######## block 1 ########
### The metal 1 layer, block 1

(8 px per um) Supply wires on this layer in gray.
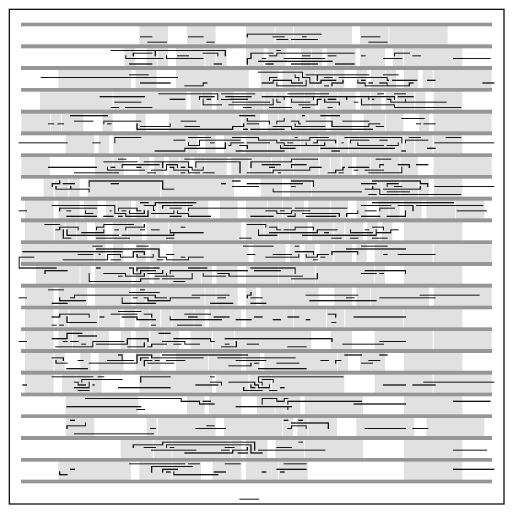

File: config.mk
export PLATFORM = sky130hd
export DESIGN_NAME = shift_reg_ctrl
export DESIGN_NICKNAME = d
export VERILOG_FILES = /design/src/rtl/shift_reg_ctrl.sv
export SDC_FILE = /design/constraint.sdc
export NUM_CORES = 1
export LEC_CHECK = 0
export ABC_AREA = 1
export ABC_CLOCK_PERIOD_IN_PS = 1500
export CAP_MARGIN = 40
export CORE_UTILIZATION = 40
export DETAILED_ROUTE_END_ITERATION = 16
export GPL_ROUTABILITY_DRIVEN = 0
export PLACE_DENSITY = 0.77
export REMOVE_ABC_BUFFERS = 1
export SYNTH_ARGS = -nofsm -noshare
export SYNTH_HDL_FRONTEND = slang
export SYNTH_SLANG_ARGS = --single-unit
File: constraint.sdc
create_clock -name clk -period 1.5 [get_ports clk]
set_clock_uncertainty 0.1 [all_clocks]
set_input_delay 0.375 -clock clk [delete_from_list [all_inputs] [get_ports clk]]
set_output_delay 0.375 -clock clk [all_outputs]
set_load 0.1 [all_outputs]
File: src/rtl/shift_reg_ctrl.sv
// Command sequencer driving j/k/d for a WIDTH-bit array of ff cells.
// Optional abort support is enabled by defining SHREG_CTRL_ABORT_EN.
module shift_reg_ctrl #(
    parameter int WIDTH = 8,
    parameter int CNT_W = 4
) (
    input  logic             clk,
    input  logic             rst,
    input  logic             cmd_valid,
    output logic             cmd_ready,
    input  logic [2:0]       cmd_op,
    input  logic [CNT_W-1:0] cmd_cnt,
    input  logic [WIDTH-1:0] cmd_data,
    input  logic             ser_in,
    input  logic [WIDTH-1:0] ff_q,
    output logic [WIDTH-1:0] ff_j,
    output logic [WIDTH-1:0] ff_k,
    output logic [WIDTH-1:0] ff_d,
    output logic             ser_out,
    output logic             busy,
`ifdef SHREG_CTRL_ABORT_EN
    input  logic             abort,
    output logic             aborted,
`endif
    output logic             done
);

    typedef enum logic [1:0] {
        IDLE = 2'd0,
        EXEC = 2'd1,
        DONE = 2'd2
    } state_t;

    localparam logic [2:0] OP_NOP  = 3'b000;
    localparam logic [2:0] OP_CLR  = 3'b001;
    localparam logic [2:0] OP_SET  = 3'b010;
    localparam logic [2:0] OP_LOAD = 3'b011;
    localparam logic [2:0] OP_SHL  = 3'b100;
    localparam logic [2:0] OP_SHR  = 3'b101;
    localparam logic [2:0] OP_INV  = 3'b110;
    localparam logic [2:0] OP_ROTL = 3'b111;

    state_t           state;
    state_t           state_nxt;
    logic [2:0]       op_q;
    logic [WIDTH-1:0] data_q;
    logic [CNT_W-1:0] rem;

    logic accept;
    logic is_shift;
    logic zero_run;
    logic last_step;
    logic abort_hit;

    assign accept    = cmd_valid && (state == IDLE);
    assign is_shift  = (cmd_op == OP_SHL) || (cmd_op == OP_SHR)
                    || (cmd_op == OP_ROTL);
    assign zero_run  = (cmd_op == OP_NOP) || (is_shift && (cmd_cnt == '0));
    assign last_step = (rem == CNT_W'(1));

`ifdef SHREG_CTRL_ABORT_EN
    assign abort_hit = abort && (state == EXEC);
`else
    assign abort_hit = 1'b0;
`endif

    always_comb begin
        state_nxt = state;
        unique case (state)
            IDLE:    if (accept) state_nxt = zero_run ? DONE : EXEC;
            EXEC:    if (last_step || abort_hit) state_nxt = DONE;
            DONE:    state_nxt = IDLE;
            default: state_nxt = IDLE;
        endcase
    end

    // Single-step ops load rem=1 so every op leaves EXEC on the same test.
    always_ff @(posedge clk or posedge rst) begin
        if (rst) begin
            state  <= IDLE;
            op_q   <= '0;
            data_q <= '0;
            rem    <= '0;
        end else begin
            state <= state_nxt;
            if (accept) begin
                op_q   <= cmd_op;
                data_q <= cmd_data;
                rem    <= is_shift ? cmd_cnt : CNT_W'(1);
            end else if (state == EXEC) begin
                rem <= abort_hit ? '0 : rem - CNT_W'(1);
            end
        end
    end

`ifdef SHREG_CTRL_ABORT_EN
    always_ff @(posedge clk or posedge rst) begin
        if (rst) begin
            aborted <= 1'b0;
        end else if (accept) begin
            aborted <= 1'b0;
        end else if (abort_hit) begin
            aborted <= 1'b1;
        end
    end
`endif

    assign cmd_ready = (state == IDLE);
    assign busy      = (state != IDLE);
    assign done      = (state == DONE);

    // Outside EXEC the cells reload their own value.
    always_comb begin
        ff_j    = '1;
        ff_k    = '1;
        ff_d    = ff_q;
        ser_out = 1'b0;
        if (state == EXEC) begin
            unique case (op_q)
                OP_CLR:  ff_j = '0;
                OP_SET:  ff_k = '0;
                OP_INV: begin
                    ff_j = '0;
                    ff_k = '0;
                end
                OP_LOAD: ff_d = data_q;
                OP_SHL: begin
                    ff_d    = {ff_q[WIDTH-2:0], ser_in};
                    ser_out = ff_q[WIDTH-1];
                end
                OP_SHR: begin
                    ff_d    = {ser_in, ff_q[WIDTH-1:1]};
                    ser_out = ff_q[0];
                end
                OP_ROTL: begin
                    ff_d    = {ff_q[WIDTH-2:0], ff_q[WIDTH-1]};
                    ser_out = ff_q[WIDTH-1];
                end
                default: ;
            endcase
        end
    end

endmodule

######## block 2 ########
## src/rtl/box_plot_pkg.sv

```systemverilog
// box_plot_pkg: shared state encoding, coordinate widths and screen limits for the box plotter.
package box_plot_pkg;
  localparam int XW = 8;
  localparam int YW = 7;
  localparam int CW = 3;
  localparam int SCR_X_MAX = 159;
  localparam int SCR_Y_MAX = 119;
  typedef enum logic [1:0] {
    S_IDLE = 2'd0,
    S_DRAW = 2'd1,
    S_DONE = 2'd2
  } state_t;
endpackage

```

## src/rtl/box_plot_counter.sv

```systemverilog
// box_plot_counter: 2-D raster dx/dy counter with runtime wrap limits and a last-pixel flag.
module box_plot_counter
  import box_plot_pkg::*;
#(
  parameter int DXW = XW,
  parameter int DYW = YW
) (
  input  logic           clk,
  input  logic           rst,
  input  logic           clr_i,
  input  logic           en_i,
  input  logic [DXW-1:0] x_last_i,
  input  logic [DYW-1:0] y_last_i,
  output logic [DXW-1:0] dx_o,
  output logic [DYW-1:0] dy_o,
  output logic           last_o
);
  logic [DXW-1:0] dx_q, dx_d;
  logic [DYW-1:0] dy_q, dy_d;
  logic           x_end;
  assign x_end  = dx_q == x_last_i;
  assign last_o = x_end && dy_q == y_last_i;
  always_comb begin
    dx_d = clr_i ? '0 : en_i ? (x_end ? '0 : dx_q + 1'b1) : dx_q;
    dy_d = clr_i ? '0 : (en_i && x_end) ? (last_o ? '0 : dy_q + 1'b1) : dy_q;
  end
  always_ff @(posedge clk) begin
    if (rst) begin
      dx_q <= '0;
      dy_q <= '0;
    end else begin
      dx_q <= dx_d;
      dy_q <= dy_d;
    end
  end
  assign dx_o = dx_q;
  assign dy_o = dy_q;
endmodule

```

## src/rtl/box_plot_fsm.sv

```systemverilog
// box_plot_fsm: walks a BOX_W x BOX_H rectangle one clipped pixel per clock for the VGA datapath.
// Defining BOX_PLOT_CLEAR_EN adds a clear input that sweeps the whole screen in black.
module box_plot_fsm
  import box_plot_pkg::*;
#(
  parameter int BOX_W = 4,
  parameter int BOX_H = 4,
  parameter int X_MAX = SCR_X_MAX,
  parameter int Y_MAX = SCR_Y_MAX
) (
  input  logic          clk,
  input  logic          reset,
  input  logic          start,
`ifdef BOX_PLOT_CLEAR_EN
  input  logic          clear,
`endif
  input  logic [XW-1:0] x_origin,
  input  logic [YW-1:0] y_origin,
  input  logic [CW-1:0] colour,
  output logic          busy,
  output logic          done,
  output logic [XW-1:0] x_out,
  output logic [YW-1:0] y_out,
  output logic [CW-1:0] colour_out,
  output logic          plot
);
  localparam int XW1 = XW + 1;
  localparam int YW1 = YW + 1;
  localparam logic [XW-1:0] BX_LAST = XW'(BOX_W - 1);
  localparam logic [YW-1:0] BY_LAST = YW'(BOX_H - 1);
  localparam logic [XW1-1:0] X_LIM = XW1'(X_MAX);
  localparam logic [YW1-1:0] Y_LIM = YW1'(Y_MAX);
  state_t        state_q, state_d;
  logic [XW-1:0] x0_q, x0_d, x_q, x_d, dx, lim_x, org_x;
  logic [YW-1:0] y0_q, y0_d, y_q, y_d, dy, lim_y, org_y;
  logic [CW-1:0] c0_q, c0_d, c_q, c_d, org_c;
  logic          plot_q, plot_d, busy_q, busy_d, done_q, done_d;
  logic          go, accept, draw, last, clip;
  logic [XW:0]   xs;
  logic [YW:0]   ys;
`ifdef BOX_PLOT_CLEAR_EN
  localparam logic [XW-1:0] SX_LAST = XW'(X_MAX);
  localparam logic [YW-1:0] SY_LAST = YW'(Y_MAX);
  logic clr_q, clr_d;
  assign go    = start | clear;
  assign clr_d = accept ? clear : clr_q;
  assign lim_x = clr_q ? SX_LAST : BX_LAST;
  assign lim_y = clr_q ? SY_LAST : BY_LAST;
  assign org_x = clear ? '0 : x_origin;
  assign org_y = clear ? '0 : y_origin;
  assign org_c = clear ? '0 : colour;
  always_ff @(posedge clk) begin
    if (reset) clr_q <= 1'b0;
    else clr_q <= clr_d;
  end
`else
  assign go    = start;
  assign lim_x = BX_LAST;
  assign lim_y = BY_LAST;
  assign org_x = x_origin;
  assign org_y = y_origin;
  assign org_c = colour;
`endif
  // done_q marks the IDLE cycle that carries the done pulse; a request there is refused.
  assign accept = state_q == S_IDLE && go && !done_q;
  assign draw   = state_q == S_DRAW;
  assign xs     = {1'b0, x0_q} + {1'b0, dx};
  assign ys     = {1'b0, y0_q} + {1'b0, dy};
  assign clip   = xs > X_LIM || ys > Y_LIM;
  box_plot_counter #(.DXW(XW), .DYW(YW)) u_cnt (
    .clk      (clk),
    .rst      (reset),
    .clr_i    (accept),
    .en_i     (draw),
    .x_last_i (lim_x),
    .y_last_i (lim_y),
    .dx_o     (dx),
    .dy_o     (dy),
    .last_o   (last)
  );
  always_comb begin
    state_d = accept ? S_DRAW : draw ? (last ? S_DONE : S_DRAW) : S_IDLE;
    x0_d    = accept ? org_x : x0_q;
    y0_d    = accept ? org_y : y0_q;
    c0_d    = accept ? org_c : c0_q;
    x_d     = draw ? xs[XW-1:0] : x_q;
    y_d     = draw ? ys[YW-1:0] : y_q;
    c_d     = draw ? c0_q : c_q;
    plot_d  = draw && !clip;
    busy_d  = draw;
    done_d  = state_q == S_DONE;
  end
  always_ff @(posedge clk) begin
    if (reset) begin
      state_q <= S_IDLE;
      x0_q    <= '0;
      y0_q    <= '0;
      c0_q    <= '0;
      x_q     <= '0;
      y_q     <= '0;
      c_q     <= '0;
      plot_q  <= 1'b0;
      busy_q  <= 1'b0;
      done_q  <= 1'b0;
    end else begin
      state_q <= state_d;
      x0_q    <= x0_d;
      y0_q    <= y0_d;
      c0_q    <= c0_d;
      x_q     <= x_d;
      y_q     <= y_d;
      c_q     <= c_d;
      plot_q  <= plot_d;
      busy_q  <= busy_d;
      done_q  <= done_d;
    end
  end
  assign busy       = busy_q;
  assign done       = done_q;
  assign plot       = plot_q;
  assign x_out      = x_q;
  assign y_out      = y_q;
  assign colour_out = c_q;
endmodule

```

## config.mk

```make
export PLATFORM = sky130hd
export DESIGN_NAME = box_plot_fsm
export DESIGN_NICKNAME = d
export VERILOG_FILES = /design/src/rtl/box_plot_pkg.sv /design/src/rtl/box_plot_counter.sv /design/src/rtl/box_plot_fsm.sv
export SDC_FILE = /design/constraint.sdc
export NUM_CORES = 1
export LEC_CHECK = 0
export CAP_MARGIN = 15
export CORE_MARGIN = 8
export CORE_UTILIZATION = 54
export DETAILED_ROUTE_END_ITERATION = 12
export GPL_TIMING_DRIVEN = 0
export PLACE_DENSITY = 0.89
export SYNTH_ARGS = -nofsm -noshare
export SYNTH_HDL_FRONTEND = slang
export SYNTH_HIERARCHICAL = 1
export SYNTH_SLANG_ARGS = --single-unit
export TNS_END_PERCENT = 50
```

## constraint.sdc

```tcl
create_clock -name clk -period 2.4 [get_ports clk]
set_input_delay 0.48 -clock clk [delete_from_list [all_inputs] [get_ports clk]]
set_output_delay 0.48 -clock clk [all_outputs]
set_load 0.01 [all_outputs]
```

######## block 3 ########
[src/rtl/cdb_arbiter_pkg.sv]
// Shared constants, types and helpers for the CDB arbiter and its queues.
package cdb_arbiter_pkg;

  typedef enum logic [1:0] {
    SRC_ALU = 2'd0,
    SRC_BR  = 2'd1,
    SRC_SLB = 2'd2
  } src_e;

  localparam int unsigned NUM_SRC = 3;
  localparam int unsigned ENTRY_W = 5;
  localparam int unsigned VALUE_W = 32;
  localparam int unsigned ITEM_W  = ENTRY_W + VALUE_W;

  typedef struct packed {
    logic [ENTRY_W-1:0] entry;
    logic [VALUE_W-1:0] value;
  } cdb_item_t;

  // (base + off) mod 3 for operands already in {0,1,2}.
  function automatic logic [1:0] rr_add(input logic [1:0] base, input logic [1:0] off);
    logic [2:0] sum;
    sum = {1'b0, base} + {1'b0, off};
    if (sum >= 3'd3) sum = sum - 3'd3;
    return sum[1:0];
  endfunction

endpackage

[src/rtl/cdb_arbiter_queue.sv]
// Per-source circular FIFO of (ROB entry, value) results awaiting the CDB.
module cdb_queue
  import cdb_arbiter_pkg::*;
#(
  parameter int unsigned QUEUE_DEPTH = 2
) (
  input  logic                                 clk_in,
  input  logic                                 flush,
  input  logic                                 push,
  input  logic [ITEM_W-1:0]                    push_item,
  input  logic                                 pop,
  output logic [$clog2(QUEUE_DEPTH + 1)-1:0]   count,
  output logic [ITEM_W-1:0]                    head
);

  localparam int unsigned CNT_W = $clog2(QUEUE_DEPTH + 1);
  localparam int unsigned PTR_W = (QUEUE_DEPTH > 1) ? $clog2(QUEUE_DEPTH) : 1;

  logic [ITEM_W-1:0] mem [QUEUE_DEPTH];
  logic [PTR_W-1:0]  head_ptr;
  logic [PTR_W-1:0]  tail_ptr;

  function automatic logic [PTR_W-1:0] wrap_inc(input logic [PTR_W-1:0] p);
    return (p == PTR_W'(QUEUE_DEPTH - 1)) ? '0 : p + PTR_W'(1);
  endfunction

  always_ff @(posedge clk_in) begin
    if (flush) begin
      head_ptr <= '0;
      tail_ptr <= '0;
      count    <= '0;
    end else begin
      if (push) tail_ptr <= wrap_inc(tail_ptr);
      if (pop)  head_ptr <= wrap_inc(head_ptr);
      case ({push, pop})
        2'b10:   count <= count + CNT_W'(1);
        2'b01:   count <= count - CNT_W'(1);
        default: ;
      endcase
    end
  end

  always_ff @(posedge clk_in) begin
    if (push && !flush) mem[tail_ptr] <= push_item;
  end

  assign head = mem[head_ptr];

endmodule

[src/rtl/cdb_arbiter.sv]
// Round-robin arbiter sharing one registered CDB broadcast among ALU, branch and SLB.
module cdb_arbiter
  import cdb_arbiter_pkg::*;
#(
  parameter int unsigned QUEUE_DEPTH = 2
) (
  input  logic        clk_in,
  input  logic        rst_in,
  input  logic        rdy_in,
  input  logic        clear,
  input  logic        alu_valid,
  input  logic [4:0]  alu_entry,
  input  logic [31:0] alu_value,
  output logic        alu_ready,
  input  logic        br_valid,
  input  logic [4:0]  br_entry,
  input  logic [31:0] br_value,
  output logic        br_ready,
  input  logic        slb_valid,
  input  logic [4:0]  slb_entry,
  input  logic [31:0] slb_value,
  output logic        slb_ready,
  output logic        have_cdb,
  output logic [4:0]  entry_cdb,
  output logic [31:0] value_cdb,
  output logic [1:0]  src_cdb
);

  localparam int unsigned CNT_W = $clog2(QUEUE_DEPTH + 1);

  logic [NUM_SRC-1:0] in_valid;
  logic [NUM_SRC-1:0] in_ready;
  logic [NUM_SRC-1:0] push;
  logic [NUM_SRC-1:0] pop;
  logic [NUM_SRC-1:0] nonempty;
  logic [ENTRY_W-1:0] in_entry [NUM_SRC];
  logic [VALUE_W-1:0] in_value [NUM_SRC];
  logic [CNT_W-1:0]   count    [NUM_SRC];
  logic [ITEM_W-1:0]  head     [NUM_SRC];

  logic       flush;
  logic [1:0] rr;
  logic       grant_valid;
  logic [1:0] grant_src;
  logic [1:0] cand;
  cdb_item_t  granted;

  assign flush = rst_in || clear;

  assign in_valid = {slb_valid, br_valid, alu_valid};
  assign in_entry[SRC_ALU] = alu_entry;
  assign in_entry[SRC_BR]  = br_entry;
  assign in_entry[SRC_SLB] = slb_entry;
  assign in_value[SRC_ALU] = alu_value;
  assign in_value[SRC_BR]  = br_value;
  assign in_value[SRC_SLB] = slb_value;

  assign alu_ready = in_ready[SRC_ALU];
  assign br_ready  = in_ready[SRC_BR];
  assign slb_ready = in_ready[SRC_SLB];

  // Ready comes from the registered count only, so a full queue stays
  // not-ready even in a cycle where it is also being popped.
  always_comb begin
    in_ready = '0;
    nonempty = '0;
    push     = '0;
    for (int unsigned s = 0; s < NUM_SRC; s++) begin
      nonempty[s] = (count[s] != '0);
      in_ready[s] = rdy_in && (count[s] < CNT_W'(QUEUE_DEPTH));
      push[s]     = in_valid[s] && in_ready[s] && !flush && (in_entry[s] != '0);
    end
  end

  always_comb begin
    grant_valid = 1'b0;
    grant_src   = rr;
    cand        = rr;
    for (int unsigned k = 0; k < NUM_SRC; k++) begin
      cand = rr_add(rr, 2'(k));
      if (!grant_valid && nonempty[cand]) begin
        grant_valid = 1'b1;
        grant_src   = cand;
      end
    end
    if (!rdy_in || flush) grant_valid = 1'b0;
    pop = '0;
    for (int unsigned s = 0; s < NUM_SRC; s++) begin
      pop[s] = grant_valid && (grant_src == 2'(s));
    end
  end

  for (genvar g = 0; g < NUM_SRC; g++) begin : g_queue
    cdb_queue #(
      .QUEUE_DEPTH(QUEUE_DEPTH)
    ) u_queue (
      .clk_in    (clk_in),
      .flush     (flush),
      .push      (push[g]),
      .push_item ({in_entry[g], in_value[g]}),
      .pop       (pop[g]),
      .count     (count[g]),
      .head      (head[g])
    );
  end

  assign granted = head[grant_src];

  always_ff @(posedge clk_in) begin
    if (flush) begin
      rr        <= '0;
      have_cdb  <= 1'b0;
      entry_cdb <= '0;
      value_cdb <= '0;
      src_cdb   <= '0;
    end else if (rdy_in) begin
      have_cdb <= grant_valid;
      if (grant_valid) begin
        entry_cdb <= granted.entry;
        value_cdb <= granted.value;
        src_cdb   <= grant_src;
        rr        <= rr_add(grant_src, 2'd1);
      end
    end
  end

endmodule

[config.mk]
export PLATFORM = sky130hd
export DESIGN_NAME = cdb_arbiter
export DESIGN_NICKNAME = d
export VERILOG_FILES = /design/src/rtl/cdb_arbiter_pkg.sv /design/src/rtl/cdb_arbiter_queue.sv /design/src/rtl/cdb_arbiter.sv
export SDC_FILE = /design/constraint.sdc
export NUM_CORES = 1
export LEC_CHECK = 0
export CORE_UTILIZATION = 54
export CTS_BUF_LIST = sky130_fd_sc_hd__clkbuf_8 sky130_fd_sc_hd__clkbuf_16
export CTS_CLUSTER_SIZE = 40
export DETAILED_ROUTE_END_ITERATION = 6
export PLACE_DENSITY = 0.76
export SETUP_SLACK_MARGIN = 0.02
export SLEW_MARGIN = 25
export SYNTH_ARGS = -nofsm -noshare
export SYNTH_HDL_FRONTEND = slang
export SYNTH_SLANG_ARGS = --single-unit
[constraint.sdc]
create_clock -name clk_in -period 4.98 [get_ports clk_in]
set_input_delay 1.245 -clock clk_in [delete_from_list [all_inputs] [get_ports clk_in]]
set_output_delay 1.245 -clock clk_in [all_outputs]
set_load 0.02 [all_outputs]
######## block 4 ########
==> src/rtl/instr_fetch.sv <==
// Instruction fetch: reads program memory at pc_in, strobes the PC counter, queues words for decode.
// Optional `PARITY_CHECK_EN adds mem_rparity input and sticky parity_err output.
module instr_fetch #(
    parameter int AW    = 8,
    parameter int DW    = 16,
    parameter int DEPTH = 2
) (
    input  logic          clk,
    input  logic          rst,
    input  logic [AW-1:0] pc_in,
    output logic          pc_inc,
    input  logic          flush,
    output logic          mem_req,
    output logic [AW-1:0] mem_addr,
    input  logic          mem_ack,
    input  logic [DW-1:0] mem_rdata,
`ifdef PARITY_CHECK_EN
    input  logic          mem_rparity,
    output logic          parity_err,
`endif
    output logic          instr_valid,
    output logic [DW-1:0] instr_data,
    output logic [AW-1:0] instr_pc,
    input  logic          instr_ready
);

    localparam int PW = $clog2(DEPTH);
    localparam int CW = PW + 1;
    localparam logic [CW-1:0] FULL = CW'(DEPTH);

    typedef enum logic [1:0] {IDLE, REQ, ADV} state_t;

    state_t        state, state_nxt;
    logic          discard;
    logic          push, pop;
    logic [PW-1:0] wr_ptr, rd_ptr;
    logic [CW-1:0] count;
    logic [DW-1:0] data_mem [DEPTH];
    logic [AW-1:0] pc_mem   [DEPTH];

    always_ff @(posedge clk or posedge rst) begin
        if (rst) state <= IDLE;
        else     state <= state_nxt;
    end

    // A flush coinciding with the ack drops the word and skips ADV.
    always_comb begin
        state_nxt = state;
        push      = 1'b0;
        case (state)
            IDLE: if (count < FULL && !flush) state_nxt = REQ;
            REQ: begin
                if (mem_ack) begin
                    if (!discard && !flush) begin
                        push      = 1'b1;
                        state_nxt = ADV;
                    end else begin
                        state_nxt = IDLE;
                    end
                end
            end
            ADV:     state_nxt = IDLE;
            default: state_nxt = IDLE;
        endcase
    end

    assign mem_req     = (state == REQ);
    assign pc_inc      = (state == ADV) && !flush;
    assign instr_valid = (count != '0);
    assign instr_data  = data_mem[rd_ptr];
    assign instr_pc    = pc_mem[rd_ptr];
    assign pop         = instr_valid && instr_ready && !flush;

    always_ff @(posedge clk or posedge rst) begin
        if (rst) begin
            mem_addr <= '0;
            discard  <= 1'b0;
        end else begin
            if (state == IDLE && state_nxt == REQ) mem_addr <= pc_in;
            // The request cannot be retracted, so a flush marks its data for discard.
            if (state == REQ) begin
                if (mem_ack)    discard <= 1'b0;
                else if (flush) discard <= 1'b1;
            end
        end
    end

    always_ff @(posedge clk or posedge rst) begin
        if (rst) begin
            wr_ptr <= '0;
            rd_ptr <= '0;
            count  <= '0;
        end else if (flush) begin
            wr_ptr <= '0;
            rd_ptr <= '0;
            count  <= '0;
        end else begin
            if (push) wr_ptr <= wr_ptr + 1'b1;
            if (pop)  rd_ptr <= rd_ptr + 1'b1;
            count <= count + CW'(push) - CW'(pop);
        end
    end

    always_ff @(posedge clk) begin
        if (push) begin
            data_mem[wr_ptr] <= mem_rdata;
            pc_mem[wr_ptr]   <= mem_addr;
        end
    end

`ifdef PARITY_CHECK_EN
    always_ff @(posedge clk or posedge rst) begin
        if (rst)                                      parity_err <= 1'b0;
        else if (flush)                               parity_err <= 1'b0;
        else if (push && ((^mem_rdata) != mem_rparity)) parity_err <= 1'b1;
    end
`endif

endmodule
==> config.mk <==
export PLATFORM = sky130hd
export DESIGN_NAME = instr_fetch
export DESIGN_NICKNAME = d
export VERILOG_FILES = /design/src/rtl/instr_fetch.sv
export SDC_FILE = /design/constraint.sdc
export NUM_CORES = 1
export LEC_CHECK = 0
export ABC_AREA = 1
export CORE_UTILIZATION = 52
export DETAILED_ROUTE_END_ITERATION = 8
export HOLD_SLACK_MARGIN = 0.1
export PLACE_DENSITY_LB_ADDON = 0.25
export SLEW_MARGIN = 5
export SYNTH_ARGS = -nofsm -noshare
export SYNTH_HDL_FRONTEND = slang
export SYNTH_SLANG_ARGS = --single-unit
export TNS_END_PERCENT = 20
==> constraint.sdc <==
create_clock -name clk -period 3.65 [get_ports clk]
set_clock_uncertainty 0.2 [all_clocks]
set_input_delay 0.5475 -clock clk [delete_from_list [all_inputs] [get_ports clk]]
set_output_delay 0.5475 -clock clk [all_outputs]
set_load 0.01 [all_outputs]
### Placement by cell class, block 1

(6 px per um)
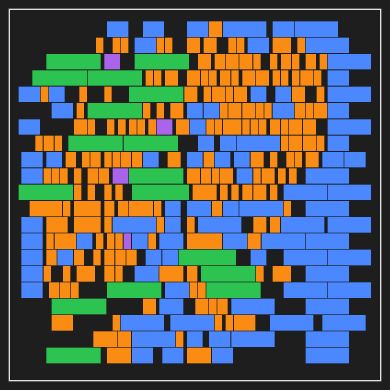
[clock drivers and dummy loads] purple | cells: 4 | share of their area: 1.0%
[combinational and other logic] orange | cells: 180 | share of their area: 37%
[other buffers and delay cells] blue | cells: 89 | share of their area: 46%
[flops] green | cells: 17 | share of their area: 17%
final instance area: 0.00262 mm2
final core utilization: 77.8%

About 'The metal 1 layer' of block 1:
share of all routed wire: 41%
nets with wire on the layer: 269
main direction: horizontal
longest straight run: 17.0 um
total number of vias: 1630
GR Util met1: 26.3%
final wirelength: 4.08 mm

==> notes.md, block 1 <==
The full implementation flow was run.

The global route stage reports its total congestion overflow as 0. The number of placed instances, taps included stands at 326. Per the CTS log, the maximum H-tree level is 1.

The final reports fail on negative setup slack. The number of hold violations in the final report stands at 0. The global-route wire length before repair stands at 6.23 mm. The die height stands at 61.7 um. The smallest setup slack after layout stands at -0.661 ns. At the end of the flow, the number of nets in the layout was 320. On the critical path the data arrives at 1.69 ns. In this design, the critical path's most frequently occurring cell is sky130_fd_sc_hd__buf_12. The synthesis report names the predominant flop master as sky130_fd_sc_hd__dfrtp_1. STA classifies the critical path startpoint as a flip-flop. Yosys attributes the largest share of cell area to sky130_fd_sc_hd__dfrtp_1 30%, sky130_fd_sc_hd__nand2_1 19%, sky130_fd_sc_hd__nand3_1 8.4%.

Per the TritonCTS log, the buffer count is 3. Among the non-sequential cells, simple AND/OR/NAND/NOR gates take the most area. The worst slack on hold paths stands at 0.274 ns. From the final report, the count of setup violators was given as 28. The maximum single-stage delay on the critical path stands at 0.43 ns. The post-CTS hold buffer count recorded in the log is 0. The placement stage leaves a total instance area of 0.00241 mm2. The floorplan utilization stands at 42.3%. The fmax stands at 463 MHz. The count of unique library cells instantiated by Yosys stands at 21. The top-level I/O count stands at 55.

The flow ran to the end, but the final reports show violations. TritonCTS reports the number of clock sinks as 17.

The launch point of the worst register-to-register path is recorded as state[1]$_DFFE_PP0P_. The most common logic cell in the final layout is sky130_fd_sc_hd__nand2_1. The stat command in Yosys gives a chip area of 0.00142 mm2. Per the CTS log, the root buffer master is sky130_fd_sc_hd__clkbuf_4.

The number of violations reported at the end of detailed-routing iteration 0 stands at 75. Yosys reports that the most numerous cell types are 71 x sky130_fd_sc_hd__nand2_1, 31 x sky130_fd_sc_hd__inv_1, 24 x sky130_fd_sc_hd__nand3_1. The post-CTS setup repair buffer count stands at 2. The length of routed met3 wiring stands at 236 um.
## block 1: registers in the layout, indices dropped and copies added (netlist names)
signal,flops
op_q,3
state,2
data_q,8
rem,4
## block 1: area by class of cell
type                            instances  area [um2]
Multi-Input combinational cell        148         812
Inverter                               32         125
Timing Repair Buffer                   89        1170
Clock buffer                            4        26.3
Tap cell                               46        57.6
Sequential cell                        17         428
Fill cell                             241         746
## block 1: worst register-to-register path: cells and delay by family (launching register included)
kind / cells / cell delay (ns)
DFF: 1 / 0.42
buffers and inverters: 4 / 0.47
and+or+nand+nor: 6 / 0.41
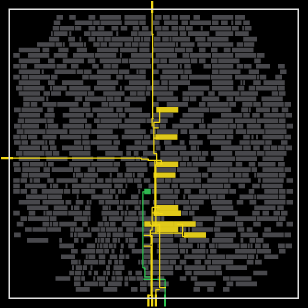
*Wires at chosen ports, followed through buffers, block 3*
(2 px per um)
[br_valid] green | bits: 1 | direction: input | end cells: 1 | buffers: 1 | wire: 67.2 um
[alu_entry] yellow | bits: 5 | direction: input | end cells: 12 | buffers: 5 | wire: 407 um
I/O pins: 161
Port Buffer Count: 160

==> notes.md, block 3 <==
The full implementation flow was run.

The flow ran to the end, and the final reports show no timing, DRC or antenna violations. Sorting the synthesized cells by how often they occur yields 222 x sky130_fd_sc_hd__edfxtp_1, 117 x sky130_fd_sc_hd__mux2i_1, 57 x sky130_fd_sc_hd__dfxtp_1. Ranked by flip-flop count, first place goes to g_queue.u_queue.mem.

The maximum single-stage delay on the critical path stands at 0.61 ns. The worst slack on hold paths stands at 0.457 ns. The portion of synthesized cell area occupied by the leading cell type stands at 61.4%.

Among all stages on the critical path, the largest delay is contributed by sky130_fd_sc_hd__clkdlybuf4s50_1. The all-layer global routing usage stands at 23.0%.

For this run, the leading register cell type out of synthesis is sky130_fd_sc_hd__edfxtp_1. The layout stage reports a final design area of 0.0137 mm2. The number of violations reported at the end of detailed-routing iteration 0 stands at 362. The detail-routed via count per cell stands at 5.59.

Clock tree synthesis selected as its root buffer the cell sky130_fd_sc_hd__clkbuf_16. After synthesis, the cell types taking the most area are sky130_fd_sc_hd__edfxtp_1 61%, sky130_fd_sc_hd__mux2i_1 11%, sky130_fd_sc_hd__dfxtp_1 11%. The critical path runs through a total of 3 cells. The number of warnings printed during yosys synthesis stands at 0. Per the synthesis report, the XOR/XNOR share of the synthesized area is 0.807%.
## block 3: layer usage
layer,GRT usage [%],vias to the layer above,wire length [um]
met4,6.55,4,547
met5,0,-,31
li1,-,2847,-
met2,41.4,218,12200
met3,4.47,49,1630
met1,28.2,3056,9070
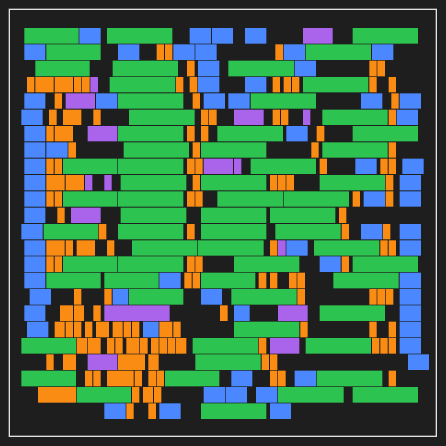
*Placement by cell class, block 4*
(6 px per um)
[other buffers and delay cells] blue | cells: 66 | share of their area: 20%
[clock drivers and dummy loads] purple | cells: 16 | share of their area: 5.4%
[flops] green | cells: 63 | share of their area: 56%
[combinational and other logic] orange | cells: 140 | share of their area: 19%
final instance area: 0.00333 mm2
final core utilization: 74.5%

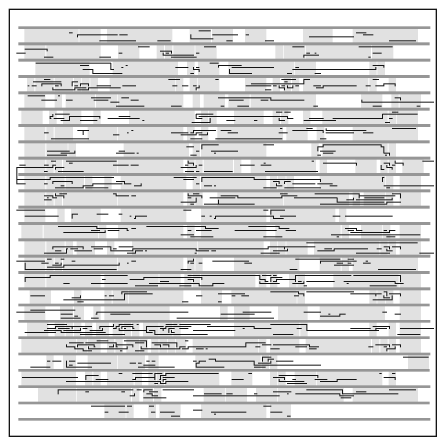
*The metal 1 layer, block 4*
(6 px per um) Supply wires on this layer in gray.
nets with wire on the layer: 270
wire length on this layer: 1830 um
share of all routed wire: 43%
total number of vias: 1637
GR Util met1: 21.6%
final wirelength: 4.27 mm

==> notes.md, block 4 <==
The full implementation flow was run.

The portion of synthesized cell area occupied by the leading cell type stands at 58.3%. The count of nets left with antenna violations once routing finished came out at 0. Counting instances, the worst hold path has a depth of 0. TritonRoute reported its final design rule violation total as 0.

After synthesis, the design contains 209 cells according to Yosys. According to the cell report, the number of logic gates is 118. The combinational gate area stands at 538 um2. The number of warnings reported in the stage logs is 26.

In the post-synthesis netlist, the biggest area contributors are sky130_fd_sc_hd__edfxtp_1 58%, sky130_fd_sc_hd__dfrtp_1 15%, sky130_fd_sc_hd__nand2_1 14%. The post-synthesis adder-cell area fraction stands at 1.01%.

The aggregate global routing overflow stands at 0. Detailed placement reports a standard cell area of 0.00316 mm2. The class occupying the most area after layout is reported as registers.

Counting the inverters off the clock network in the layout gives 22. The layout report lists the clock-cell share of area as 5.29%. The flow ran to the end, and the final reports show no timing, DRC or antenna violations. The startpoint identified for the worst register-to-register timing path is count[1]$_DFF_PP0_. The layout has 304 filler cells.

The count of clock buffers in the final design stands at 14. The largest driver fanout on the critical path stands at 6. The global router reports that the layer with the highest usage is met2. The capture point of the worst register-to-register path is recorded as count[1]$_DFF_PP0_. The routed length on met1 stands at 1.83 mm.

The detailed router used layers up to and including met4. The detail-routed via count per cell stands at 4.86. STA reports the tightest min-delay check as being of type flip-flop to flip-flop. According to the floorplan log, the row count is 24.
-- block 4: worst max-delay path: stages --
cell and delay [ns]:
sky130_fd_sc_hd__clkdlybuf4s50_1 0.53, sky130_fd_sc_hd__nor3_1 0.24, sky130_fd_sc_hd__clkdlybuf4s50_1 0.56
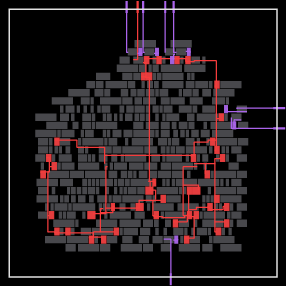
*Wires at chosen ports, followed through buffers, block 2*
(3 px per um)
[y_origin] purple | bits: 7 | direction: input | end cells: 7 | buffers: 7 | wire: 124 um
[reset] red | bits: 1 | direction: input | end cells: 41 | buffers: 5 | wire: 443 um
I/O pins: 42
Port Buffer Count: 41

==> notes.md, block 2 <==
The full implementation flow was run.

The met3 track demand over resource stands at 3.34%. The timing report notes that buffer and inverter cells on the critical path total 1. The final design instance area without fill stands at 0.00349 mm2. The largest net degree at the start of global routing stands at 18. The met2 routing resource usage after global routing stands at 32.6%.

The critical path's slowest stage uses the library cell sky130_fd_sc_hd__dfxtp_1. The run finished with clean final reports. The total via count in the routed design stands at 2512. The number of fill cells stands at 418.

Yosys reported a register bit count of 56. The setup check on the worst reg-to-reg path leaves a slack of 0.13 ns. The post-synthesis cell area stands at 0.00286 mm2. Once layout is complete, the cells apart from fillers number 475. The worst setup path is launched from a flip-flop. sky130_fd_sc_hd__dfxtp_1 takes more of the synthesized area than any other cell. Dividing the final minimum period by the clock period gives 94.6%. The worst path meets setup with 0.129 ns of slack.

The most common logic cell in the final layout is sky130_fd_sc_hd__nand2_1. Post-CTS repair ended up resizing 0 cells. The total number of clock tree sinks stands at 56. The pre-antenna-repair detailed-routing pass consisted of 4 iterations.

The number of CTS-inserted buffers stands at 5. Per the final layout report, the fraction of cells sized above drive strength 1 comes to 5.43%. The antenna diode count stands at 0. Among all flip-flop cells after synthesis, the most frequent one is sky130_fd_sc_hd__dfxtp_1.

Looking at the clock tree report, the maximum root-to-sink buffer count equals 2. Once detail routing completed, the nets flagged for antenna violations numbered 0. In the Yosys report the total cell count is 344. The first global-routing pass estimated 11.2 mm of wire.

The aggregate global routing overflow stands at 0.
==> block 2: area by class of cell <==
| class | instances | area, um2 | share of cell area, % |
|---|---|---|---|
| clock inverter | 2 | 16.3 | 0.466 |
| multi-input combinational | 276 | 1680 | 48.1 |
| timing repair buffer | 41 | 410 | 11.8 |
| inverter | 10 | 37.5 | 1.07 |
| buffer | 14 | 67.6 | 1.93 |
| tap | 70 | 87.6 | 2.51 |
| sequential | 56 | 1120 | 32.1 |
| clock buffer | 6 | 72.6 | 2.08 |

==> gallery <==
Placement view.
shot_01.png
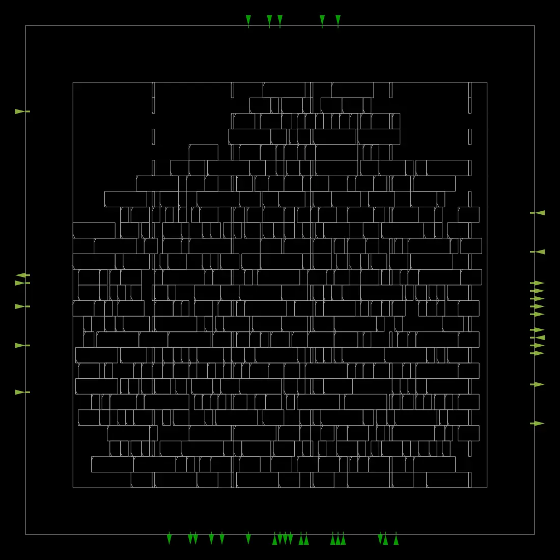
shot_02.png
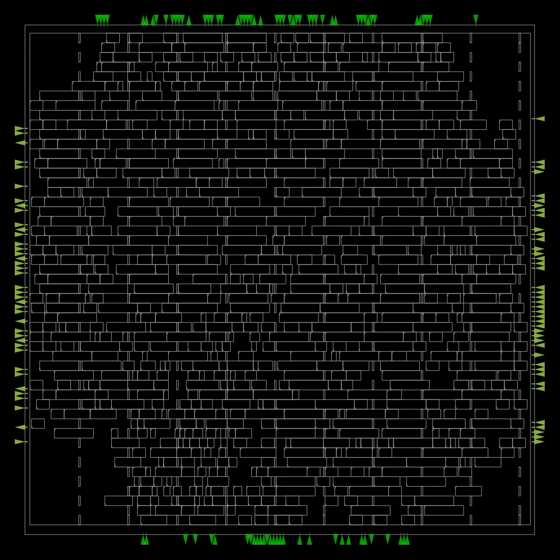
shot_03.png
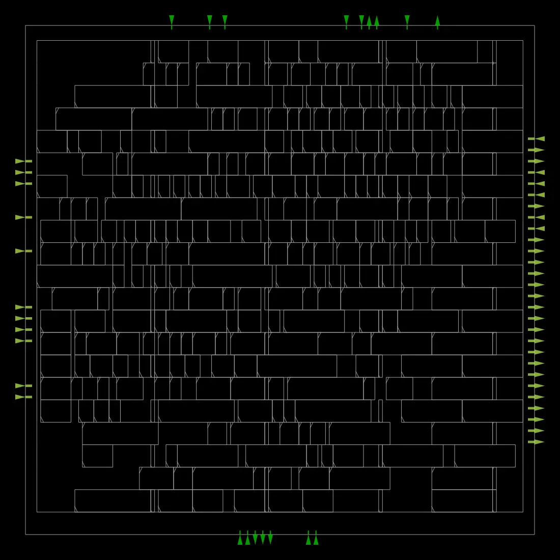
shot_04.png
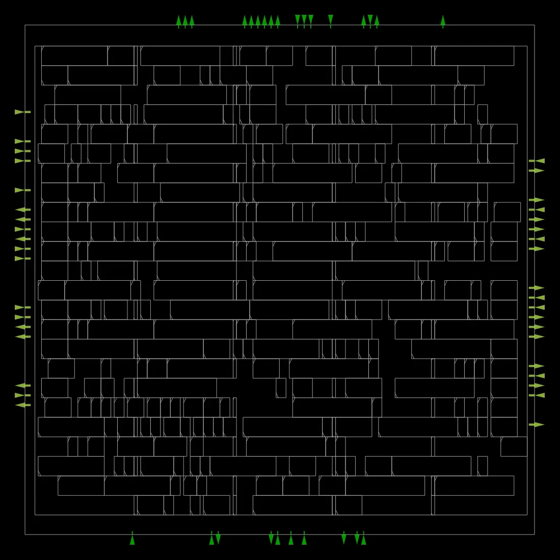
- shot_02.png = block 3
- shot_03.png = block 1
- shot_04.png = block 4
- shot_01.png = block 2
The one with the fewest sequential cells is shot_03.png.
The one with the most cells is shot_02.png.


######## block 5 ########
===== src/rtl/ifetch_pkg.sv =====
// Shared types and constants for the instruction-fetch buffer.
// Holds the NOP filler, the FSM state enum and the FIFO entry layout.
package ifetch_pkg;

    localparam logic [31:0] NOP_INSTR = 32'h0000_0013;

    typedef enum logic {
        RUN,
        DRAIN
    } ifb_state_e;

    typedef struct packed {
        logic [31:0] addr;
        logic [31:0] instr;
    } fetch_entry_t;

    function automatic logic [31:0] word_align(
        input logic [31:0] a
    );
        return a & 32'hFFFF_FFFC;
    endfunction

endpackage


===== src/rtl/ifb_fifo.sv =====
// In-order FIFO of fetched {addr, instr} entries for the fetch buffer.
// Ports: clk, reset (async, active-low), clear (sync flush), push/push_data,
// pop, head (oldest entry), count, empty, full.
module ifb_fifo
    import ifetch_pkg::*;
#(
    parameter int DEPTH = 2
) (
    input  logic                   clk,
    input  logic                   reset,
    input  logic                   clear,
    input  logic                   push,
    input  fetch_entry_t           push_data,
    input  logic                   pop,
    output fetch_entry_t           head,
    output logic [$clog2(DEPTH):0] count,
    output logic                   empty,
    output logic                   full
);

    localparam int PW = $clog2(DEPTH);
    localparam int CW = PW + 1;

    fetch_entry_t mem [DEPTH];
    logic [PW-1:0] rd_ptr;
    logic [PW-1:0] wr_ptr;
    logic          do_push;
    logic          do_pop;

    assign empty   = (count == '0);
    assign full    = (count == CW'(DEPTH));
    assign do_pop  = pop && !empty;
    // A full FIFO still accepts a push when the head leaves this cycle.
    assign do_push = push && (!full || do_pop);
    assign head    = mem[rd_ptr];

    always_ff @(posedge clk or negedge reset) begin
        if (!reset) begin
            rd_ptr <= '0;
            wr_ptr <= '0;
            count  <= '0;
        end else if (clear) begin
            rd_ptr <= '0;
            wr_ptr <= '0;
            count  <= '0;
        end else begin
            if (do_push) wr_ptr <= wr_ptr + PW'(1);
            if (do_pop)  rd_ptr <= rd_ptr + PW'(1);
            unique case ({do_push, do_pop})
                2'b10:   count <= count + CW'(1);
                2'b01:   count <= count - CW'(1);
                default: count <= count;
            endcase
        end
    end

    always_ff @(posedge clk) begin
        if (do_push && !clear) mem[wr_ptr] <= push_data;
    end

endmodule


===== src/rtl/ifetch_buffer.sv =====
// Fetch front end: prefetches sequential words over req/gnt/rvalid, tags
// them with their address, and presents InstrF for PCF.
// Ports: clk, reset (async, active-low), PCF, StallF, imem_req, imem_addr,
// imem_gnt, imem_rvalid, imem_rdata, InstrF, FetchStall.
// IFB_MISALIGN_CHECK_EN adds output misaligned and blocks fetch while
// PCF[1:0] != 0; without it PCF[1:0] is ignored.
module ifetch_buffer
    import ifetch_pkg::*;
#(
    parameter int          DEPTH    = 2,
    parameter logic [31:0] RESET_PC = 32'h0000_0000
) (
    input  logic        clk,
    input  logic        reset,
    input  logic [31:0] PCF,
    input  logic        StallF,
    output logic        imem_req,
    output logic [31:0] imem_addr,
    input  logic        imem_gnt,
    input  logic        imem_rvalid,
    input  logic [31:0] imem_rdata,
    output logic [31:0] InstrF,
    output logic        FetchStall
`ifdef IFB_MISALIGN_CHECK_EN
    ,
    output logic        misaligned
`endif
);

    localparam int CW = $clog2(DEPTH) + 1;
    localparam int SW = CW + 1;

    ifb_state_e    state_q;
    ifb_state_e    state_d;
    logic [31:0]   fetch_addr_q;
    logic [31:0]   fetch_addr_d;
    logic [31:0]   resp_addr_q;
    logic [31:0]   resp_addr_d;
    logic [CW-1:0] outst_q;
    logic [CW-1:0] outst_d;
    logic [CW-1:0] discard_q;
    logic [CW-1:0] discard_d;

    fetch_entry_t  head;
    fetch_entry_t  push_data;
    logic [CW-1:0] count;
    logic          empty;
    logic          full;
    logic          push;
    logic          pop;
    logic          clear;

    logic [31:0]   pc;
    logic [31:0]   expect_pc;
    logic [SW-1:0] occ;
    logic          hold;
    logic          valid;
    logic          redirect;
    logic          hs;
    logic          rsp;

    assign pc = word_align(PCF);

`ifdef IFB_MISALIGN_CHECK_EN
    assign misaligned = reset && (PCF[1:0] != 2'b00);
    assign hold       = misaligned;
`else
    assign hold = 1'b0;
`endif

    // Address the buffer will deliver next if nothing changes.
    always_comb begin
        expect_pc = fetch_addr_q;
        if (!empty) begin
            expect_pc = head.addr;
        end else if (outst_q > discard_q) begin
            expect_pc = resp_addr_q;
        end
    end

    assign redirect = reset && !hold && (expect_pc != pc);
    assign occ      = SW'(count) + SW'(outst_q);

    assign imem_req  = reset && !hold && !redirect
                     && (state_q == RUN)
                     && (occ < SW'(DEPTH));
    assign imem_addr = fetch_addr_q;

    assign hs  = imem_req && imem_gnt;
    // A response with nothing outstanding is ignored.
    assign rsp = imem_rvalid && (outst_q != '0);

    assign valid = !hold && !empty && (head.addr == pc);
    assign pop   = valid && !StallF;

    assign push_data.addr  = resp_addr_q;
    assign push_data.instr = imem_rdata;

    always_comb begin
        InstrF     = NOP_INSTR;
        FetchStall = 1'b1;
        if (hold) begin
            FetchStall = 1'b0;
        end else if (valid) begin
            InstrF     = head.instr;
            FetchStall = 1'b0;
        end
    end

    always_comb begin
        state_d      = state_q;
        fetch_addr_d = fetch_addr_q;
        resp_addr_d  = resp_addr_q;
        outst_d      = outst_q + CW'(hs) - CW'(rsp);
        discard_d    = discard_q;
        clear        = 1'b0;
        push         = 1'b0;
        if (redirect) begin
            // Everything still in flight belongs to the old stream.
            clear        = 1'b1;
            fetch_addr_d = pc;
            resp_addr_d  = pc;
            discard_d    = outst_d;
            state_d      = (outst_d != '0) ? DRAIN : RUN;
        end else begin
            if (hs) fetch_addr_d = fetch_addr_q + 32'd4;
            if (rsp) begin
                if (discard_q != '0) begin
                    discard_d = discard_q - CW'(1);
                end else if (!full || pop) begin
                    push        = 1'b1;
                    resp_addr_d = resp_addr_q + 32'd4;
                end
            end
            unique case (state_q)
                RUN:     state_d = RUN;
                DRAIN:   if (discard_d == '0) state_d = RUN;
                default: state_d = RUN;
            endcase
        end
    end

    always_ff @(posedge clk or negedge reset) begin
        if (!reset) begin
            state_q      <= RUN;
            fetch_addr_q <= RESET_PC;
            resp_addr_q  <= RESET_PC;
            outst_q      <= '0;
            discard_q    <= '0;
        end else begin
            state_q      <= state_d;
            fetch_addr_q <= fetch_addr_d;
            resp_addr_q  <= resp_addr_d;
            outst_q      <= outst_d;
            discard_q    <= discard_d;
        end
    end

    ifb_fifo #(
        .DEPTH (DEPTH)
    ) u_fifo (
        .clk       (clk),
        .reset     (reset),
        .clear     (clear),
        .push      (push),
        .push_data (push_data),
        .pop       (pop),
        .head      (head),
        .count     (count),
        .empty     (empty),
        .full      (full)
    );

endmodule


===== config.mk =====
export PLATFORM = sky130hd
export DESIGN_NAME = ifetch_buffer
export DESIGN_NICKNAME = d
export VERILOG_FILES = /design/src/rtl/ifetch_pkg.sv /design/src/rtl/ifb_fifo.sv /design/src/rtl/ifetch_buffer.sv
export SDC_FILE = /design/constraint.sdc
export NUM_CORES = 1
export LEC_CHECK = 0
export CAP_MARGIN = 15
export CORE_MARGIN = 1
export CORE_UTILIZATION = 30
export CTS_CLUSTER_DIAMETER = 200
export DETAILED_ROUTE_END_ITERATION = 7
export PLACE_DENSITY = 0.53
export SLEW_MARGIN = 20
export SYNTH_ARGS = -nofsm -noshare
export SYNTH_HDL_FRONTEND = slang
export SYNTH_SLANG_ARGS = --single-unit

===== constraint.sdc =====
create_clock -name clk -period 8.39 [get_ports clk]
set_input_delay 2.0975 -clock clk [delete_from_list [all_inputs] [get_ports clk]]
set_output_delay 2.0975 -clock clk [all_outputs]
set_load 0.02 [all_outputs]

######## block 6 ########
`config.mk`:
```
export PLATFORM = sky130hd
export DESIGN_NAME = core_mc_seq
export DESIGN_NICKNAME = d
export VERILOG_FILES = /design/src/rtl/core_pkg.sv /design/src/rtl/core_seq_timeout.sv /design/src/rtl/core_mc_seq.sv
export SDC_FILE = /design/constraint.sdc
export NUM_CORES = 1
export LEC_CHECK = 0
export ABC_CLOCK_PERIOD_IN_PS = 5200
export CORE_AREA = 2 2 131 133
export CTS_BUF_LIST = sky130_fd_sc_hd__clkbuf_4 sky130_fd_sc_hd__clkbuf_8 sky130_fd_sc_hd__clkbuf_16
export DETAILED_ROUTE_END_ITERATION = 10
export DIE_AREA = 0 0 133 135
export DONT_BUFFER_PORTS = 1
export PLACE_DENSITY = 0.65
export SETUP_SLACK_MARGIN = 0.3
export SLEW_MARGIN = 20
export SYNTH_ARGS = -nofsm -noshare
export SYNTH_HDL_FRONTEND = slang
export SYNTH_HIERARCHICAL = 1
export SYNTH_SLANG_ARGS = --single-unit
```
`constraint.sdc`:
```
create_clock -name clk -period 5.2 [get_ports clk]
set_input_delay 1.04 -clock clk [delete_from_list [all_inputs] [get_ports clk]]
set_output_delay 1.04 -clock clk [all_outputs]
set_load 0.1 [all_outputs]
```
`src/rtl/core_pkg.sv`:
```
// Shared types and constants for the multi-cycle core sequencer.
package core_pkg;

  typedef enum logic [2:0] {
    ST_START,
    ST_FETCH,
    ST_EXEC,
    ST_MEM,
    ST_WB,
    ST_HALT
  } state_e;

  localparam logic [31:0] NOP_INST = 32'h0000_0013;

  function automatic bit xlen_legal(input int unsigned xlen);
    return (xlen == 32) || (xlen == 64);
  endfunction

endpackage

```
`src/rtl/core_seq_timeout.sv`:
```
// Bus wait-cycle counter; flags expiry when a request is still unanswered in the limit cycle.
module core_seq_timeout #(
  parameter int unsigned TIMEOUT_CYCLES = 255
) (
  input  logic clk,
  input  logic rst,
  input  logic req,
  input  logic ready,
  output logic expire
);

  localparam int unsigned CW = (TIMEOUT_CYCLES < 1) ? 1 : $clog2(TIMEOUT_CYCLES + 1);
  localparam logic [CW-1:0] LIMIT = CW'(TIMEOUT_CYCLES);

  logic [CW-1:0] cnt_q, cnt_d;
  logic          at_limit;

  // Requests are always separated by a request-free cycle, so clearing while
  // idle is the same as clearing on entry to a bus state.
  always_comb begin
    at_limit = (cnt_q == LIMIT);
    cnt_d    = cnt_q;
    if (!req) begin
      cnt_d = '0;
    end else if (!ready && !at_limit) begin
      cnt_d = cnt_q + CW'(1);
    end
    expire = req & ~ready & at_limit;
  end

  always_ff @(posedge clk or negedge rst) begin
    if (!rst) begin
      cnt_q <= '0;
    end else begin
      cnt_q <= cnt_d;
    end
  end

endmodule

```
`src/rtl/core_mc_seq.sv`:
```
// Multi-cycle FETCH/EXEC/MEM/WB sequencer over a shared request/ready bus.
// Optional bus timeout with HALT state enabled by defining CORE_BUS_TIMEOUT_EN.
module core_mc_seq
  import core_pkg::*;
#(
  parameter int unsigned     XLEN           = 32,
  parameter logic [XLEN-1:0] RESET_PC       = '0,
  parameter int unsigned     TIMEOUT_CYCLES = 255
) (
  input  logic              clk,
  input  logic              rst,
  output logic              bus_req,
  output logic              bus_we,
  output logic [XLEN-1:0]   bus_addr,
  output logic [XLEN-1:0]   bus_wdata,
  output logic [XLEN/8-1:0] bus_be,
  input  logic              bus_ready,
  input  logic [XLEN-1:0]   bus_rdata,
  output logic              bus_err,
  input  logic              dec_mem_rd,
  input  logic              dec_mem_wr,
  input  logic              dec_reg_wen,
  input  logic              take_branch,
  input  logic [XLEN-1:0]   branch_target,
  input  logic [XLEN-1:0]   mem_addr,
  input  logic [XLEN-1:0]   mem_wrdata,
  input  logic [XLEN/8-1:0] mem_be,
  output logic [31:0]       inst,
  output logic [XLEN-1:0]   pc,
  output logic [XLEN-1:0]   mem_rddata,
  output logic              reg_file_wen,
  output logic              pc_wren,
  output logic [XLEN-1:0]   instret
);

  if (!xlen_legal(XLEN)) begin : g_bad_xlen
    $error("core_mc_seq: XLEN must be 32 or 64");
  end
  if (TIMEOUT_CYCLES < 1) begin : g_bad_timeout
    $error("core_mc_seq: TIMEOUT_CYCLES must be at least 1");
  end

  state_e            state_q, state_d;
  logic [XLEN-1:0]   pc_q, pc_d;
  logic [31:0]       inst_q, inst_d;
  logic [XLEN-1:0]   rddata_q, rddata_d;
  logic [XLEN-1:0]   instret_q, instret_d;
  logic              err_q, err_d;
  logic [31:0]       fetch_word;
  logic              expire;

  if (XLEN == 64) begin : g_fetch64
    assign fetch_word = pc_q[2] ? bus_rdata[63:32] : bus_rdata[31:0];
  end else begin : g_fetch32
    assign fetch_word = bus_rdata[31:0];
  end

`ifdef CORE_BUS_TIMEOUT_EN
  core_seq_timeout #(
    .TIMEOUT_CYCLES(TIMEOUT_CYCLES)
  ) u_timeout (
    .clk   (clk),
    .rst   (rst),
    .req   (bus_req),
    .ready (bus_ready),
    .expire(expire)
  );
`else
  assign expire = 1'b0;
`endif

  always_comb begin
    state_d      = state_q;
    pc_d         = pc_q;
    inst_d       = inst_q;
    rddata_d     = rddata_q;
    instret_d    = instret_q;
    err_d        = err_q;
    bus_req      = 1'b0;
    bus_we       = 1'b0;
    bus_addr     = '0;
    bus_wdata    = '0;
    bus_be       = '0;
    reg_file_wen = 1'b0;
    pc_wren      = 1'b0;

    case (state_q)
      ST_START: state_d = ST_FETCH;
      ST_FETCH: begin
        bus_req  = 1'b1;
        bus_addr = pc_q;
        bus_be   = '1;
        if (bus_ready) begin
          inst_d  = fetch_word;
          state_d = ST_EXEC;
        end else if (expire) begin
          err_d   = 1'b1;
          state_d = ST_HALT;
        end
      end
      ST_EXEC: state_d = (dec_mem_rd || dec_mem_wr) ? ST_MEM : ST_WB;
      ST_MEM: begin
        bus_req   = 1'b1;
        bus_we    = dec_mem_wr;
        bus_addr  = mem_addr;
        bus_wdata = mem_wrdata;
        bus_be    = mem_be;
        if (bus_ready) begin
          // A decode with both read and write set is a store: no load capture.
          if (!dec_mem_wr) rddata_d = bus_rdata;
          state_d = ST_WB;
        end else if (expire) begin
          err_d   = 1'b1;
          state_d = ST_HALT;
        end
      end
      ST_WB: begin
        reg_file_wen = dec_reg_wen;
        pc_wren      = 1'b1;
        pc_d         = take_branch ? {branch_target[XLEN-1:2], 2'b00} : pc_q + XLEN'(4);
        instret_d    = instret_q + XLEN'(1);
        state_d      = ST_FETCH;
      end
      ST_HALT: state_d = ST_HALT;
      default: state_d = ST_START;
    endcase
  end

  always_ff @(posedge clk or negedge rst) begin
    if (!rst) begin
      state_q   <= ST_START;
      pc_q      <= RESET_PC;
      inst_q    <= NOP_INST;
      rddata_q  <= '0;
      instret_q <= '0;
      err_q     <= 1'b0;
    end else begin
      state_q   <= state_d;
      pc_q      <= pc_d;
      inst_q    <= inst_d;
      rddata_q  <= rddata_d;
      instret_q <= instret_d;
      err_q     <= err_d;
    end
  end

  assign inst       = inst_q;
  assign pc         = pc_q;
  assign mem_rddata = rddata_q;
  assign instret    = instret_q;
  assign bus_err    = err_q;

endmodule

```

## Gallery

Wires at chosen ports, followed through buffers.
Plate I
(2 px per um)
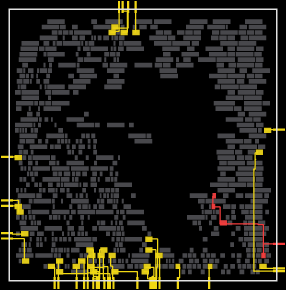
Plate II
(1.5 px per um)
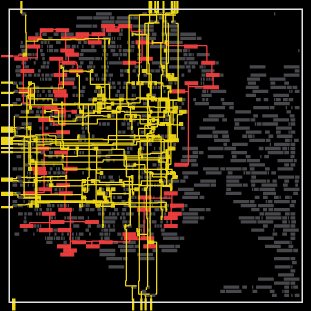
| from | picture |
|---|---|
| block 6 | Plate I |
| block 5 | Plate II |
Of these, largest die: Plate II
Of these, most cells: Plate II

Key to Plate II:
[PCF] yellow | bits: 32 | direction: input | end cells: 156 | buffers: 36 | wire: 4440 um
[reset] red | bits: 1 | direction: input | end cells: 74 | buffers: 2 | wire: 788 um

### Placement view, block 5

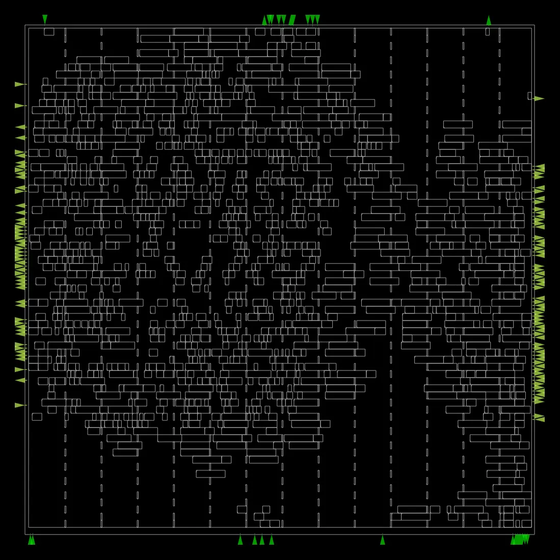
core area: 0.0365 mm2
Tapcell Cnt: 468
Cell Count, Final, Fillers Out: 1656

==> notes.md, block 5 <==
The full implementation flow was run.

By instance count after routing, the leading logic cell types are 129 x sky130_fd_sc_hd__clkdlybuf4s50_1, 124 x sky130_fd_sc_hd__edfxtp_1, 88 x sky130_fd_sc_hd__nor2_1. The layout contains a multi-input combinational cell count of 755. Before antenna repair, the detailed router went through 7 iterations. The fraction of the mapped netlist area in simple logic gates stands at 16.5%. By area the synthesized netlist is led by sky130_fd_sc_hd__edfxtp_1 34%, sky130_fd_sc_hd__dfrtp_1 16%, sky130_fd_sc_hd__mux2i_1 5.3%.

The root buffer cell chosen for the clock tree is sky130_fd_sc_hd__clkbuf_16. The chip occupies 0.0378 mm2. Summing every instance area after synthesis gives 0.0111 mm2.

Counting flops with an async set or reset pin after synthesis yields a share of 35.8%. The final timing summary puts the cycle share of the worst path at 92.4%. The run finished with clean final reports. The number of slew-limit violations in the final report stands at 0.

The final timing report lists clock skew as 0.0217 ns. The synthesized netlist has a Yosys-reported chip area of 0.0111 mm2. The met3 track demand over resource stands at 4.10%. The first routing iteration left 842 violations. The register with the most flip-flops in the layout has 124 of them.

The global placer's final weighted congestion stands at 0.970. Per the repair_timing log after CTS, setup buffers inserted total 0. The final number of setup-violating endpoints stands at 0. The combinational share of cell area stands at 38.0%. Signal nets in the final route climb as high as met4. Summed over all failing endpoints, the final setup total negative slack is 0 ns. In this design, the stage delay of the slowest critical-path cell is 0.69 ns.
## block 5: final timing paths
check	start	to	slack [ns]
hold / removal	resp_addr_q[21]$_DFFE_PN0P_	u_fifo.mem[1][53]$_DFFE_PP_	0.53
max in group asynchronous	reset	resp_addr_q[18]$_DFFE_PN0P_	5.85
hold reg to reg	resp_addr_q[21]$_DFFE_PN0P_	u_fifo.mem[1][53]$_DFFE_PP_	0.53
setup / recovery	PCF[18]	imem_req	0.64
min in group asynchronous	reset	imem_addr[11]$_DFFE_PN0P_	1.57
setup reg to reg	discard_q[1]$_DFF_PN0_	state_q$_DFF_PN0_	2.67
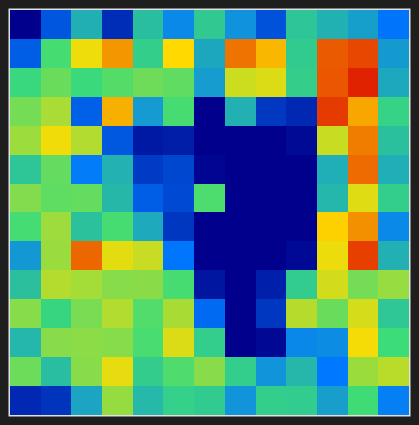
*Cell density map, block 6*
(3 px per um) The die is cut into 13 by 14 equal tiles; dark blue is low, red is high, 0 to 100% covered.
emptiest ninth of the die: middle
fullest tile: 96%
nearly empty tiles: 13%
final core utilization: 48.0%
core area: 0.0164 mm2
Core Util at FP: 40.6%

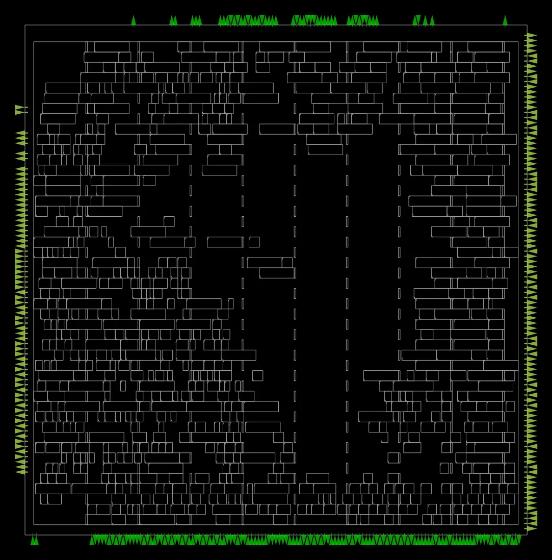
*Placement view, block 6*
share of cell area taken by flip-flops and latches: 41.1%
Cell Count, Final, Fillers Out: 915

==> notes.md, block 6 <==
The full implementation flow was run.

The worst path arrival time stands at 2.93 ns. The relative area change from synthesis to final layout stands at 18.3%. After layout, the minimum clock period comes to 3.97 ns. The area taken by multi-input combinational cells is reported as 0.00330 mm2. In the per-layer breakdown of the detailed-route log, met1 shows 7.26 mm.

The total via count in the routed design stands at 5189. The number of buffers inserted by port buffering stands at 0. OpenROAD emitted warnings numbering 31.

Summing all flip-flop and latch instances after layout gives 0.00324 mm2. The fraction of the mapped netlist area in simple logic gates stands at 19.3%. The setup TNS stands at 0 ns. The number of synthesized flops with an enable pin stands at 0.

The number of buffers on the longest clock path stands at 2. The most critical setup path has its startpoint at state_q[1]$_DFFE_PN0P_. The OpenROAD report gives the critical path a required time of 4.16 ns. The smallest setup slack after layout stands at 1.23 ns. The number of maximum-capacitance violations stands at 0. The critical path contains buffers and inverters numbering 2 combined. The flow ran to the end, and the final reports show no timing, DRC or antenna violations. The number of slew-limit violations in the final report stands at 0. The total routed wirelength stands at 19.2 mm. By instance count, the leading cell after synthesis is sky130_fd_sc_hd__dfrtp_1.

Dividing the detail-routed via count by the number of cells gives 5.67. Among the non-sequential cells, simple AND/OR/NAND/NOR gates take the most area. The root buffer cell chosen for the clock tree is sky130_fd_sc_hd__clkbuf_16. In this run the critical path is formed by or3b_4 > inv_2 > buf_4. In the final layout, the fill cell count is 1496. The number of antenna violations at the first check in global routing is 3. The largest driver fanout on the critical path stands at 80.

The post-synthesis adder-cell area fraction stands at 0.376%. The overall die width stands at 133 um. The most used flip-flop cell after synthesis is sky130_fd_sc_hd__dfrtp_1. Per the synthesis report, the XOR/XNOR share of the synthesized area is 4.21%.
block 6: per-stage QoR:
stage,hold WS (ns),std cells,cell area (um2)
finish,0.319,915,7880
global route,0.295,913,7880
CTS,0.304,912,7850
detailed placement,0.543,880,7280
global placement,0.520,880,7280
floorplan,0.458,648,6670
block 6: cell type report:
cell class / instances / area share, %
inverter: 15 / 0.715
multi-input combinational: 458 / 41.9
sequential: 129 / 41.1
antenna: 3 / 0.0953
clock buffer: 17 / 5.40
clock inverter: 15 / 1.84
timing repair buffer: 58 / 5.53
tap: 220 / 3.49

######## block 7 ########
### Wires at chosen ports, followed through buffers, block 7

(4 px per um)
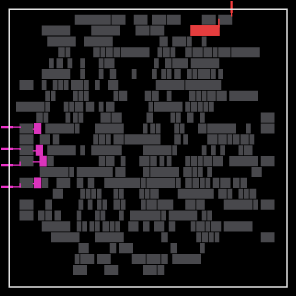

File: config.mk
export PLATFORM = sky130hd
export DESIGN_NAME = pat_det_ctrl
export DESIGN_NICKNAME = d
export VERILOG_FILES = /design/src/rtl/pat_det_ctrl.sv
export SDC_FILE = /design/constraint.sdc
export NUM_CORES = 1
export LEC_CHECK = 0
export ABC_AREA = 1
export CAP_MARGIN = 40
export CORE_UTILIZATION = 35
export CTS_BUF_LIST = sky130_fd_sc_hd__clkbuf_16
export DETAILED_ROUTE_END_ITERATION = 6
export HOLD_SLACK_MARGIN = 0.05
export PLACE_DENSITY_LB_ADDON = 0.15
export SLEW_MARGIN = 40
export SYNTH_ARGS = -nofsm -noshare
export SYNTH_HDL_FRONTEND = slang
export SYNTH_SLANG_ARGS = --single-unit
File: constraint.sdc
create_clock -name clk -period 1.9 [get_ports clk]
set_clock_uncertainty 0.05 [all_clocks]
set_input_delay 0.38 -clock clk [delete_from_list [all_inputs] [get_ports clk]]
set_output_delay 0.38 -clock clk [all_outputs]
set_load 0.005 [all_outputs]
File: src/rtl/pat_det_ctrl.sv
// Run controller for a bit-serial pattern detector: arm, count matches, stop at target.
// Define PAT_DET_POS_TRACK_EN to add a bit-position counter and the last_pos output.
module pat_det_ctrl #(
  parameter int PAT_W = 4,
  parameter int CNT_W = 8
) (
  input  logic             clk,
  input  logic             rst,
  input  logic             cfg_we,
  input  logic [PAT_W-1:0] cfg_pattern,
  input  logic             cfg_overlap,
  input  logic [CNT_W-1:0] cfg_target,
  input  logic             start,
  input  logic             abort,
  input  logic             in_valid,
  input  logic             in,
  output logic             busy,
  output logic             match,
  output logic [CNT_W-1:0] match_cnt,
  output logic             done,
`ifdef PAT_DET_POS_TRACK_EN
  output logic [15:0]      last_pos,
`endif
  output logic             cfg_err
);

  localparam int FILL_W = $clog2(PAT_W);
  localparam logic [FILL_W-1:0] FILL_MAX = FILL_W'(PAT_W - 1);

  typedef enum logic [1:0] {
    ST_IDLE  = 2'd0,
    ST_ARMED = 2'd1,
    ST_DONE  = 2'd2
  } state_t;

  state_t             state_reg, state_next;
  logic [PAT_W-1:0]   pattern_reg, pattern_next;
  logic               overlap_reg, overlap_next;
  logic [CNT_W-1:0]   target_reg, target_next;
  logic [PAT_W-2:0]   hist_reg, hist_next;
  logic [FILL_W-1:0]  fill_reg, fill_next;
  logic               match_reg, match_next;
  logic [CNT_W-1:0]   match_cnt_reg, match_cnt_next;
  logic               cfg_err_reg, cfg_err_next;
  logic [PAT_W-1:0]   sample;

`ifdef PAT_DET_POS_TRACK_EN
  logic [15:0] bit_pos_reg, bit_pos_next;
  logic [15:0] last_pos_reg, last_pos_next;
`endif

  // Window including the bit on the wire this cycle; used for the Mealy match test.
  assign sample = {hist_reg, in};

  always_ff @(posedge clk) begin
    if (rst) begin
      state_reg     <= ST_IDLE;
      pattern_reg   <= '0;
      overlap_reg   <= 1'b1;
      target_reg    <= '0;
      hist_reg      <= '0;
      fill_reg      <= '0;
      match_reg     <= 1'b0;
      match_cnt_reg <= '0;
      cfg_err_reg   <= 1'b0;
`ifdef PAT_DET_POS_TRACK_EN
      bit_pos_reg   <= '0;
      last_pos_reg  <= '0;
`endif
    end else begin
      state_reg     <= state_next;
      pattern_reg   <= pattern_next;
      overlap_reg   <= overlap_next;
      target_reg    <= target_next;
      hist_reg      <= hist_next;
      fill_reg      <= fill_next;
      match_reg     <= match_next;
      match_cnt_reg <= match_cnt_next;
      cfg_err_reg   <= cfg_err_next;
`ifdef PAT_DET_POS_TRACK_EN
      bit_pos_reg   <= bit_pos_next;
      last_pos_reg  <= last_pos_next;
`endif
    end
  end

  always_comb begin
    state_next     = state_reg;
    pattern_next   = pattern_reg;
    overlap_next   = overlap_reg;
    target_next    = target_reg;
    hist_next      = hist_reg;
    fill_next      = fill_reg;
    match_next     = 1'b0;
    match_cnt_next = match_cnt_reg;
    cfg_err_next   = 1'b0;
`ifdef PAT_DET_POS_TRACK_EN
    bit_pos_next   = bit_pos_reg;
    last_pos_next  = last_pos_reg;
`endif

    case (state_reg)
      ST_ARMED: begin
        cfg_err_next = cfg_we;
        // Abort wins over a sample completing in the same cycle.
        if (abort) begin
          state_next = ST_IDLE;
        end else if (in_valid) begin
          hist_next = sample[PAT_W-2:0];
          if (fill_reg != FILL_MAX) fill_next = fill_reg + 1'b1;
`ifdef PAT_DET_POS_TRACK_EN
          if (bit_pos_reg != 16'hFFFF) bit_pos_next = bit_pos_reg + 16'd1;
`endif
          if (fill_reg == FILL_MAX && sample == pattern_reg) begin
            match_next     = 1'b1;
            match_cnt_next = match_cnt_reg + 1'b1;
`ifdef PAT_DET_POS_TRACK_EN
            last_pos_next  = bit_pos_next;
`endif
            if (!overlap_reg) fill_next = '0;
            if (target_reg != '0 && match_cnt_next == target_reg) state_next = ST_DONE;
          end
        end
      end
      default: begin
        if (cfg_we) begin
          pattern_next = cfg_pattern;
          overlap_next = cfg_overlap;
          target_next  = cfg_target;
        end
        if (abort) begin
          state_next = ST_IDLE;
        end else if (start) begin
          state_next     = ST_ARMED;
          hist_next      = '0;
          fill_next      = '0;
          match_cnt_next = '0;
`ifdef PAT_DET_POS_TRACK_EN
          bit_pos_next   = '0;
`endif
        end
      end
    endcase
  end

  assign busy      = (state_reg == ST_ARMED);
  assign done      = (state_reg == ST_DONE);
  assign match     = match_reg;
  assign match_cnt = match_cnt_reg;
  assign cfg_err   = cfg_err_reg;
`ifdef PAT_DET_POS_TRACK_EN
  assign last_pos  = last_pos_reg;
`endif

endmodule
######## block 8 ########
File: config.mk
export PLATFORM = sky130hd
export DESIGN_NAME = dump_controller
export DESIGN_NICKNAME = d
export VERILOG_FILES = /design/src/rtl/dump_controller.sv
export SDC_FILE = /design/constraint.sdc
export NUM_CORES = 1
export LEC_CHECK = 0
export CELL_PAD_IN_SITES_DETAIL_PLACEMENT = 0
export CELL_PAD_IN_SITES_GLOBAL_PLACEMENT = 1
export CORE_MARGIN = 4
export CORE_UTILIZATION = 36
export CTS_CLUSTER_SIZE = 24
export DETAILED_ROUTE_END_ITERATION = 16
export PLACE_DENSITY = 0.87
export SKIP_LAST_GASP = 1
export SYNTH_ARGS = -nofsm -noshare
export SYNTH_HDL_FRONTEND = slang
export SYNTH_SLANG_ARGS = --single-unit
export TNS_END_PERCENT = 100
File: constraint.sdc
create_clock -name clk -period 4.8 [get_ports clk]
set_clock_uncertainty 0.2 [all_clocks]
set_input_delay 1.44 -clock clk [delete_from_list [all_inputs] [get_ports clk]]
set_output_delay 1.44 -clock clk [all_outputs]
set_load 0.01 [all_outputs]
File: src/rtl/dump_controller.sv
// -----------------------------------------------------------------------------
// dump_controller
//
// Runs the end-of-program state dump. It walks the register file and, when
// DUMP_MEM_EN is defined, the data memory too. Each word goes out as one ASCII
// line of '0'/'1' characters, MSB first, followed by CR LF. Bytes are handed
// to uart_tx over a valid/ready handshake. While a dump is running, this block
// drives the storage read ports.
//
// Build option:
//   DUMP_MEM_EN  defined   -> "REGS:" section followed by "MEM:" section
//                undefined -> "REGS:" section only; mem_rd_addr tied to 0,
//                             mem_rd_data ignored
//
// Ports:
//   clk, rst      clock, synchronous active-high reset
//   start         level request; one dump per assertion
//   reg_rd_addr   register-file read address (combinational read)
//   reg_rd_data   register-file read data for reg_rd_addr, same cycle
//   mem_rd_addr   data-memory read address (synchronous read)
//   mem_rd_data   data-memory read data, valid one cycle after the address
//   tx_byte       byte presented to uart_tx
//   tx_valid      tx_byte is valid; transfer when tx_valid && tx_ready
//   tx_ready      uart_tx accepts a byte
//   busy          dump in progress
//   done          dump complete; held until start drops
// -----------------------------------------------------------------------------
module dump_controller #(
  parameter int DATA_WIDTH     = 32,
  parameter int REG_COUNT      = 32,
  parameter int REG_ADDR_WIDTH = 5,
  parameter int MEM_WORDS      = 32,
  parameter int MEM_ADDR_WIDTH = 6
) (
  input  logic                      clk,
  input  logic                      rst,
  input  logic                      start,
  output logic [REG_ADDR_WIDTH-1:0] reg_rd_addr,
  input  logic [DATA_WIDTH-1:0]     reg_rd_data,
  output logic [MEM_ADDR_WIDTH-1:0] mem_rd_addr,
  input  logic [DATA_WIDTH-1:0]     mem_rd_data,
  output logic [7:0]                tx_byte,
  output logic                      tx_valid,
  input  logic                      tx_ready,
  output logic                      busy,
  output logic                      done
);

  // The line counter spans the data bits plus CR and LF (0..DATA_WIDTH+1).
  localparam int CNT_W     = $clog2(DATA_WIDTH + 2);
  localparam int MAX_WORDS = (REG_COUNT > MEM_WORDS) ? REG_COUNT : MEM_WORDS;
  localparam int IDX_W     = (MAX_WORDS > 1) ? $clog2(MAX_WORDS) : 1;

  localparam logic [CNT_W-1:0] LAST_BIT = CNT_W'(DATA_WIDTH - 1);
  localparam logic [CNT_W-1:0] CR_POS   = CNT_W'(DATA_WIDTH);
  localparam logic [IDX_W-1:0] LAST_REG = IDX_W'(REG_COUNT - 1);

  localparam logic [2:0] REGS_HDR_LAST = 3'd6;

  localparam logic [7:0] CHAR_0  = 8'h30;
  localparam logic [7:0] CHAR_1  = 8'h31;
  localparam logic [7:0] CHAR_CR = 8'h0D;
  localparam logic [7:0] CHAR_LF = 8'h0A;

  typedef enum logic [3:0] {
    IDLE,
    HDR_REGS,
    REG_BITS,
    REG_EOL,
`ifdef DUMP_MEM_EN
    HDR_MEM,
    MEM_FETCH,
    MEM_BITS,
    MEM_EOL,
`endif
    DONE
  } state_t;

  // "REGS:\r\n"
  function automatic logic [7:0] regs_hdr(input logic [2:0] i);
    case (i)
      3'd0:    return 8'h52;
      3'd1:    return 8'h45;
      3'd2:    return 8'h47;
      3'd3:    return 8'h53;
      3'd4:    return 8'h3A;
      3'd5:    return CHAR_CR;
      3'd6:    return CHAR_LF;
      default: return 8'h00;
    endcase
  endfunction

`ifdef DUMP_MEM_EN
  localparam logic [IDX_W-1:0] LAST_MEM     = IDX_W'(MEM_WORDS - 1);
  localparam logic [2:0]       MEM_HDR_LAST = 3'd5;

  // "MEM:\r\n"
  function automatic logic [7:0] mem_hdr(input logic [2:0] i);
    case (i)
      3'd0:    return 8'h4D;
      3'd1:    return 8'h45;
      3'd2:    return 8'h4D;
      3'd3:    return 8'h3A;
      3'd4:    return CHAR_CR;
      3'd5:    return CHAR_LF;
      default: return 8'h00;
    endcase
  endfunction
`endif

  state_t                state, state_next;
  logic [CNT_W-1:0]      cnt, cnt_next;      // byte within the current line
  logic [2:0]            hdr, hdr_next;      // byte within a header
  logic [IDX_W-1:0]      idx, idx_next;      // register / memory word index
  logic [DATA_WIDTH-1:0] shreg, shreg_next;  // word being serialised
  logic [DATA_WIDTH-1:0] word_cur;

  // NOTE: sequential state uses non-blocking assignments so that every
  // register samples the values from before the edge.
  always_ff @(posedge clk) begin
    if (rst) begin
      state <= IDLE;
      cnt   <= '0;
      hdr   <= '0;
      idx   <= '0;
      shreg <= '0;
    end else begin
      state <= state_next;
      cnt   <= cnt_next;
      hdr   <= hdr_next;
      idx   <= idx_next;
      shreg <= shreg_next;
    end
  end

  // The first bit of a word is taken straight from the read port. The full
  // word is then loaded into the shift register when that first bit is
  // transferred. The read address is held for the whole line, so the port
  // output stays stable if the first bit is stalled. This keeps reg_rd_addr
  // and mem_rd_addr equal to the current index and avoids any look-ahead
  // address.
  always_comb begin
    // NOTE: every signal written here gets a default first, so no path leaves
    // it unassigned and infers a latch.
    state_next  = state;
    cnt_next    = cnt;
    hdr_next    = hdr;
    idx_next    = idx;
    shreg_next  = shreg;
    word_cur    = shreg;
    tx_byte     = 8'h00;
    tx_valid    = 1'b0;
    busy        = 1'b1;
    done        = 1'b0;
    reg_rd_addr = '0;
`ifdef DUMP_MEM_EN
    mem_rd_addr = '0;
`endif

    case (state)
      IDLE: begin
        busy = 1'b0;
        if (start) begin
          state_next = HDR_REGS;
          hdr_next   = '0;
          cnt_next   = '0;
          idx_next   = '0;
        end
      end

      HDR_REGS: begin
        tx_valid = 1'b1;
        tx_byte  = regs_hdr(hdr);
        if (tx_ready) begin
          if (hdr == REGS_HDR_LAST) begin
            state_next = REG_BITS;
            hdr_next   = '0;
            cnt_next   = '0;
            idx_next   = '0;
          end else begin
            hdr_next = hdr + 3'd1;
          end
        end
      end

      REG_BITS: begin
        reg_rd_addr = REG_ADDR_WIDTH'(idx);
        if (cnt == '0) word_cur = reg_rd_data;
        tx_valid = 1'b1;
        tx_byte  = word_cur[DATA_WIDTH-1] ? CHAR_1 : CHAR_0;
        if (tx_ready) begin
          shreg_next = {word_cur[DATA_WIDTH-2:0], 1'b0};
          cnt_next   = cnt + CNT_W'(1);
          if (cnt == LAST_BIT) state_next = REG_EOL;
        end
      end

      REG_EOL: begin
        reg_rd_addr = REG_ADDR_WIDTH'(idx);
        tx_valid    = 1'b1;
        tx_byte     = (cnt == CR_POS) ? CHAR_CR : CHAR_LF;
        if (tx_ready) begin
          if (cnt == CR_POS) begin
            cnt_next = cnt + CNT_W'(1);
          end else begin
            cnt_next = '0;
            if (idx != LAST_REG) begin
              idx_next   = idx + IDX_W'(1);
              state_next = REG_BITS;
            end else begin
`ifdef DUMP_MEM_EN
              state_next = HDR_MEM;
              hdr_next   = '0;
              idx_next   = '0;
`else
              state_next = DONE;
`endif
            end
          end
        end
      end

`ifdef DUMP_MEM_EN
      HDR_MEM: begin
        tx_valid = 1'b1;
        tx_byte  = mem_hdr(hdr);
        if (tx_ready) begin
          if (hdr == MEM_HDR_LAST) begin
            state_next = MEM_FETCH;
            hdr_next   = '0;
            cnt_next   = '0;
            idx_next   = '0;
          end else begin
            hdr_next = hdr + 3'd1;
          end
        end
      end

      // One bubble cycle so the synchronous memory can return the word.
      MEM_FETCH: begin
        mem_rd_addr = MEM_ADDR_WIDTH'(idx);
        state_next  = MEM_BITS;
      end

      MEM_BITS: begin
        mem_rd_addr = MEM_ADDR_WIDTH'(idx);
        if (cnt == '0) word_cur = mem_rd_data;
        tx_valid = 1'b1;
        tx_byte  = word_cur[DATA_WIDTH-1] ? CHAR_1 : CHAR_0;
        if (tx_ready) begin
          shreg_next = {word_cur[DATA_WIDTH-2:0], 1'b0};
          cnt_next   = cnt + CNT_W'(1);
          if (cnt == LAST_BIT) state_next = MEM_EOL;
        end
      end

      MEM_EOL: begin
        mem_rd_addr = MEM_ADDR_WIDTH'(idx);
        tx_valid    = 1'b1;
        tx_byte     = (cnt == CR_POS) ? CHAR_CR : CHAR_LF;
        if (tx_ready) begin
          if (cnt == CR_POS) begin
            cnt_next = cnt + CNT_W'(1);
          end else begin
            cnt_next = '0;
            if (idx != LAST_MEM) begin
              idx_next   = idx + IDX_W'(1);
              state_next = MEM_FETCH;
            end else begin
              state_next = DONE;
            end
          end
        end
      end
`endif

      DONE: begin
        busy = 1'b0;
        done = 1'b1;
        if (!start) state_next = IDLE;
      end

      default: begin
        busy       = 1'b0;
        state_next = IDLE;
      end
    endcase
  end

`ifndef DUMP_MEM_EN
  // The memory read data is not used when the memory section is compiled out.
  logic unused_mem_rd_data;
  assign unused_mem_rd_data = ^mem_rd_data;
  assign mem_rd_addr        = '0;
`endif

endmodule

######## block 9 ########
[src/rtl/serializer_pkg.sv]
// Shared definitions for the parallel-to-serial converter: default widths,
// FSM state encoding and the smallest bit count a request may carry.
package serializer_pkg;

  localparam int DATA_W_DEF = 16;
  localparam int MOD_W_DEF  = 4;

  // Requests asking for 1 or 2 bits are dropped; 0 encodes a full word.
  localparam int MOD_MIN    = 3;

  typedef enum logic {
    IDLE  = 1'b0,
    SHIFT = 1'b1
  } state_t;

endpackage

[src/rtl/serializer.sv]
// Parallel-to-serial converter. A qualified request loads a word and emits
// its top N bits MSB first, one per cycle, starting the cycle after the
// request is taken. All outputs come straight from flops.
module serializer
  import serializer_pkg::*;
#(
  parameter int DATA_W = DATA_W_DEF,
  parameter int MOD_W  = MOD_W_DEF
) (
  input  logic              clk_i,
  input  logic              srst_n_i,
  input  logic [DATA_W-1:0] data_i,
  input  logic [MOD_W-1:0]  data_mod_i,
  input  logic              data_val_i,
  output logic              ser_data_o,
  output logic              ser_data_val_o,
  output logic              busy_o
);

  // One extra bit so a full DATA_W count is representable without wrapping.
  localparam int CNT_W = MOD_W + 1;

  state_t             state;
  logic [CNT_W-1:0]   cnt;
  logic [DATA_W-1:0]  sreg;
  logic               legal;
  logic               accept;

  // Number of bits requested; a zero field stands for a whole word.
  function automatic logic [CNT_W-1:0] bit_count(input logic [MOD_W-1:0] mod);
    if (mod == '0) begin
      bit_count = CNT_W'(DATA_W);
    end else begin
      bit_count = {1'b0, mod};
    end
  endfunction

  // Bit counts of 1 and 2 are rejected outright.
  function automatic logic mod_legal(input logic [MOD_W-1:0] mod);
    mod_legal = (mod == '0) || (mod >= MOD_W'(MOD_MIN));
  endfunction

  assign legal  = mod_legal(data_mod_i);
  assign accept = data_val_i && !busy_o && legal;

  // Shift register holds the bits still to be sent; the MSB of the loaded
  // word goes straight to the output flop, so the register is preloaded
  // one position ahead. Data only, so no reset.
  always_ff @(posedge clk_i) begin
    if (accept && (state == IDLE)) begin
      sreg <= data_i << 1;
    end else if (state == SHIFT) begin
      sreg <= sreg << 1;
    end
  end

  // Control FSM: counter tracks bits remaining after the one on the output.
  always_ff @(posedge clk_i) begin
    if (!srst_n_i) begin
      state          <= IDLE;
      cnt            <= '0;
      ser_data_o     <= 1'b0;
      ser_data_val_o <= 1'b0;
      busy_o         <= 1'b0;
    end else begin
      case (state)
        IDLE: begin
          if (accept) begin
            state          <= SHIFT;
            cnt            <= bit_count(data_mod_i) - CNT_W'(1);
            ser_data_o     <= data_i[DATA_W-1];
            ser_data_val_o <= 1'b1;
            busy_o         <= 1'b1;
          end else begin
            ser_data_o     <= 1'b0;
            ser_data_val_o <= 1'b0;
            busy_o         <= 1'b0;
          end
        end
        SHIFT: begin
          if (cnt == '0) begin
            state          <= IDLE;
            ser_data_o     <= 1'b0;
            ser_data_val_o <= 1'b0;
            busy_o         <= 1'b0;
          end else begin
            cnt            <= cnt - CNT_W'(1);
            ser_data_o     <= sreg[DATA_W-1];
            ser_data_val_o <= 1'b1;
            busy_o         <= 1'b1;
          end
        end
        default: begin
          state          <= IDLE;
          cnt            <= '0;
          ser_data_o     <= 1'b0;
          ser_data_val_o <= 1'b0;
          busy_o         <= 1'b0;
        end
      endcase
    end
  end

endmodule

[config.mk]
export PLATFORM = sky130hd
export DESIGN_NAME = serializer
export DESIGN_NICKNAME = d
export VERILOG_FILES = /design/src/rtl/serializer_pkg.sv /design/src/rtl/serializer.sv
export SDC_FILE = /design/constraint.sdc
export NUM_CORES = 1
export LEC_CHECK = 0
export ABC_AREA = 0
export CORE_MARGIN = 3
export CORE_UTILIZATION = 49
export CTS_CLUSTER_DIAMETER = 60
export DETAILED_ROUTE_END_ITERATION = 7
export HOLD_SLACK_MARGIN = 0.1
export PLACE_DENSITY = 0.86
export SYNTH_ARGS = -nofsm -noshare
export SYNTH_HDL_FRONTEND = slang
export SYNTH_SLANG_ARGS = --single-unit
[constraint.sdc]
create_clock -name clk_i -period 2.41 [get_ports clk_i]
set_input_delay 0.482 -clock clk_i [delete_from_list [all_inputs] [get_ports clk_i]]
set_output_delay 0.482 -clock clk_i [all_outputs]
set_load 0.01 [all_outputs]
######## block 10 ########
==> src/rtl/ov7670_capture.sv <==
// rtl/ov7670_capture.sv - OV7670 byte stream to RGB565 frame buffer writer
// Single pclk domain: input stage, byte pairing FSM, registered write port.
module ov7670_capture #(
  parameter int WIDTH  = 640,
  parameter int HEIGHT = 480,
  parameter int ADDR_W = 19
) (
  input  logic              pclk,
  input  logic              reset,
  input  logic              captureEn,
  input  logic              vsync,
  input  logic              href,
  input  logic [7:0]        camData,
  output logic [ADDR_W-1:0] inAddr,
  output logic              writeEn,
  output logic [15:0]       pixelIn,
  output logic              frameDone,
  output logic              frameShort,
  output logic              overflow
);

  localparam logic [ADDR_W:0] PIXELS = (ADDR_W+1)'(WIDTH * HEIGHT);

  typedef enum logic [1:0] {SYNC, BLANK, ACTIVE, SKIP} state_t;

  state_t            state;
  logic              vsyncS1;
  logic              hrefS1;
  logic [7:0]        dataS1;
  logic              phase;
  logic [7:0]        highByte;
  logic [ADDR_W:0]   pixCount;
  logic              pairValid;
  logic [15:0]       pairData;
  logic [ADDR_W-1:0] pairAddr;

  always_ff @(posedge pclk) begin
    if (reset) begin
      state      <= SYNC;
      vsyncS1    <= 1'b0;
      hrefS1     <= 1'b0;
      dataS1     <= '0;
      phase      <= 1'b0;
      highByte   <= '0;
      pixCount   <= '0;
      pairValid  <= 1'b0;
      pairData   <= '0;
      pairAddr   <= '0;
      inAddr     <= '0;
      writeEn    <= 1'b0;
      pixelIn    <= '0;
      frameDone  <= 1'b0;
      frameShort <= 1'b0;
      overflow   <= 1'b0;
    end else begin
      vsyncS1    <= vsync;
      hrefS1     <= href;
      dataS1     <= camData;
      frameDone  <= 1'b0;
      frameShort <= 1'b0;
      pairValid  <= 1'b0;
      writeEn    <= pairValid;
      if (pairValid) begin
        inAddr  <= pairAddr;
        pixelIn <= pairData;
      end

      case (state)
        SYNC: if (vsyncS1) state <= BLANK;
        BLANK: begin
          if (!vsyncS1) begin
            if (captureEn) begin
              state    <= ACTIVE;
              pixCount <= '0;
              overflow <= 1'b0;
              phase    <= 1'b0;
            end else begin
              state <= SKIP;
            end
          end
        end
        SKIP: if (vsyncS1) state <= BLANK;
        ACTIVE: begin
          if (vsyncS1) begin
            // a half-assembled pair at vsync rise is simply dropped
            state      <= BLANK;
            frameDone  <= 1'b1;
            frameShort <= (pixCount != PIXELS);
            phase      <= 1'b0;
          end else if (!hrefS1) begin
            phase <= 1'b0;
          end else if (!phase) begin
            highByte <= dataS1;
            phase    <= 1'b1;
          end else begin
            phase <= 1'b0;
            if (pixCount < PIXELS) begin
              pairValid <= 1'b1;
              pairData  <= {highByte, dataS1};
              pairAddr  <= pixCount[ADDR_W-1:0];
            end else begin
              overflow <= 1'b1;
            end
            if (pixCount != '1) pixCount <= pixCount + 1'b1;
          end
        end
        default: state <= SYNC;
      endcase
    end
  end

endmodule
==> config.mk <==
export PLATFORM = sky130hd
export DESIGN_NAME = ov7670_capture
export DESIGN_NICKNAME = d
export VERILOG_FILES = /design/src/rtl/ov7670_capture.sv
export SDC_FILE = /design/constraint.sdc
export NUM_CORES = 1
export LEC_CHECK = 0
export CAP_MARGIN = 25
export CORE_MARGIN = 3
export CORE_UTILIZATION = 59
export CTS_CLUSTER_DIAMETER = 100
export DETAILED_ROUTE_END_ITERATION = 8
export PLACE_DENSITY = 0.82
export SYNTH_ARGS = -nofsm -noshare
export SYNTH_HDL_FRONTEND = slang
export SYNTH_SLANG_ARGS = --single-unit
==> constraint.sdc <==
create_clock -name pclk -period 3.05 [get_ports pclk]
set_input_delay 0.61 -clock pclk [delete_from_list [all_inputs] [get_ports pclk]]
set_output_delay 0.61 -clock pclk [all_outputs]
set_load 0.1 [all_outputs]
######## block 11 ########
--- src/rtl/arith_pkg.sv ---
// rtl/arith_pkg.sv - shared types and default widths for the arithmetic datapath
package arith_pkg;

  typedef enum logic {
    EMPTY = 1'b0,
    TRACK = 1'b1
  } state_e;

  localparam int ARITH_W   = 32;
  localparam int RUN_CNT_W = 6;

endpackage

--- src/rtl/sign_zero_cmp.sv ---
// rtl/sign_zero_cmp.sv - combinational sign and zero detect for a two's-complement operand
module sign_zero_cmp #(
  parameter int WIDTH = 32
) (
  input  logic [WIDTH-1:0] data_i,
  output logic             neg_o,
  output logic             zero_o
);

  assign neg_o  = data_i[WIDTH-1];
  assign zero_o = (data_i == '0);

endmodule

--- src/rtl/sign_flag_tracker.sv ---
// rtl/sign_flag_tracker.sv - registered sign/zero flags, sticky negative and saturating non-negative run count
module sign_flag_tracker
  import arith_pkg::*;
#(
  parameter int WIDTH = ARITH_W,
  parameter int CNT_W = RUN_CNT_W
) (
  input  logic             clk,
  input  logic             rst_n,
  input  logic             in_valid,
  input  logic [WIDTH-1:0] in_data,
  input  logic             clr,
  output logic             out_valid,
  output logic             neg,
  output logic             nonneg,
  output logic             zero,
  output logic             sticky_neg,
  output logic [CNT_W-1:0] run_cnt,
  output logic             run_sat,
  output logic             seen
);

  localparam logic [CNT_W-1:0] CNT_MAX = '1;

  state_e             state_q;
  logic               out_valid_q;
  logic               neg_q;
  logic               nonneg_q;
  logic               zero_q;
  logic               sticky_q;
  logic [CNT_W-1:0]   cnt_q;

  logic               s_neg;
  logic               s_zero;
  logic [CNT_W-1:0]   cnt_base;
  logic [CNT_W-1:0]   cnt_d;

  sign_zero_cmp #(
    .WIDTH (WIDTH)
  ) u_cmp (
    .data_i (in_data),
    .neg_o  (s_neg),
    .zero_o (s_zero)
  );

  // A clear in the same cycle as a sample takes effect before the sample is counted.
  always_comb begin
    cnt_base = clr ? '0 : cnt_q;
    cnt_d    = (cnt_base == CNT_MAX) ? cnt_base : cnt_base + CNT_W'(1);
  end

  always_ff @(posedge clk or negedge rst_n) begin
    if (!rst_n) begin
      state_q     <= EMPTY;
      out_valid_q <= 1'b0;
      neg_q       <= 1'b0;
      nonneg_q    <= 1'b0;
      zero_q      <= 1'b0;
      sticky_q    <= 1'b0;
      cnt_q       <= '0;
    end else begin
      out_valid_q <= in_valid;
      if (in_valid) begin
        state_q  <= TRACK;
        neg_q    <= s_neg;
        nonneg_q <= ~s_neg;
        zero_q   <= s_zero;
        sticky_q <= s_neg | (sticky_q & ~clr);
        cnt_q    <= s_neg ? '0 : cnt_d;
      end else if (clr) begin
        state_q  <= EMPTY;
        sticky_q <= 1'b0;
        cnt_q    <= '0;
      end
    end
  end

  assign out_valid  = out_valid_q;
  assign neg        = neg_q;
  assign nonneg     = nonneg_q;
  assign zero       = zero_q;
  assign sticky_neg = sticky_q;
  assign run_cnt    = cnt_q;
  assign run_sat    = (cnt_q == CNT_MAX);
  assign seen       = (state_q == TRACK);

endmodule

--- config.mk ---
export PLATFORM = sky130hd
export DESIGN_NAME = sign_flag_tracker
export DESIGN_NICKNAME = d
export VERILOG_FILES = /design/src/rtl/arith_pkg.sv /design/src/rtl/sign_zero_cmp.sv /design/src/rtl/sign_flag_tracker.sv
export SDC_FILE = /design/constraint.sdc
export NUM_CORES = 1
export LEC_CHECK = 0
export ABC_CLOCK_PERIOD_IN_PS = 1500
export CAP_MARGIN = 20
export CORE_MARGIN = 8
export CORE_UTILIZATION = 30
export CTS_CLUSTER_DIAMETER = 60
export DETAILED_ROUTE_END_ITERATION = 6
export PLACE_DENSITY_LB_ADDON = 0.1
export SKIP_CTS_REPAIR_TIMING = 1
export SYNTH_ARGS = -nofsm -noshare
export SYNTH_HDL_FRONTEND = slang
export SYNTH_SLANG_ARGS = --single-unit
--- constraint.sdc ---
create_clock -name clk -period 1.5 [get_ports clk]
set_input_delay 0.15 -clock clk [delete_from_list [all_inputs] [get_ports clk]]
set_output_delay 0.15 -clock clk [all_outputs]
set_load 0.03 [all_outputs]

==> gallery <==
Cell density map.
(a)
(6 px per um) The die is cut into 7 by 7 equal tiles; dark blue is low, red is high, 0 to 100% covered.
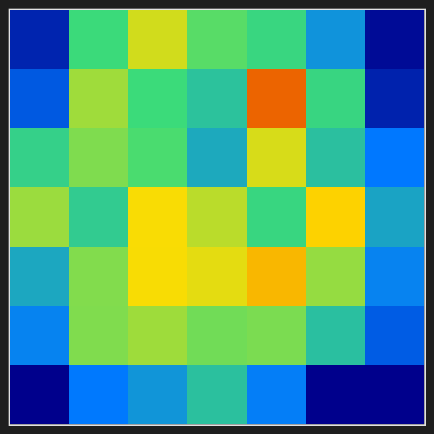
(b)
(4 px per um) The die is cut into 9 by 9 equal tiles; dark blue is low, red is high, 0 to 100% covered.
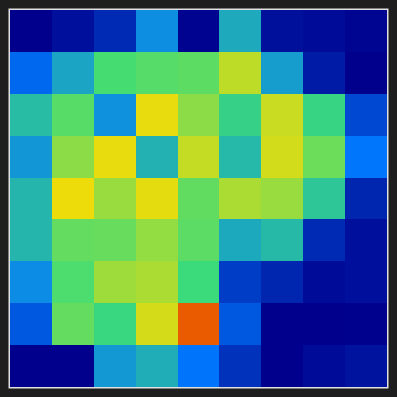
(c)
(6 px per um) The die is cut into 11 by 11 equal tiles; dark blue is low, red is high, 0 to 100% covered.
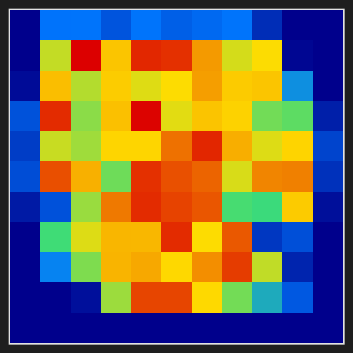
(d)
(4 px per um) The die is cut into 9 by 9 equal tiles; dark blue is low, red is high, 0 to 100% covered.
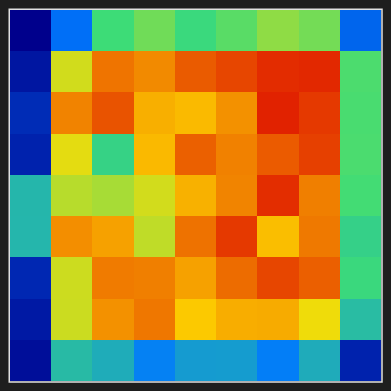
(e)
(6 px per um) The die is cut into 6 by 6 equal tiles; dark blue is low, red is high, 0 to 100% covered.
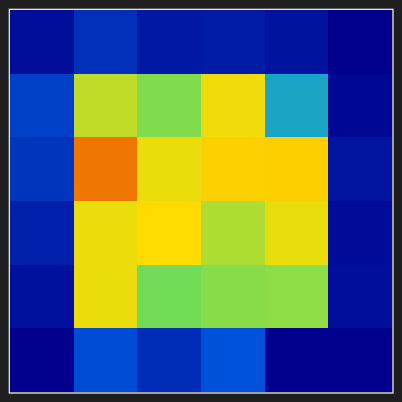
- smallest die: (c)
block 9: (c)
block 8: (b)
block 11: (e)
block 7: (a)
block 10: (d)

Key to (a):
densest ninth of the die: middle
fullest tile: 89%
nearly empty tiles: 6.1%
mean over tiles: 45%
tiles over 75% full: 6.1%
emptiest ninth of the die: bottom right

### Placement by cell class, block 9

(6 px per um)
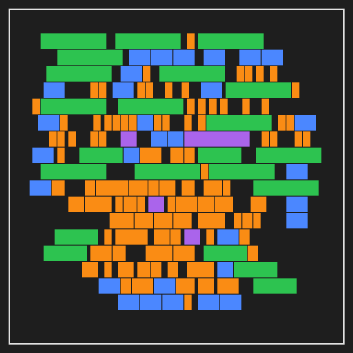
[flops] green | cells: 22 | share of their area: 40%
[clock drivers and dummy loads] purple | cells: 4 | share of their area: 3.5%
[combinational and other logic] orange | cells: 97 | share of their area: 38%
[other buffers and delay cells] blue | cells: 30 | share of their area: 19%
core area: 0.00228 mm2
std cell rows: 17
final core utilization: 67.0%

==> notes.md, block 9 <==
The full implementation flow was run.

The flow ran to the end, and the final reports show no timing, DRC or antenna violations. The slew at the pin closest to its max-slew limit stands at 0.649 ns. The estimated wirelength of the detail-placed design stands at 1.92 mm.

The post-synthesis adder-cell area fraction stands at 1.04%. The combinational gate area stands at 548 um2. Ranked by total cell area, the synthesized netlist is headed by sky130_fd_sc_hd__edfxtp_1 38%, sky130_fd_sc_hd__nand2_1 14%, sky130_fd_sc_hd__dfxtp_1 12%.

Between the synthesized netlist and the finished layout, the area growth was recorded as 27.0%. The clock group power stands at 0.286 mW. The proportion of cell area spent on the clock network stands at 3.45%.

Averaged over all synthesized cells, the footprint is 9.53 um2. The die is 55.5 um wide. The number of antenna diodes in the final layout is 0. In this run the worst setup path begins at state$_SDFF_PN0_. The number of synthesized flops with an enable pin stands at 15.

The global-route wire length before repair stands at 4.43 mm. The die outline area stands at 0.00308 mm2. The data required time at the worst endpoint stands at 1.93 ns. In this run, the synthesized area fraction spent on and/or/nand/nor cells is recorded as 24.9%. The top-level I/O count stands at 26. The combined buffer and inverter count along the critical path stands at 1. sky130_fd_sc_hd__nand2_1 is the most common cell in the netlist. For this design, Yosys synthesis ends with a cell count of 126.

The total sequential power stands at 0.509 mW. TritonRoute reported its final design rule violation total as 0. The portion of the clock cycle consumed by the worst path in the final layout stands at 91.8%. The first detailed-routing pass ran for 4 iterations. Entering global routing, the biggest net connects 19 pins. The clock buffers instantiated in the layout total 3. The report lists the cells along the critical path as clkdlybuf4s50_1. The vertical die dimension reported for this design is 55.5 um. The timing report gives the biggest stage delay along the critical path as 0.76 ns. The number of slew-limit violations in the final report stands at 0. Overall routing resource usage recorded by global route was 17.8%. The number of buffers on the longest clock path stands at 2.

After its last routability iteration, the placer logged a weighted congestion of 0.797.
==> block 9: stage by stage <==
step           setup slack, ns  hold slack [ns]
6_report                 0.197            0.541
5_1_grt                  0.114            0.556
4_1_cts                  0.196            0.540
3_5_place_dp             0.143            0.506
3_3_place_gp             0.240            0.484
2_1_floorplan            0.628            0.459
==> block 9: state kept, by name, summed over array words and instances (netlist names) <==
register	cells
ser_data_o	1
state	1
sreg	15
cnt	5
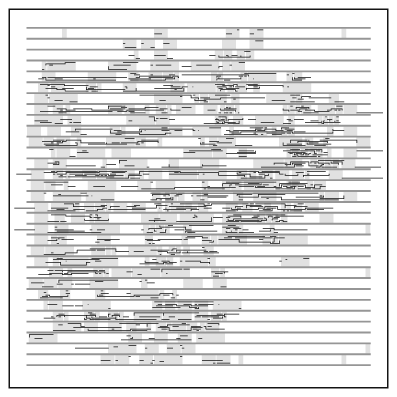
*The metal 1 layer, block 8*
(4 px per um) Supply wires on this layer in gray.
main direction: horizontal
share of all routed wire: 46%
longest straight run: 41.9 um
final wirelength: 5.50 mm
GR Util met1: 15.5%
total number of vias: 2250

==> notes.md, block 8 <==
The full implementation flow was run.

The run finished with clean final reports. Summed over all instances, the cell type with the most area after synthesis is sky130_fd_sc_hd__dfxtp_1. Setup total negative slack on the finished layout was measured at 0 ns. The sequential area share after synthesis stands at 35.9%. The number of buffers inserted by port buffering stands at 50.

Hold timing on the final database bottoms out at a slack of 0.281 ns. According to the floorplan report, the placeable core area is 0.00725 mm2. Leaving out the clock tree, the finished layout contains a buffer count of 52. Ranked by instance count, the synthesized netlist is headed by 48 x sky130_fd_sc_hd__dfxtp_1, 46 x sky130_fd_sc_hd__nor2_1, 34 x sky130_fd_sc_hd__mux2i_1.

Leaving out filler cells and counting taps, the final layout contains 444. The launch point of the worst min-delay path is recorded as shreg[1]$_SDFFE_PP0P_. The first global-routing pass estimated 9.28 mm of wire.

The post-place setup slack stands at 0.342 ns. The worst setup path is launched from a primary input. The cell family contributing the most delay on the critical path is buffers and inverters. The storage element area stands at 961 um2. The count of clock buffers in the final design stands at 6. The non-clock buffer share of cell area stands at 15.9%. In the finished design, the share of the clock period the worst path needs comes to 93.3%.

The proportion of cell area occupied by registers stands at 29.7%. The synth_stat.txt file lists the number of cells as 311. The depth of the CTS H-tree stands at 2. The data arrival time reported for the critical path is 2.84 ns. The most frequently used library cell after synthesis is sky130_fd_sc_hd__dfxtp_1.

In this run, the synthesized area fraction spent on xor and xnor cells is recorded as 0%. The post-synth register bit count is 48. The critical path in this run is classified as primary input to primary output.

According to the I/O placement log, the pin count is 90. The number of cells produced by synthesis stands at 311. The number of hold violations in the final report stands at 0. In the hold timing report, the worst path depth is 2. In the synthesized netlist, the dominant kind of combinational cell is simple AND/OR/NAND/NOR gates. In the detailed route, the total length drawn on met3 is 276 um. The timing report gives the worst reg2reg path a setup slack of 2.11 ns. Per the repair_timing log after CTS, setup buffers inserted total 0. The number of warnings printed during yosys synthesis stands at 0. The synthesis report names the predominant flop master as sky130_fd_sc_hd__dfxtp_1.

At the end of routability-driven placement, the weighted congestion stood at 0.795. The all-layer global routing usage stands at 12.8%. In this run the cell area measured after placement is 0.00316 mm2.

The final design instance area without fill stands at 0.00324 mm2.
[block 8: tightest hold or removal path: cells and delay by family, from the launching register on]
kind | cells | cell delay (ns)
AND/OR/NAND/NOR | 1 | 0.07
AND-OR/OR-AND | 1 | 0.05
flip-flops | 1 | 0.32
[block 8: report_power, final]
group | internal [mW] | switching [mW] | total (mW)
combinational | 0.191 | 0.207 | 0.398
sequential | 0.433 | 0.0412 | 0.474
clock | 0.0992 | 0.126 | 0.225
[block 8: state kept, by name, indices dropped and copies added, names as in the netlist]
| register | count |
|---|---|
| cnt | 6 |
| idx | 5 |
| state | 3 |
| hdr | 3 |
| shreg | 31 |
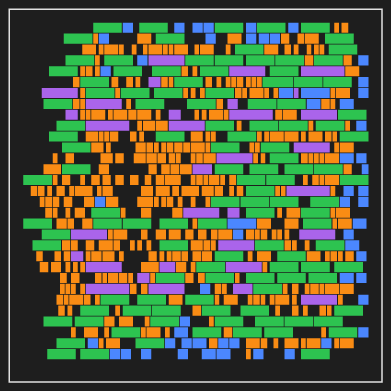
*Placement by cell class, block 10*
(4 px per um)
[clock drivers and dummy loads] purple | cells: 32 | share of their area: 12%
[other buffers and delay cells] blue | cells: 57 | share of their area: 8.8%
[flops] green | cells: 116 | share of their area: 43%
[combinational and other logic] orange | cells: 350 | share of their area: 37%
final instance area: 0.00557 mm2
std cell rows: 31

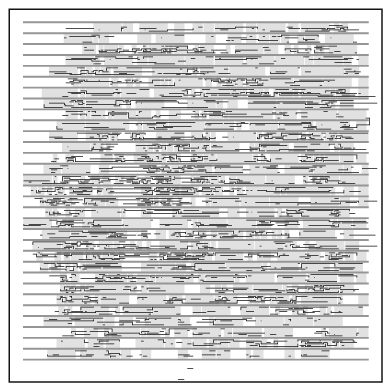
*The metal 1 layer, block 10*
(4 px per um) Supply wires on this layer in gray.
share of all routed wire: 44%
wire length on this layer: 4280 um
main direction: horizontal
final wirelength: 9.83 mm
total number of vias: 3607

==> notes.md, block 10 <==
The full implementation flow was run.

The count of unique library cells instantiated by Yosys stands at 47. The launch point of the worst register-to-register path is recorded as pixCount[1]$_SDFFE_PP0P_. For hold timing, the worst endpoint is pairData[4]$_SDFFE_PP0P_. The final net count stands at 557.

The placeable core region stands at 0.00729 mm2. The via count of the first global-routing pass is 3570. The number of synthesized flops with an enable pin stands at 0. In the final design, more cell area goes to registers than to any other class. The run finished with clean final reports. The worst hold path stage count stands at 2. Setup slack closes at 0.837 ns. The largest single stage delay on the critical path is 0.57 ns. In this run the vertical extent of the chip is 92.8 um. Across every metal layer, demand over resource in global routing totals 24.2%. The switching power stands at 0.767 mW.
==> block 10: routing by layer <==
| metal | vias up | wire length [um] | GRT usage [%] |
|---|---|---|---|
| met5 | - | 0 | 0 |
| met4 | 0 | 178 | 9.52 |
| met3 | 18 | 489 | 6.58 |
| met2 | 95 | 4880 | 39.7 |
| met1 | 1701 | 4280 | 30.2 |
| li1 | 1793 | - | - |
==> block 10: worst max-delay path, delay by kind of cell (launching register included) <==
kind	cells	cell delay [ns]
AND-OR/OR-AND	3	0.89
flip-flops	1	0.57
adder cells (fa/ha/maj)	1	0.38
AND/OR/NAND/NOR	1	0.30
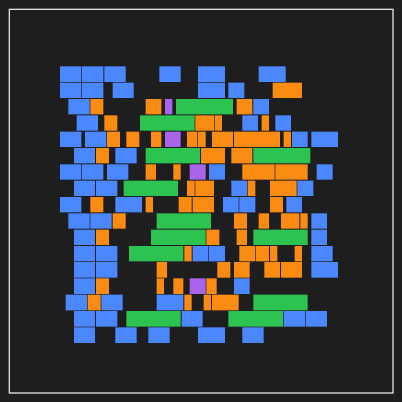
*Placement by cell class, block 11*
(6 px per um)
[combinational and other logic] orange | cells: 58 | share of their area: 30%
[flops] green | cells: 12 | share of their area: 22%
[other buffers and delay cells] blue | cells: 64 | share of their area: 46%
[clock drivers and dummy loads] purple | cells: 4 | share of their area: 1.9%
std cell rows: 17
core area: 0.00219 mm2
final core utilization: 63.2%
share of cell area taken by flip-flops and latches: 21.9%
final instance area: 0.00138 mm2

==> notes.md, block 11 <==
The full implementation flow was run.

The flow ran to the end, but the final reports show violations. The checks that failed: negative setup slack. The number of slew-limit violations in the final report stands at 0. Counting buffers and inverters, the worst setup path is 6 cells deep. The critical path maximum fanout is 4. The net count after synthesis stands at 108.

The critical path contains buffers and inverters numbering 0 combined. The most common logic cell in the final layout is sky130_fd_sc_hd__clkdlybuf4s50_1. The met2 routing resource usage after global routing stands at 20.4%. The async set-reset flop share out of synthesis stands at 100%. Per the synthesis report, the XOR/XNOR share of the synthesized area is 0%. The sequential area share after synthesis stands at 44.0%.

The final layout report lists a filler cell count of 198. According to the timing report, the arrival time at the worst endpoint equals 1.77 ns. The final number of setup-violating endpoints stands at 3. After layout, the design draws a total of 0.776 mW. The script extracted a total leakage power of 0.715 nW.

The top-level I/O count stands at 49. The finished design was reported to have a net count of 176. The total via count in the routed design stands at 825.

The top cell type by area accounts for 44.0% of the synthesized area. STA classifies the critical path endpoint as a flip-flop. The routed design could run at a clock period as short as 1.57 ns.

The worst slack on hold paths stands at 0.223 ns. The via count of the first global-routing pass is 965. Global routing consumed, over all layers together, 12.2% of the routing resources. The total number of clock tree sinks stands at 12.

Once routing completed, OpenROAD measured the worst setup slack at -0.0677 ns. The global-route wire length before repair stands at 4.00 mm. The share of post-route cells with drive strength above 1 stands at 22.5%.

The number of antenna-violating nets in the routed design stands at 0. Detailed placement reports a standard cell area of 0.00131 mm2. Signal routing reaches up to met4. The yosys-reported design area after synthesis stands at 683 um2.

In this design, the stage delay of the slowest critical-path cell is 0.40 ns. Before placement the cells fill 31.2% of the core. Checking max transition, the worst relative margin is 63.7%. The aggregate global routing overflow stands at 0. Per the OpenROAD floorplan log, the width of the die is 63.7 um. Entering global routing, the biggest net connects 13 pins.
==> block 11: power breakdown <==
group / total [mW] / switching (mW) / internal [mW]
sequential: 0.345 / 0.00759 / 0.337
combinational: 0.221 / 0.0859 / 0.135
clock: 0.211 / 0.108 / 0.103
==> block 11: cell type report <==
type | instances | area [um2] | area share (%)
timing repair buffer | 64 | 618 | 44.7
multi-input combinational | 51 | 375 | 27.1
tap | 28 | 35.0 | 2.53
inverter | 7 | 26.3 | 1.90
clock buffer | 4 | 26.3 | 1.90
sequential | 12 | 303 | 21.9
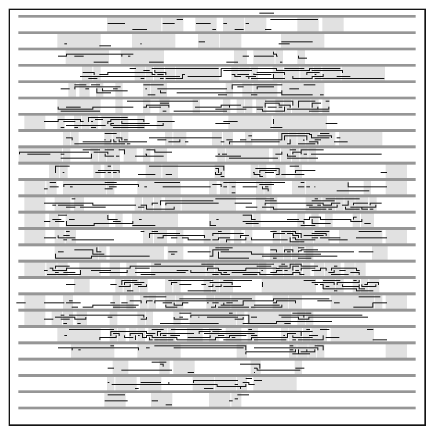
*The metal 1 layer, block 7*
(6 px per um) Supply wires on this layer in gray.
wire length on this layer: 1850 um
nets with wire on the layer: 279
share of all routed wire: 48%
total number of vias: 1615
GR Util met1: 20.5%
final wirelength: 3.82 mm

## Picture notes: 'Wires at chosen ports, followed through buffers' of block 7
[cfg_err] red | bits: 1 | direction: output | end cells: 1 | buffers: 1 | wire: 3.40 um
[cfg_pattern] magenta | bits: 4 | direction: input | end cells: 4 | buffers: 4 | wire: 14.0 um
I/O pins: 32
Port Buffer Count: 31

==> notes.md, block 7 <==
The full implementation flow was run.

The flow ran to the end, and the final reports show no timing, DRC or antenna violations. Setup total negative slack on the finished layout was measured at 0 ns. The commonest register cell is sky130_fd_sc_hd__dfxtp_1. The number of sequential cells in the layout stands at 30. By instance count, the leading cell after synthesis is sky130_fd_sc_hd__nand2_1.

The detailed router used layers up to and including met4. The async set-reset flop share out of synthesis stands at 0%. STA classifies the critical path endpoint as a primary output. In the power breakdown, the biggest contributor is the clock network. The first global-routing pass estimated 6.36 mm of wire. The data required time at the worst endpoint stands at 1.47 ns.

The number of cells produced by synthesis stands at 241. The antenna diode count stands at 0. The number of placed instances, taps included stands at 331. After detailed routing, the number of remaining DRC violations is 0. The count of multi-input gates stands at 168. Looking at the hold checks, the worst path lands on overlap_reg$_SDFFE_PP1P_. Sequential elements use 38.2% of the synthesized area. After synthesis, the cell types taking the most area are sky130_fd_sc_hd__dfxtp_1 38%, sky130_fd_sc_hd__nand2_1 17%, sky130_fd_sc_hd__inv_1 8.3%. For this run, the share of the core covered by cells in the final layout is 50.7%. The synthesized-area fraction occupied by xor and xnor cells stands at 0%.

The report gives the cell count of the worst hold path as 2. The largest driver fanout on the critical path stands at 6. TritonCTS built the clock tree. Non-clock inverters in the final layout number 36. Summing the areas of all fa, ha and maj instances in the mapped netlist gives 0.795% of the synthesized area. The first detailed-routing pass took 4 iterations.

The final power report lists total power as 1.72 mW. The maximum ir drop on the vdd rail stands at 0.424 mV.
block 7: worst max-delay path: stages, from the launching register on:
cell and delay (ns):
sky130_fd_sc_hd__dfxtp_1 0.37, sky130_fd_sc_hd__nand2_2 0.14, sky130_fd_sc_hd__inv_4 0.11, sky130_fd_sc_hd__clkdlybuf4s50_1 0.50
block 7: repair_timing:
item / in CTS / in global routing
hold buffers: 0 / 0
resized: 1 / 5
setup buffers: 0 / 0
pin swaps: 0 / 1
hold endpoints to repair: 0 / 0
setup endpoints to repair: 1 / 3

######## block 12 ########
<file path="config.mk">
export PLATFORM = sky130hd
export DESIGN_NAME = spi_flash_loader
export DESIGN_NICKNAME = d
export VERILOG_FILES = /design/src/rtl/flash_loader_pkg.sv /design/src/rtl/spi_bit_engine.sv /design/src/rtl/spi_flash_loader.sv
export SDC_FILE = /design/constraint.sdc
export NUM_CORES = 1
export LEC_CHECK = 0
export CAP_MARGIN = 20
export CORE_ASPECT_RATIO = 1.75
export CORE_MARGIN = 2
export CORE_UTILIZATION = 25
export CTS_CLUSTER_SIZE = 16
export DETAILED_ROUTE_END_ITERATION = 7
export MAX_ROUTING_LAYER = met4
export PLACE_DENSITY = 0.49
export SYNTH_ARGS = -nofsm -noshare
export SYNTH_HDL_FRONTEND = slang
export SYNTH_SLANG_ARGS = --single-unit
</file>
<file path="constraint.sdc">
create_clock -name clk -period 7 [get_ports clk]
set_input_delay 1.4 -clock clk [delete_from_list [all_inputs] [get_ports clk]]
set_output_delay 1.4 -clock clk [all_outputs]
set_load 0.01 [all_outputs]
</file>
<file path="src/rtl/flash_loader_pkg.sv">
// flash_loader_pkg: state codes, flash opcodes and command lengths shared by
// the SPI flash image loader and its bit engine.
package flash_loader_pkg;

  // Loader state codes (kept as plain constants for legacy tool flows)
  typedef logic [2:0] state_t;
  localparam state_t ST_IDLE      = 3'd0;
  localparam state_t ST_WAKE_CMD  = 3'd1;
  localparam state_t ST_WAKE_WAIT = 3'd2;
  localparam state_t ST_READ_CMD  = 3'd3;
  localparam state_t ST_READ_DATA = 3'd4;
  localparam state_t ST_DONE      = 3'd5;

  // Flash opcodes
  localparam logic [7:0] FLASH_OP_READ = 8'h03;
  localparam logic [7:0] FLASH_OP_WAKE = 8'hAB;

  // Read command is opcode plus 24-bit address; wake is the bare opcode
  localparam int CMD_LEN  = 32;
  localparam int WAKE_LEN = 8;

endpackage

</file>
<file path="src/rtl/spi_bit_engine.sv">
// spi_bit_engine: mode-0 SPI shifter running at clk/2. Shifts out a
// left-aligned command word (zeros once it is exhausted) and shifts in the
// same number of bits. bit_valid marks the cycle a MISO bit is captured.
module spi_bit_engine
  import flash_loader_pkg::*;
(
  input  logic               clk,
  input  logic               rst,
  input  logic               start,
  input  logic [31:0]        nbits,
  input  logic [CMD_LEN-1:0] tx_data,
  input  logic               spi_miso,
  output logic               busy,
  output logic               bit_valid,
  output logic [15:0]        rx_data,
  output logic               spi_sclk,
  output logic               spi_mosi
);

  logic               busy_q, busy_d;
  logic               sclk_q, sclk_d;
  logic               mosi_q, mosi_d;
  logic [CMD_LEN-1:0] tx_q, tx_d;
  logic [31:0]        cnt_q, cnt_d;
  logic [15:0]        rx_q, rx_d;

  // Next-state: rise SCLK on low cycles, capture MISO and present next MOSI bit on high cycles
  always_comb begin
    busy_d    = busy_q;
    sclk_d    = sclk_q;
    mosi_d    = mosi_q;
    tx_d      = tx_q;
    cnt_d     = cnt_q;
    rx_d      = rx_q;
    bit_valid = 1'b0;
    if (!busy_q) begin
      if (start) begin
        busy_d = 1'b1;
        sclk_d = 1'b0;
        mosi_d = tx_data[CMD_LEN-1];
        tx_d   = {tx_data[CMD_LEN-2:0], 1'b0};
        cnt_d  = nbits;
      end
    end else if (!sclk_q) begin
      sclk_d = 1'b1;
    end else begin
      bit_valid = 1'b1;
      rx_d      = {rx_q[14:0], spi_miso};
      cnt_d     = cnt_q - 32'd1;
      sclk_d    = 1'b0;
      if (cnt_q == 32'd1) begin
        busy_d = 1'b0;
        mosi_d = 1'b0;
      end else begin
        mosi_d = tx_q[CMD_LEN-1];
        tx_d   = {tx_q[CMD_LEN-2:0], 1'b0};
      end
    end
  end

  // Engine registers; reset leaves SCLK and MOSI idle low
  always_ff @(posedge clk or posedge rst) begin
    if (rst) begin
      busy_q <= 1'b0;
      sclk_q <= 1'b0;
      mosi_q <= 1'b0;
      tx_q   <= '0;
      cnt_q  <= '0;
      rx_q   <= '0;
    end else begin
      busy_q <= busy_d;
      sclk_q <= sclk_d;
      mosi_q <= mosi_d;
      tx_q   <= tx_d;
      cnt_q  <= cnt_d;
      rx_q   <= rx_d;
    end
  end

  assign busy     = busy_q;
  assign rx_data  = rx_q;
  assign spi_sclk = sclk_q;
  assign spi_mosi = mosi_q;

endmodule

</file>
<file path="src/rtl/spi_flash_loader.sv">
// spi_flash_loader: boot-time copy of a frame image from SPI flash into the
// VRAM write port, 16 bits per write, then raises a sticky 'loaded'.
// Optional flash wake-up (0xAB plus hold-off) is enabled by defining
// SPI_FLASH_LOADER_WAKE_EN.
module spi_flash_loader
  import flash_loader_pkg::*;
#(
  parameter logic [23:0] START_ADDR = 24'h100000,
  parameter int          WORDS      = 9600,
  parameter int          AW         = 14,
  parameter int          WAKE_WAIT  = 100
) (
  input  logic          clk,
  input  logic          rst,
  output logic          spi_cs,
  output logic          spi_sclk,
  output logic          spi_mosi,
  input  logic          spi_miso,
  output logic [AW-1:0] waddr,
  output logic [15:0]   wdata,
  output logic          wen,
  output logic          loaded
);

`ifdef SPI_FLASH_LOADER_WAKE_EN
  localparam logic WAKE_EN = 1'b1;
`else
  localparam logic WAKE_EN = 1'b0;
`endif

  // The read covers the command and every data bit as one unbroken transfer
  localparam logic [31:0]        READ_BITS = 32'(CMD_LEN + 16 * WORDS);
  localparam logic [31:0]        WAKE_BITS = 32'(WAKE_LEN);
  localparam logic [CMD_LEN-1:0] READ_WORD = {FLASH_OP_READ, START_ADDR};
  localparam logic [CMD_LEN-1:0] WAKE_WORD = {FLASH_OP_WAKE, 24'h000000};
  localparam logic [AW-1:0]      LAST_ADDR = AW'(WORDS - 1);
  localparam logic [31:0]        WAIT_LAST = 32'(WAKE_WAIT - 1);

  state_t        state_q, state_d;
  logic          cs_q, cs_d;
  logic [AW-1:0] waddr_q, waddr_d;
  logic [15:0]   wdata_q, wdata_d;
  logic          wen_q, wen_d;
  logic          loaded_q, loaded_d;
  logic [4:0]    cmd_cnt_q, cmd_cnt_d;
  logic [3:0]    bit_cnt_q, bit_cnt_d;
  logic          word_full_q, word_full_d;
  logic          fin_q, fin_d;
  logic [31:0]   wait_cnt_q, wait_cnt_d;

  logic               eng_start;
  logic [31:0]        eng_nbits;
  logic [CMD_LEN-1:0] eng_tx;
  logic               eng_busy;
  logic               eng_bit_valid;
  logic [15:0]        eng_rx;

  spi_bit_engine u_engine (
    .clk       (clk),
    .rst       (rst),
    .start     (eng_start),
    .nbits     (eng_nbits),
    .tx_data   (eng_tx),
    .spi_miso  (spi_miso),
    .busy      (eng_busy),
    .bit_valid (eng_bit_valid),
    .rx_data   (eng_rx),
    .spi_sclk  (spi_sclk),
    .spi_mosi  (spi_mosi)
  );

  // Sequencer: wake (optional), read command, data words, then park in DONE
  always_comb begin
    state_d     = state_q;
    cs_d        = cs_q;
    waddr_d     = waddr_q;
    wdata_d     = wdata_q;
    wen_d       = 1'b0;
    loaded_d    = loaded_q;
    cmd_cnt_d   = cmd_cnt_q;
    bit_cnt_d   = bit_cnt_q;
    word_full_d = 1'b0;
    fin_d       = 1'b0;
    wait_cnt_d  = wait_cnt_q;
    eng_start   = 1'b0;
    eng_nbits   = READ_BITS;
    eng_tx      = READ_WORD;
    case (state_q)
      ST_IDLE: begin
        if (!eng_busy) begin
          eng_start = 1'b1;
          cs_d      = 1'b0;
          if (WAKE_EN) begin
            eng_nbits = WAKE_BITS;
            eng_tx    = WAKE_WORD;
            state_d   = ST_WAKE_CMD;
          end else begin
            state_d   = ST_READ_CMD;
          end
        end
      end
      ST_WAKE_CMD: begin
        if (eng_bit_valid) begin
          if (cmd_cnt_q == 5'(WAKE_LEN - 1)) begin
            cmd_cnt_d  = 5'd0;
            cs_d       = 1'b1;
            wait_cnt_d = 32'd0;
            state_d    = ST_WAKE_WAIT;
          end else begin
            cmd_cnt_d = cmd_cnt_q + 5'd1;
          end
        end
      end
      ST_WAKE_WAIT: begin
        if (wait_cnt_q == WAIT_LAST && !eng_busy) begin
          eng_start = 1'b1;
          cs_d      = 1'b0;
          state_d   = ST_READ_CMD;
        end else begin
          wait_cnt_d = wait_cnt_q + 32'd1;
        end
      end
      ST_READ_CMD: begin
        if (eng_bit_valid) begin
          if (cmd_cnt_q == 5'(CMD_LEN - 1)) begin
            cmd_cnt_d = 5'd0;
            state_d   = ST_READ_DATA;
          end else begin
            cmd_cnt_d = cmd_cnt_q + 5'd1;
          end
        end
      end
      ST_READ_DATA: begin
        if (eng_bit_valid) begin
          bit_cnt_d   = bit_cnt_q + 4'd1;
          word_full_d = (bit_cnt_q == 4'd15);
        end
        if (word_full_q) begin
          wen_d   = 1'b1;
          wdata_d = eng_rx;
        end
        if (wen_q) begin
          if (waddr_q == LAST_ADDR) begin
            fin_d = 1'b1;
          end else begin
            waddr_d = waddr_q + AW'(1);
          end
        end
        if (fin_q) begin
          cs_d     = 1'b1;
          loaded_d = 1'b1;
          state_d  = ST_DONE;
        end
      end
      ST_DONE: begin
      end
      default: begin
        state_d = ST_IDLE;
      end
    endcase
  end

  // Loader registers; reset returns every output to idle and restarts the load
  always_ff @(posedge clk or posedge rst) begin
    if (rst) begin
      state_q     <= ST_IDLE;
      cs_q        <= 1'b1;
      waddr_q     <= '0;
      wdata_q     <= '0;
      wen_q       <= 1'b0;
      loaded_q    <= 1'b0;
      cmd_cnt_q   <= '0;
      bit_cnt_q   <= '0;
      word_full_q <= 1'b0;
      fin_q       <= 1'b0;
      wait_cnt_q  <= '0;
    end else begin
      state_q     <= state_d;
      cs_q        <= cs_d;
      waddr_q     <= waddr_d;
      wdata_q     <= wdata_d;
      wen_q       <= wen_d;
      loaded_q    <= loaded_d;
      cmd_cnt_q   <= cmd_cnt_d;
      bit_cnt_q   <= bit_cnt_d;
      word_full_q <= word_full_d;
      fin_q       <= fin_d;
      wait_cnt_q  <= wait_cnt_d;
    end
  end

  assign spi_cs = cs_q;
  assign waddr  = waddr_q;
  assign wdata  = wdata_q;
  assign wen    = wen_q;
  assign loaded = loaded_q;

endmodule

</file>
==> notes.md <==
The full implementation flow was run.

The run finished with clean final reports. Tracing the worst setup path back leads to its startpoint at u_engine.spi_sclk$_DFFE_PP0P_. The async set-reset flop share out of synthesis stands at 100%. The most critical hold endpoint after final layout shows a slack of 0.472 ns.

The final layout report lists a non-clock buffer count of 44. Adding up every negative setup slack in the final design gives 0 ns. In the layout the commonest cells are 140 x sky130_fd_sc_hd__dfrtp_1, 120 x sky130_fd_sc_hd__nand2_1, 48 x sky130_fd_sc_hd__nor2_1. The synthesized netlist devotes 5.18% of its cell area to XOR and XNOR gates. Max-cap violations in this run came to 0. The critical path endpoint has a required time of 5.60 ns. The non-clock buffer share of cell area stands at 5.26%.

The worst relative slew slack stands at 29.5%. The relative area change from synthesis to final layout stands at 18.8%. The commonest cells after synthesis are 140 x sky130_fd_sc_hd__dfrtp_1, 120 x sky130_fd_sc_hd__nand2_1, 48 x sky130_fd_sc_hd__nor2_1. The net count after synthesis stands at 703. The depth of the CTS H-tree stands at 4. The placeable core region stands at 0.0266 mm2. The share of power burned in the clock network stands at 51.9%.

The reg-to-reg setup timing slack stands at 4.12 ns. The worst setup path is launched from a flip-flop. The aoi/oai-family share of the synthesized area stands at 9.73%. The highest layer touched by signal routing is met4. The pin closest to its max-slew limit shows a slew of 1.05 ns. The number of placed instances, taps included, is 1027. The main area contributors are sky130_fd_sc_hd__dfrtp_1 52%, sky130_fd_sc_hd__nand2_1 6.7%, sky130_fd_sc_hd__xnor2_1 3.8%. The global-route wire length before repair stands at 26.1 mm. TritonCTS built the clock tree.

The number of sequential cells reported for the layout is 141. Per the detail_route log, met2 wirelength is 8.07 mm. Total power for the finished layout comes to 1.76 mW. RePlAce ended its routability-driven mode at a weighted congestion of 0.765.

The endpoint of the worst hold path is reported as u_engine.rx_data[15]$_DFFE_PP0P_. The number of warnings printed during yosys synthesis stands at 0. The worst path in the final design needs a cycle of 3.01 ns, including I/O delays and setup. OpenROAD reports that the post-layout worst path occupies 43.0% of the period.

The combinational share of cell area stands at 37.7%. Global routing used 20.5% of the available met2 tracks. Per the GRT log, the top usage layer is met2. After synthesis, the largest family of logic cells by area is simple AND/OR/NAND/NOR gates. In this run, the combinational gates consume 1.2% of the power.

The post-synthesis cell area stands at 0.00676 mm2. After legalization and detailed placement, the total HPWL measured 10.1 mm. In this run the critical register-to-register path is launched from u_engine.cnt_q[12]$_DFFE_PP0P_. Max-slew check failures listed in the final report amount to 0.
-- sequential cells by signal, indices dropped and copies added, names as in the netlist --
| signal | count |
|---|---|
| wdata | 16 |
| word_full_q | 1 |
| u_engine.busy | 1 |
| cmd_cnt_q | 5 |
| u_engine.spi_sclk | 1 |
| spi_cs | 1 |
| u_engine.spi_mosi | 1 |
| state_q | 3 |
| bit_cnt_q | 4 |
| wen | 1 |
| u_engine.tx_q | 11 |
| u_engine.cnt_q | 32 |
| loaded | 1 |
| fin_q | 1 |
| wait_cnt_q | 32 |
| waddr | 14 |
| u_engine.rx_data | 16 |
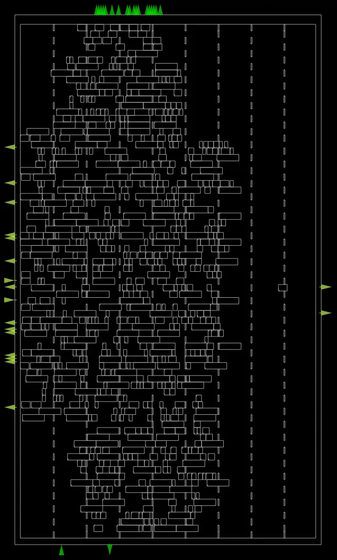
*Placement view, block 12*
Tapcell Cnt: 324
std cell rows: 79

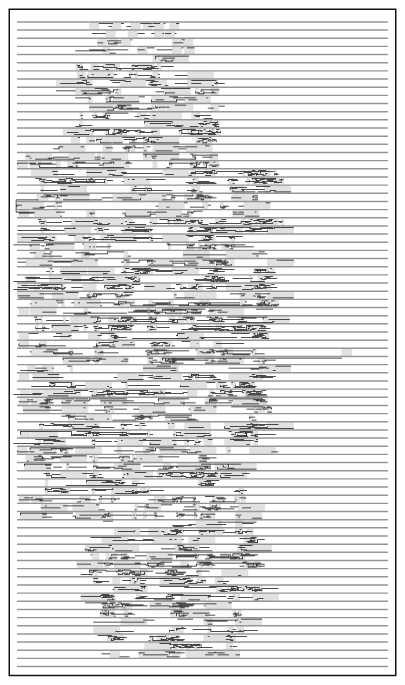
*The metal 1 layer, block 12*
(3 px per um) Supply wires on this layer in gray.
wire length on this layer: 6410 um
main direction: horizontal
share of all routed wire: 42%
final wirelength: 15.2 mm
total number of vias: 5143
GR Util met1: 12.9%



==> screenshots <==
Cell density map.
panel A
(6 px per um) The die is cut into 7 by 7 equal tiles; dark blue is low, red is high, 0 to 100% covered.
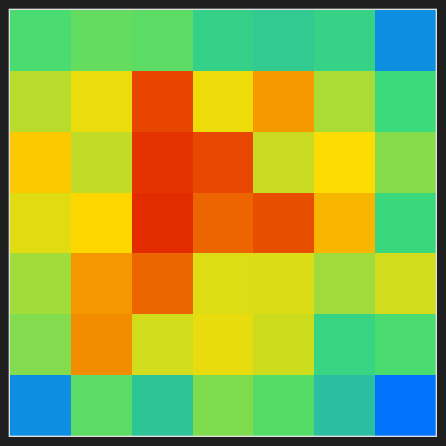
panel B
(4 px per um) The die is cut into 9 by 9 equal tiles; dark blue is low, red is high, 0 to 100% covered.
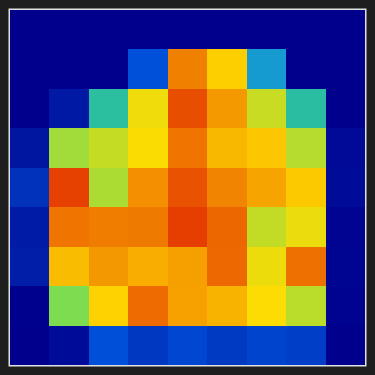
panel C
(2 px per um) The die is cut into 19 by 19 equal tiles; dark blue is low, red is high, 0 to 100% covered.
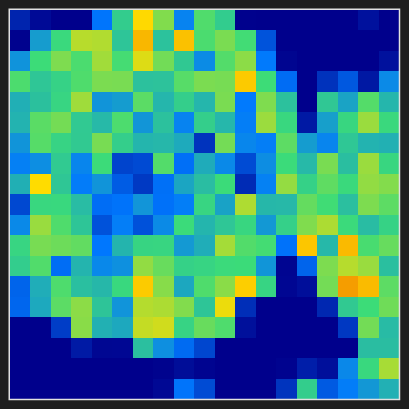
panel D
(2 px per um) The die is cut into 14 by 14 equal tiles; dark blue is low, red is high, 0 to 100% covered.
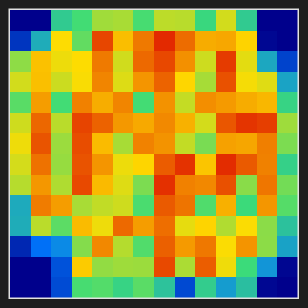
panel E
(6 px per um) The die is cut into 6 by 6 equal tiles; dark blue is low, red is high, 0 to 100% covered.
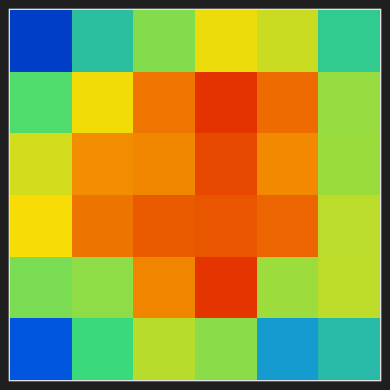
panel F
(2 px per um) The die is cut into 13 by 22 equal tiles; dark blue is low, red is high, 0 to 100% covered.
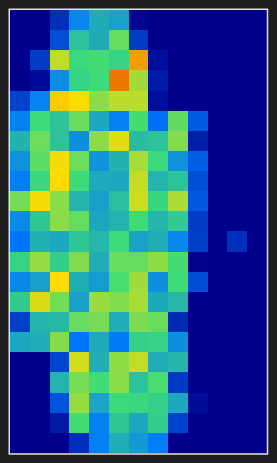
Of these, smallest die: panel E
Of these, lowest utilization: panel F
| from | picture |
|---|---|
| block 4 | panel A |
| block 3 | panel D |
| block 1 | panel E |
| block 12 | panel F |
| block 2 | panel B |
| block 5 | panel C |


==> gallery <==
Placement view.
picture 1
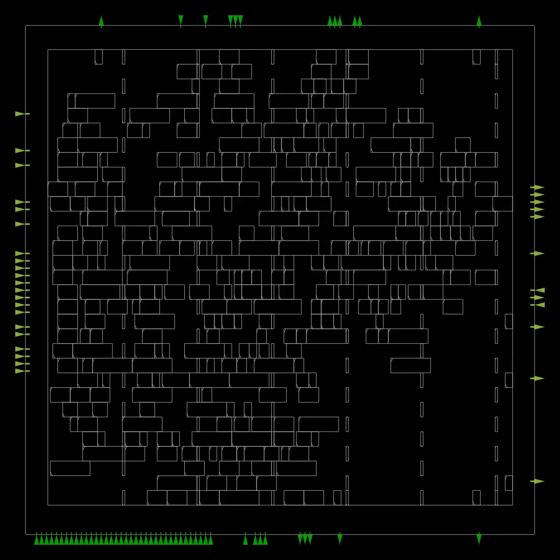
picture 2
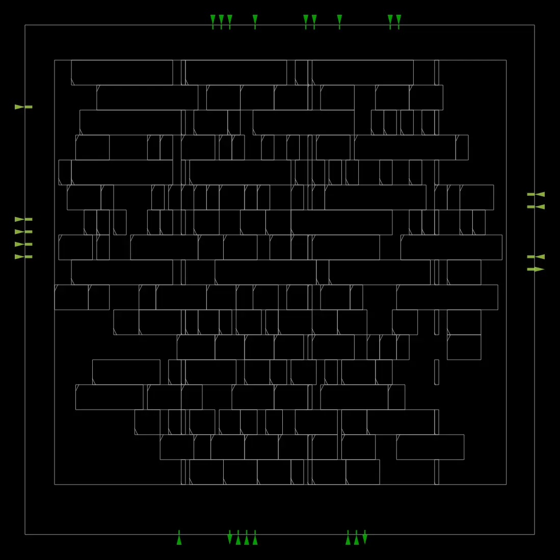
picture 3
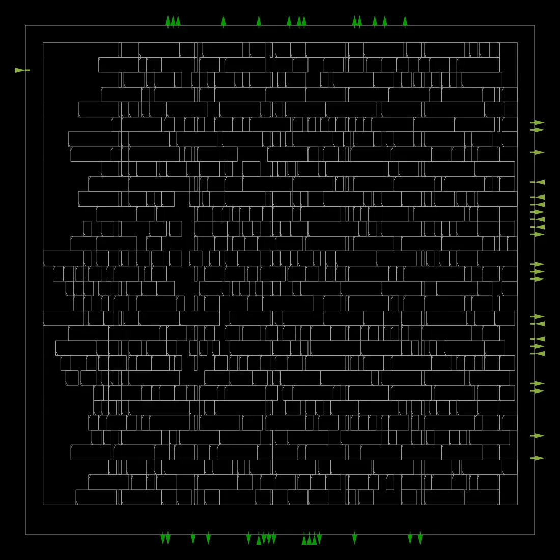
picture 4
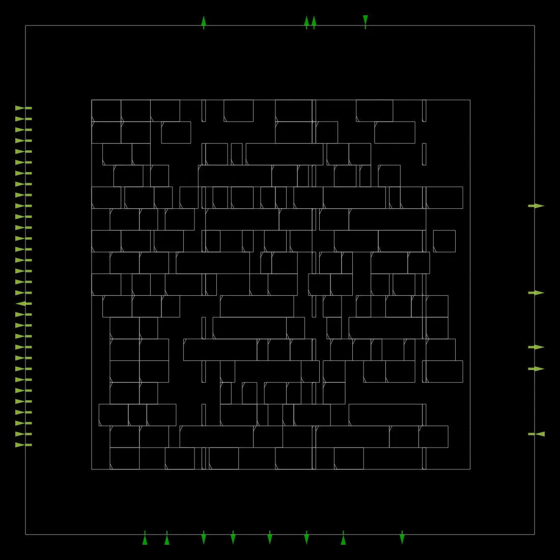
The one with the lowest utilization is picture 1.
The one with the most cells is picture 3.
block 8: picture 1
block 11: picture 4
block 10: picture 3
block 9: picture 2

No activity file was given, so power comes from the tool's default toggle rates.
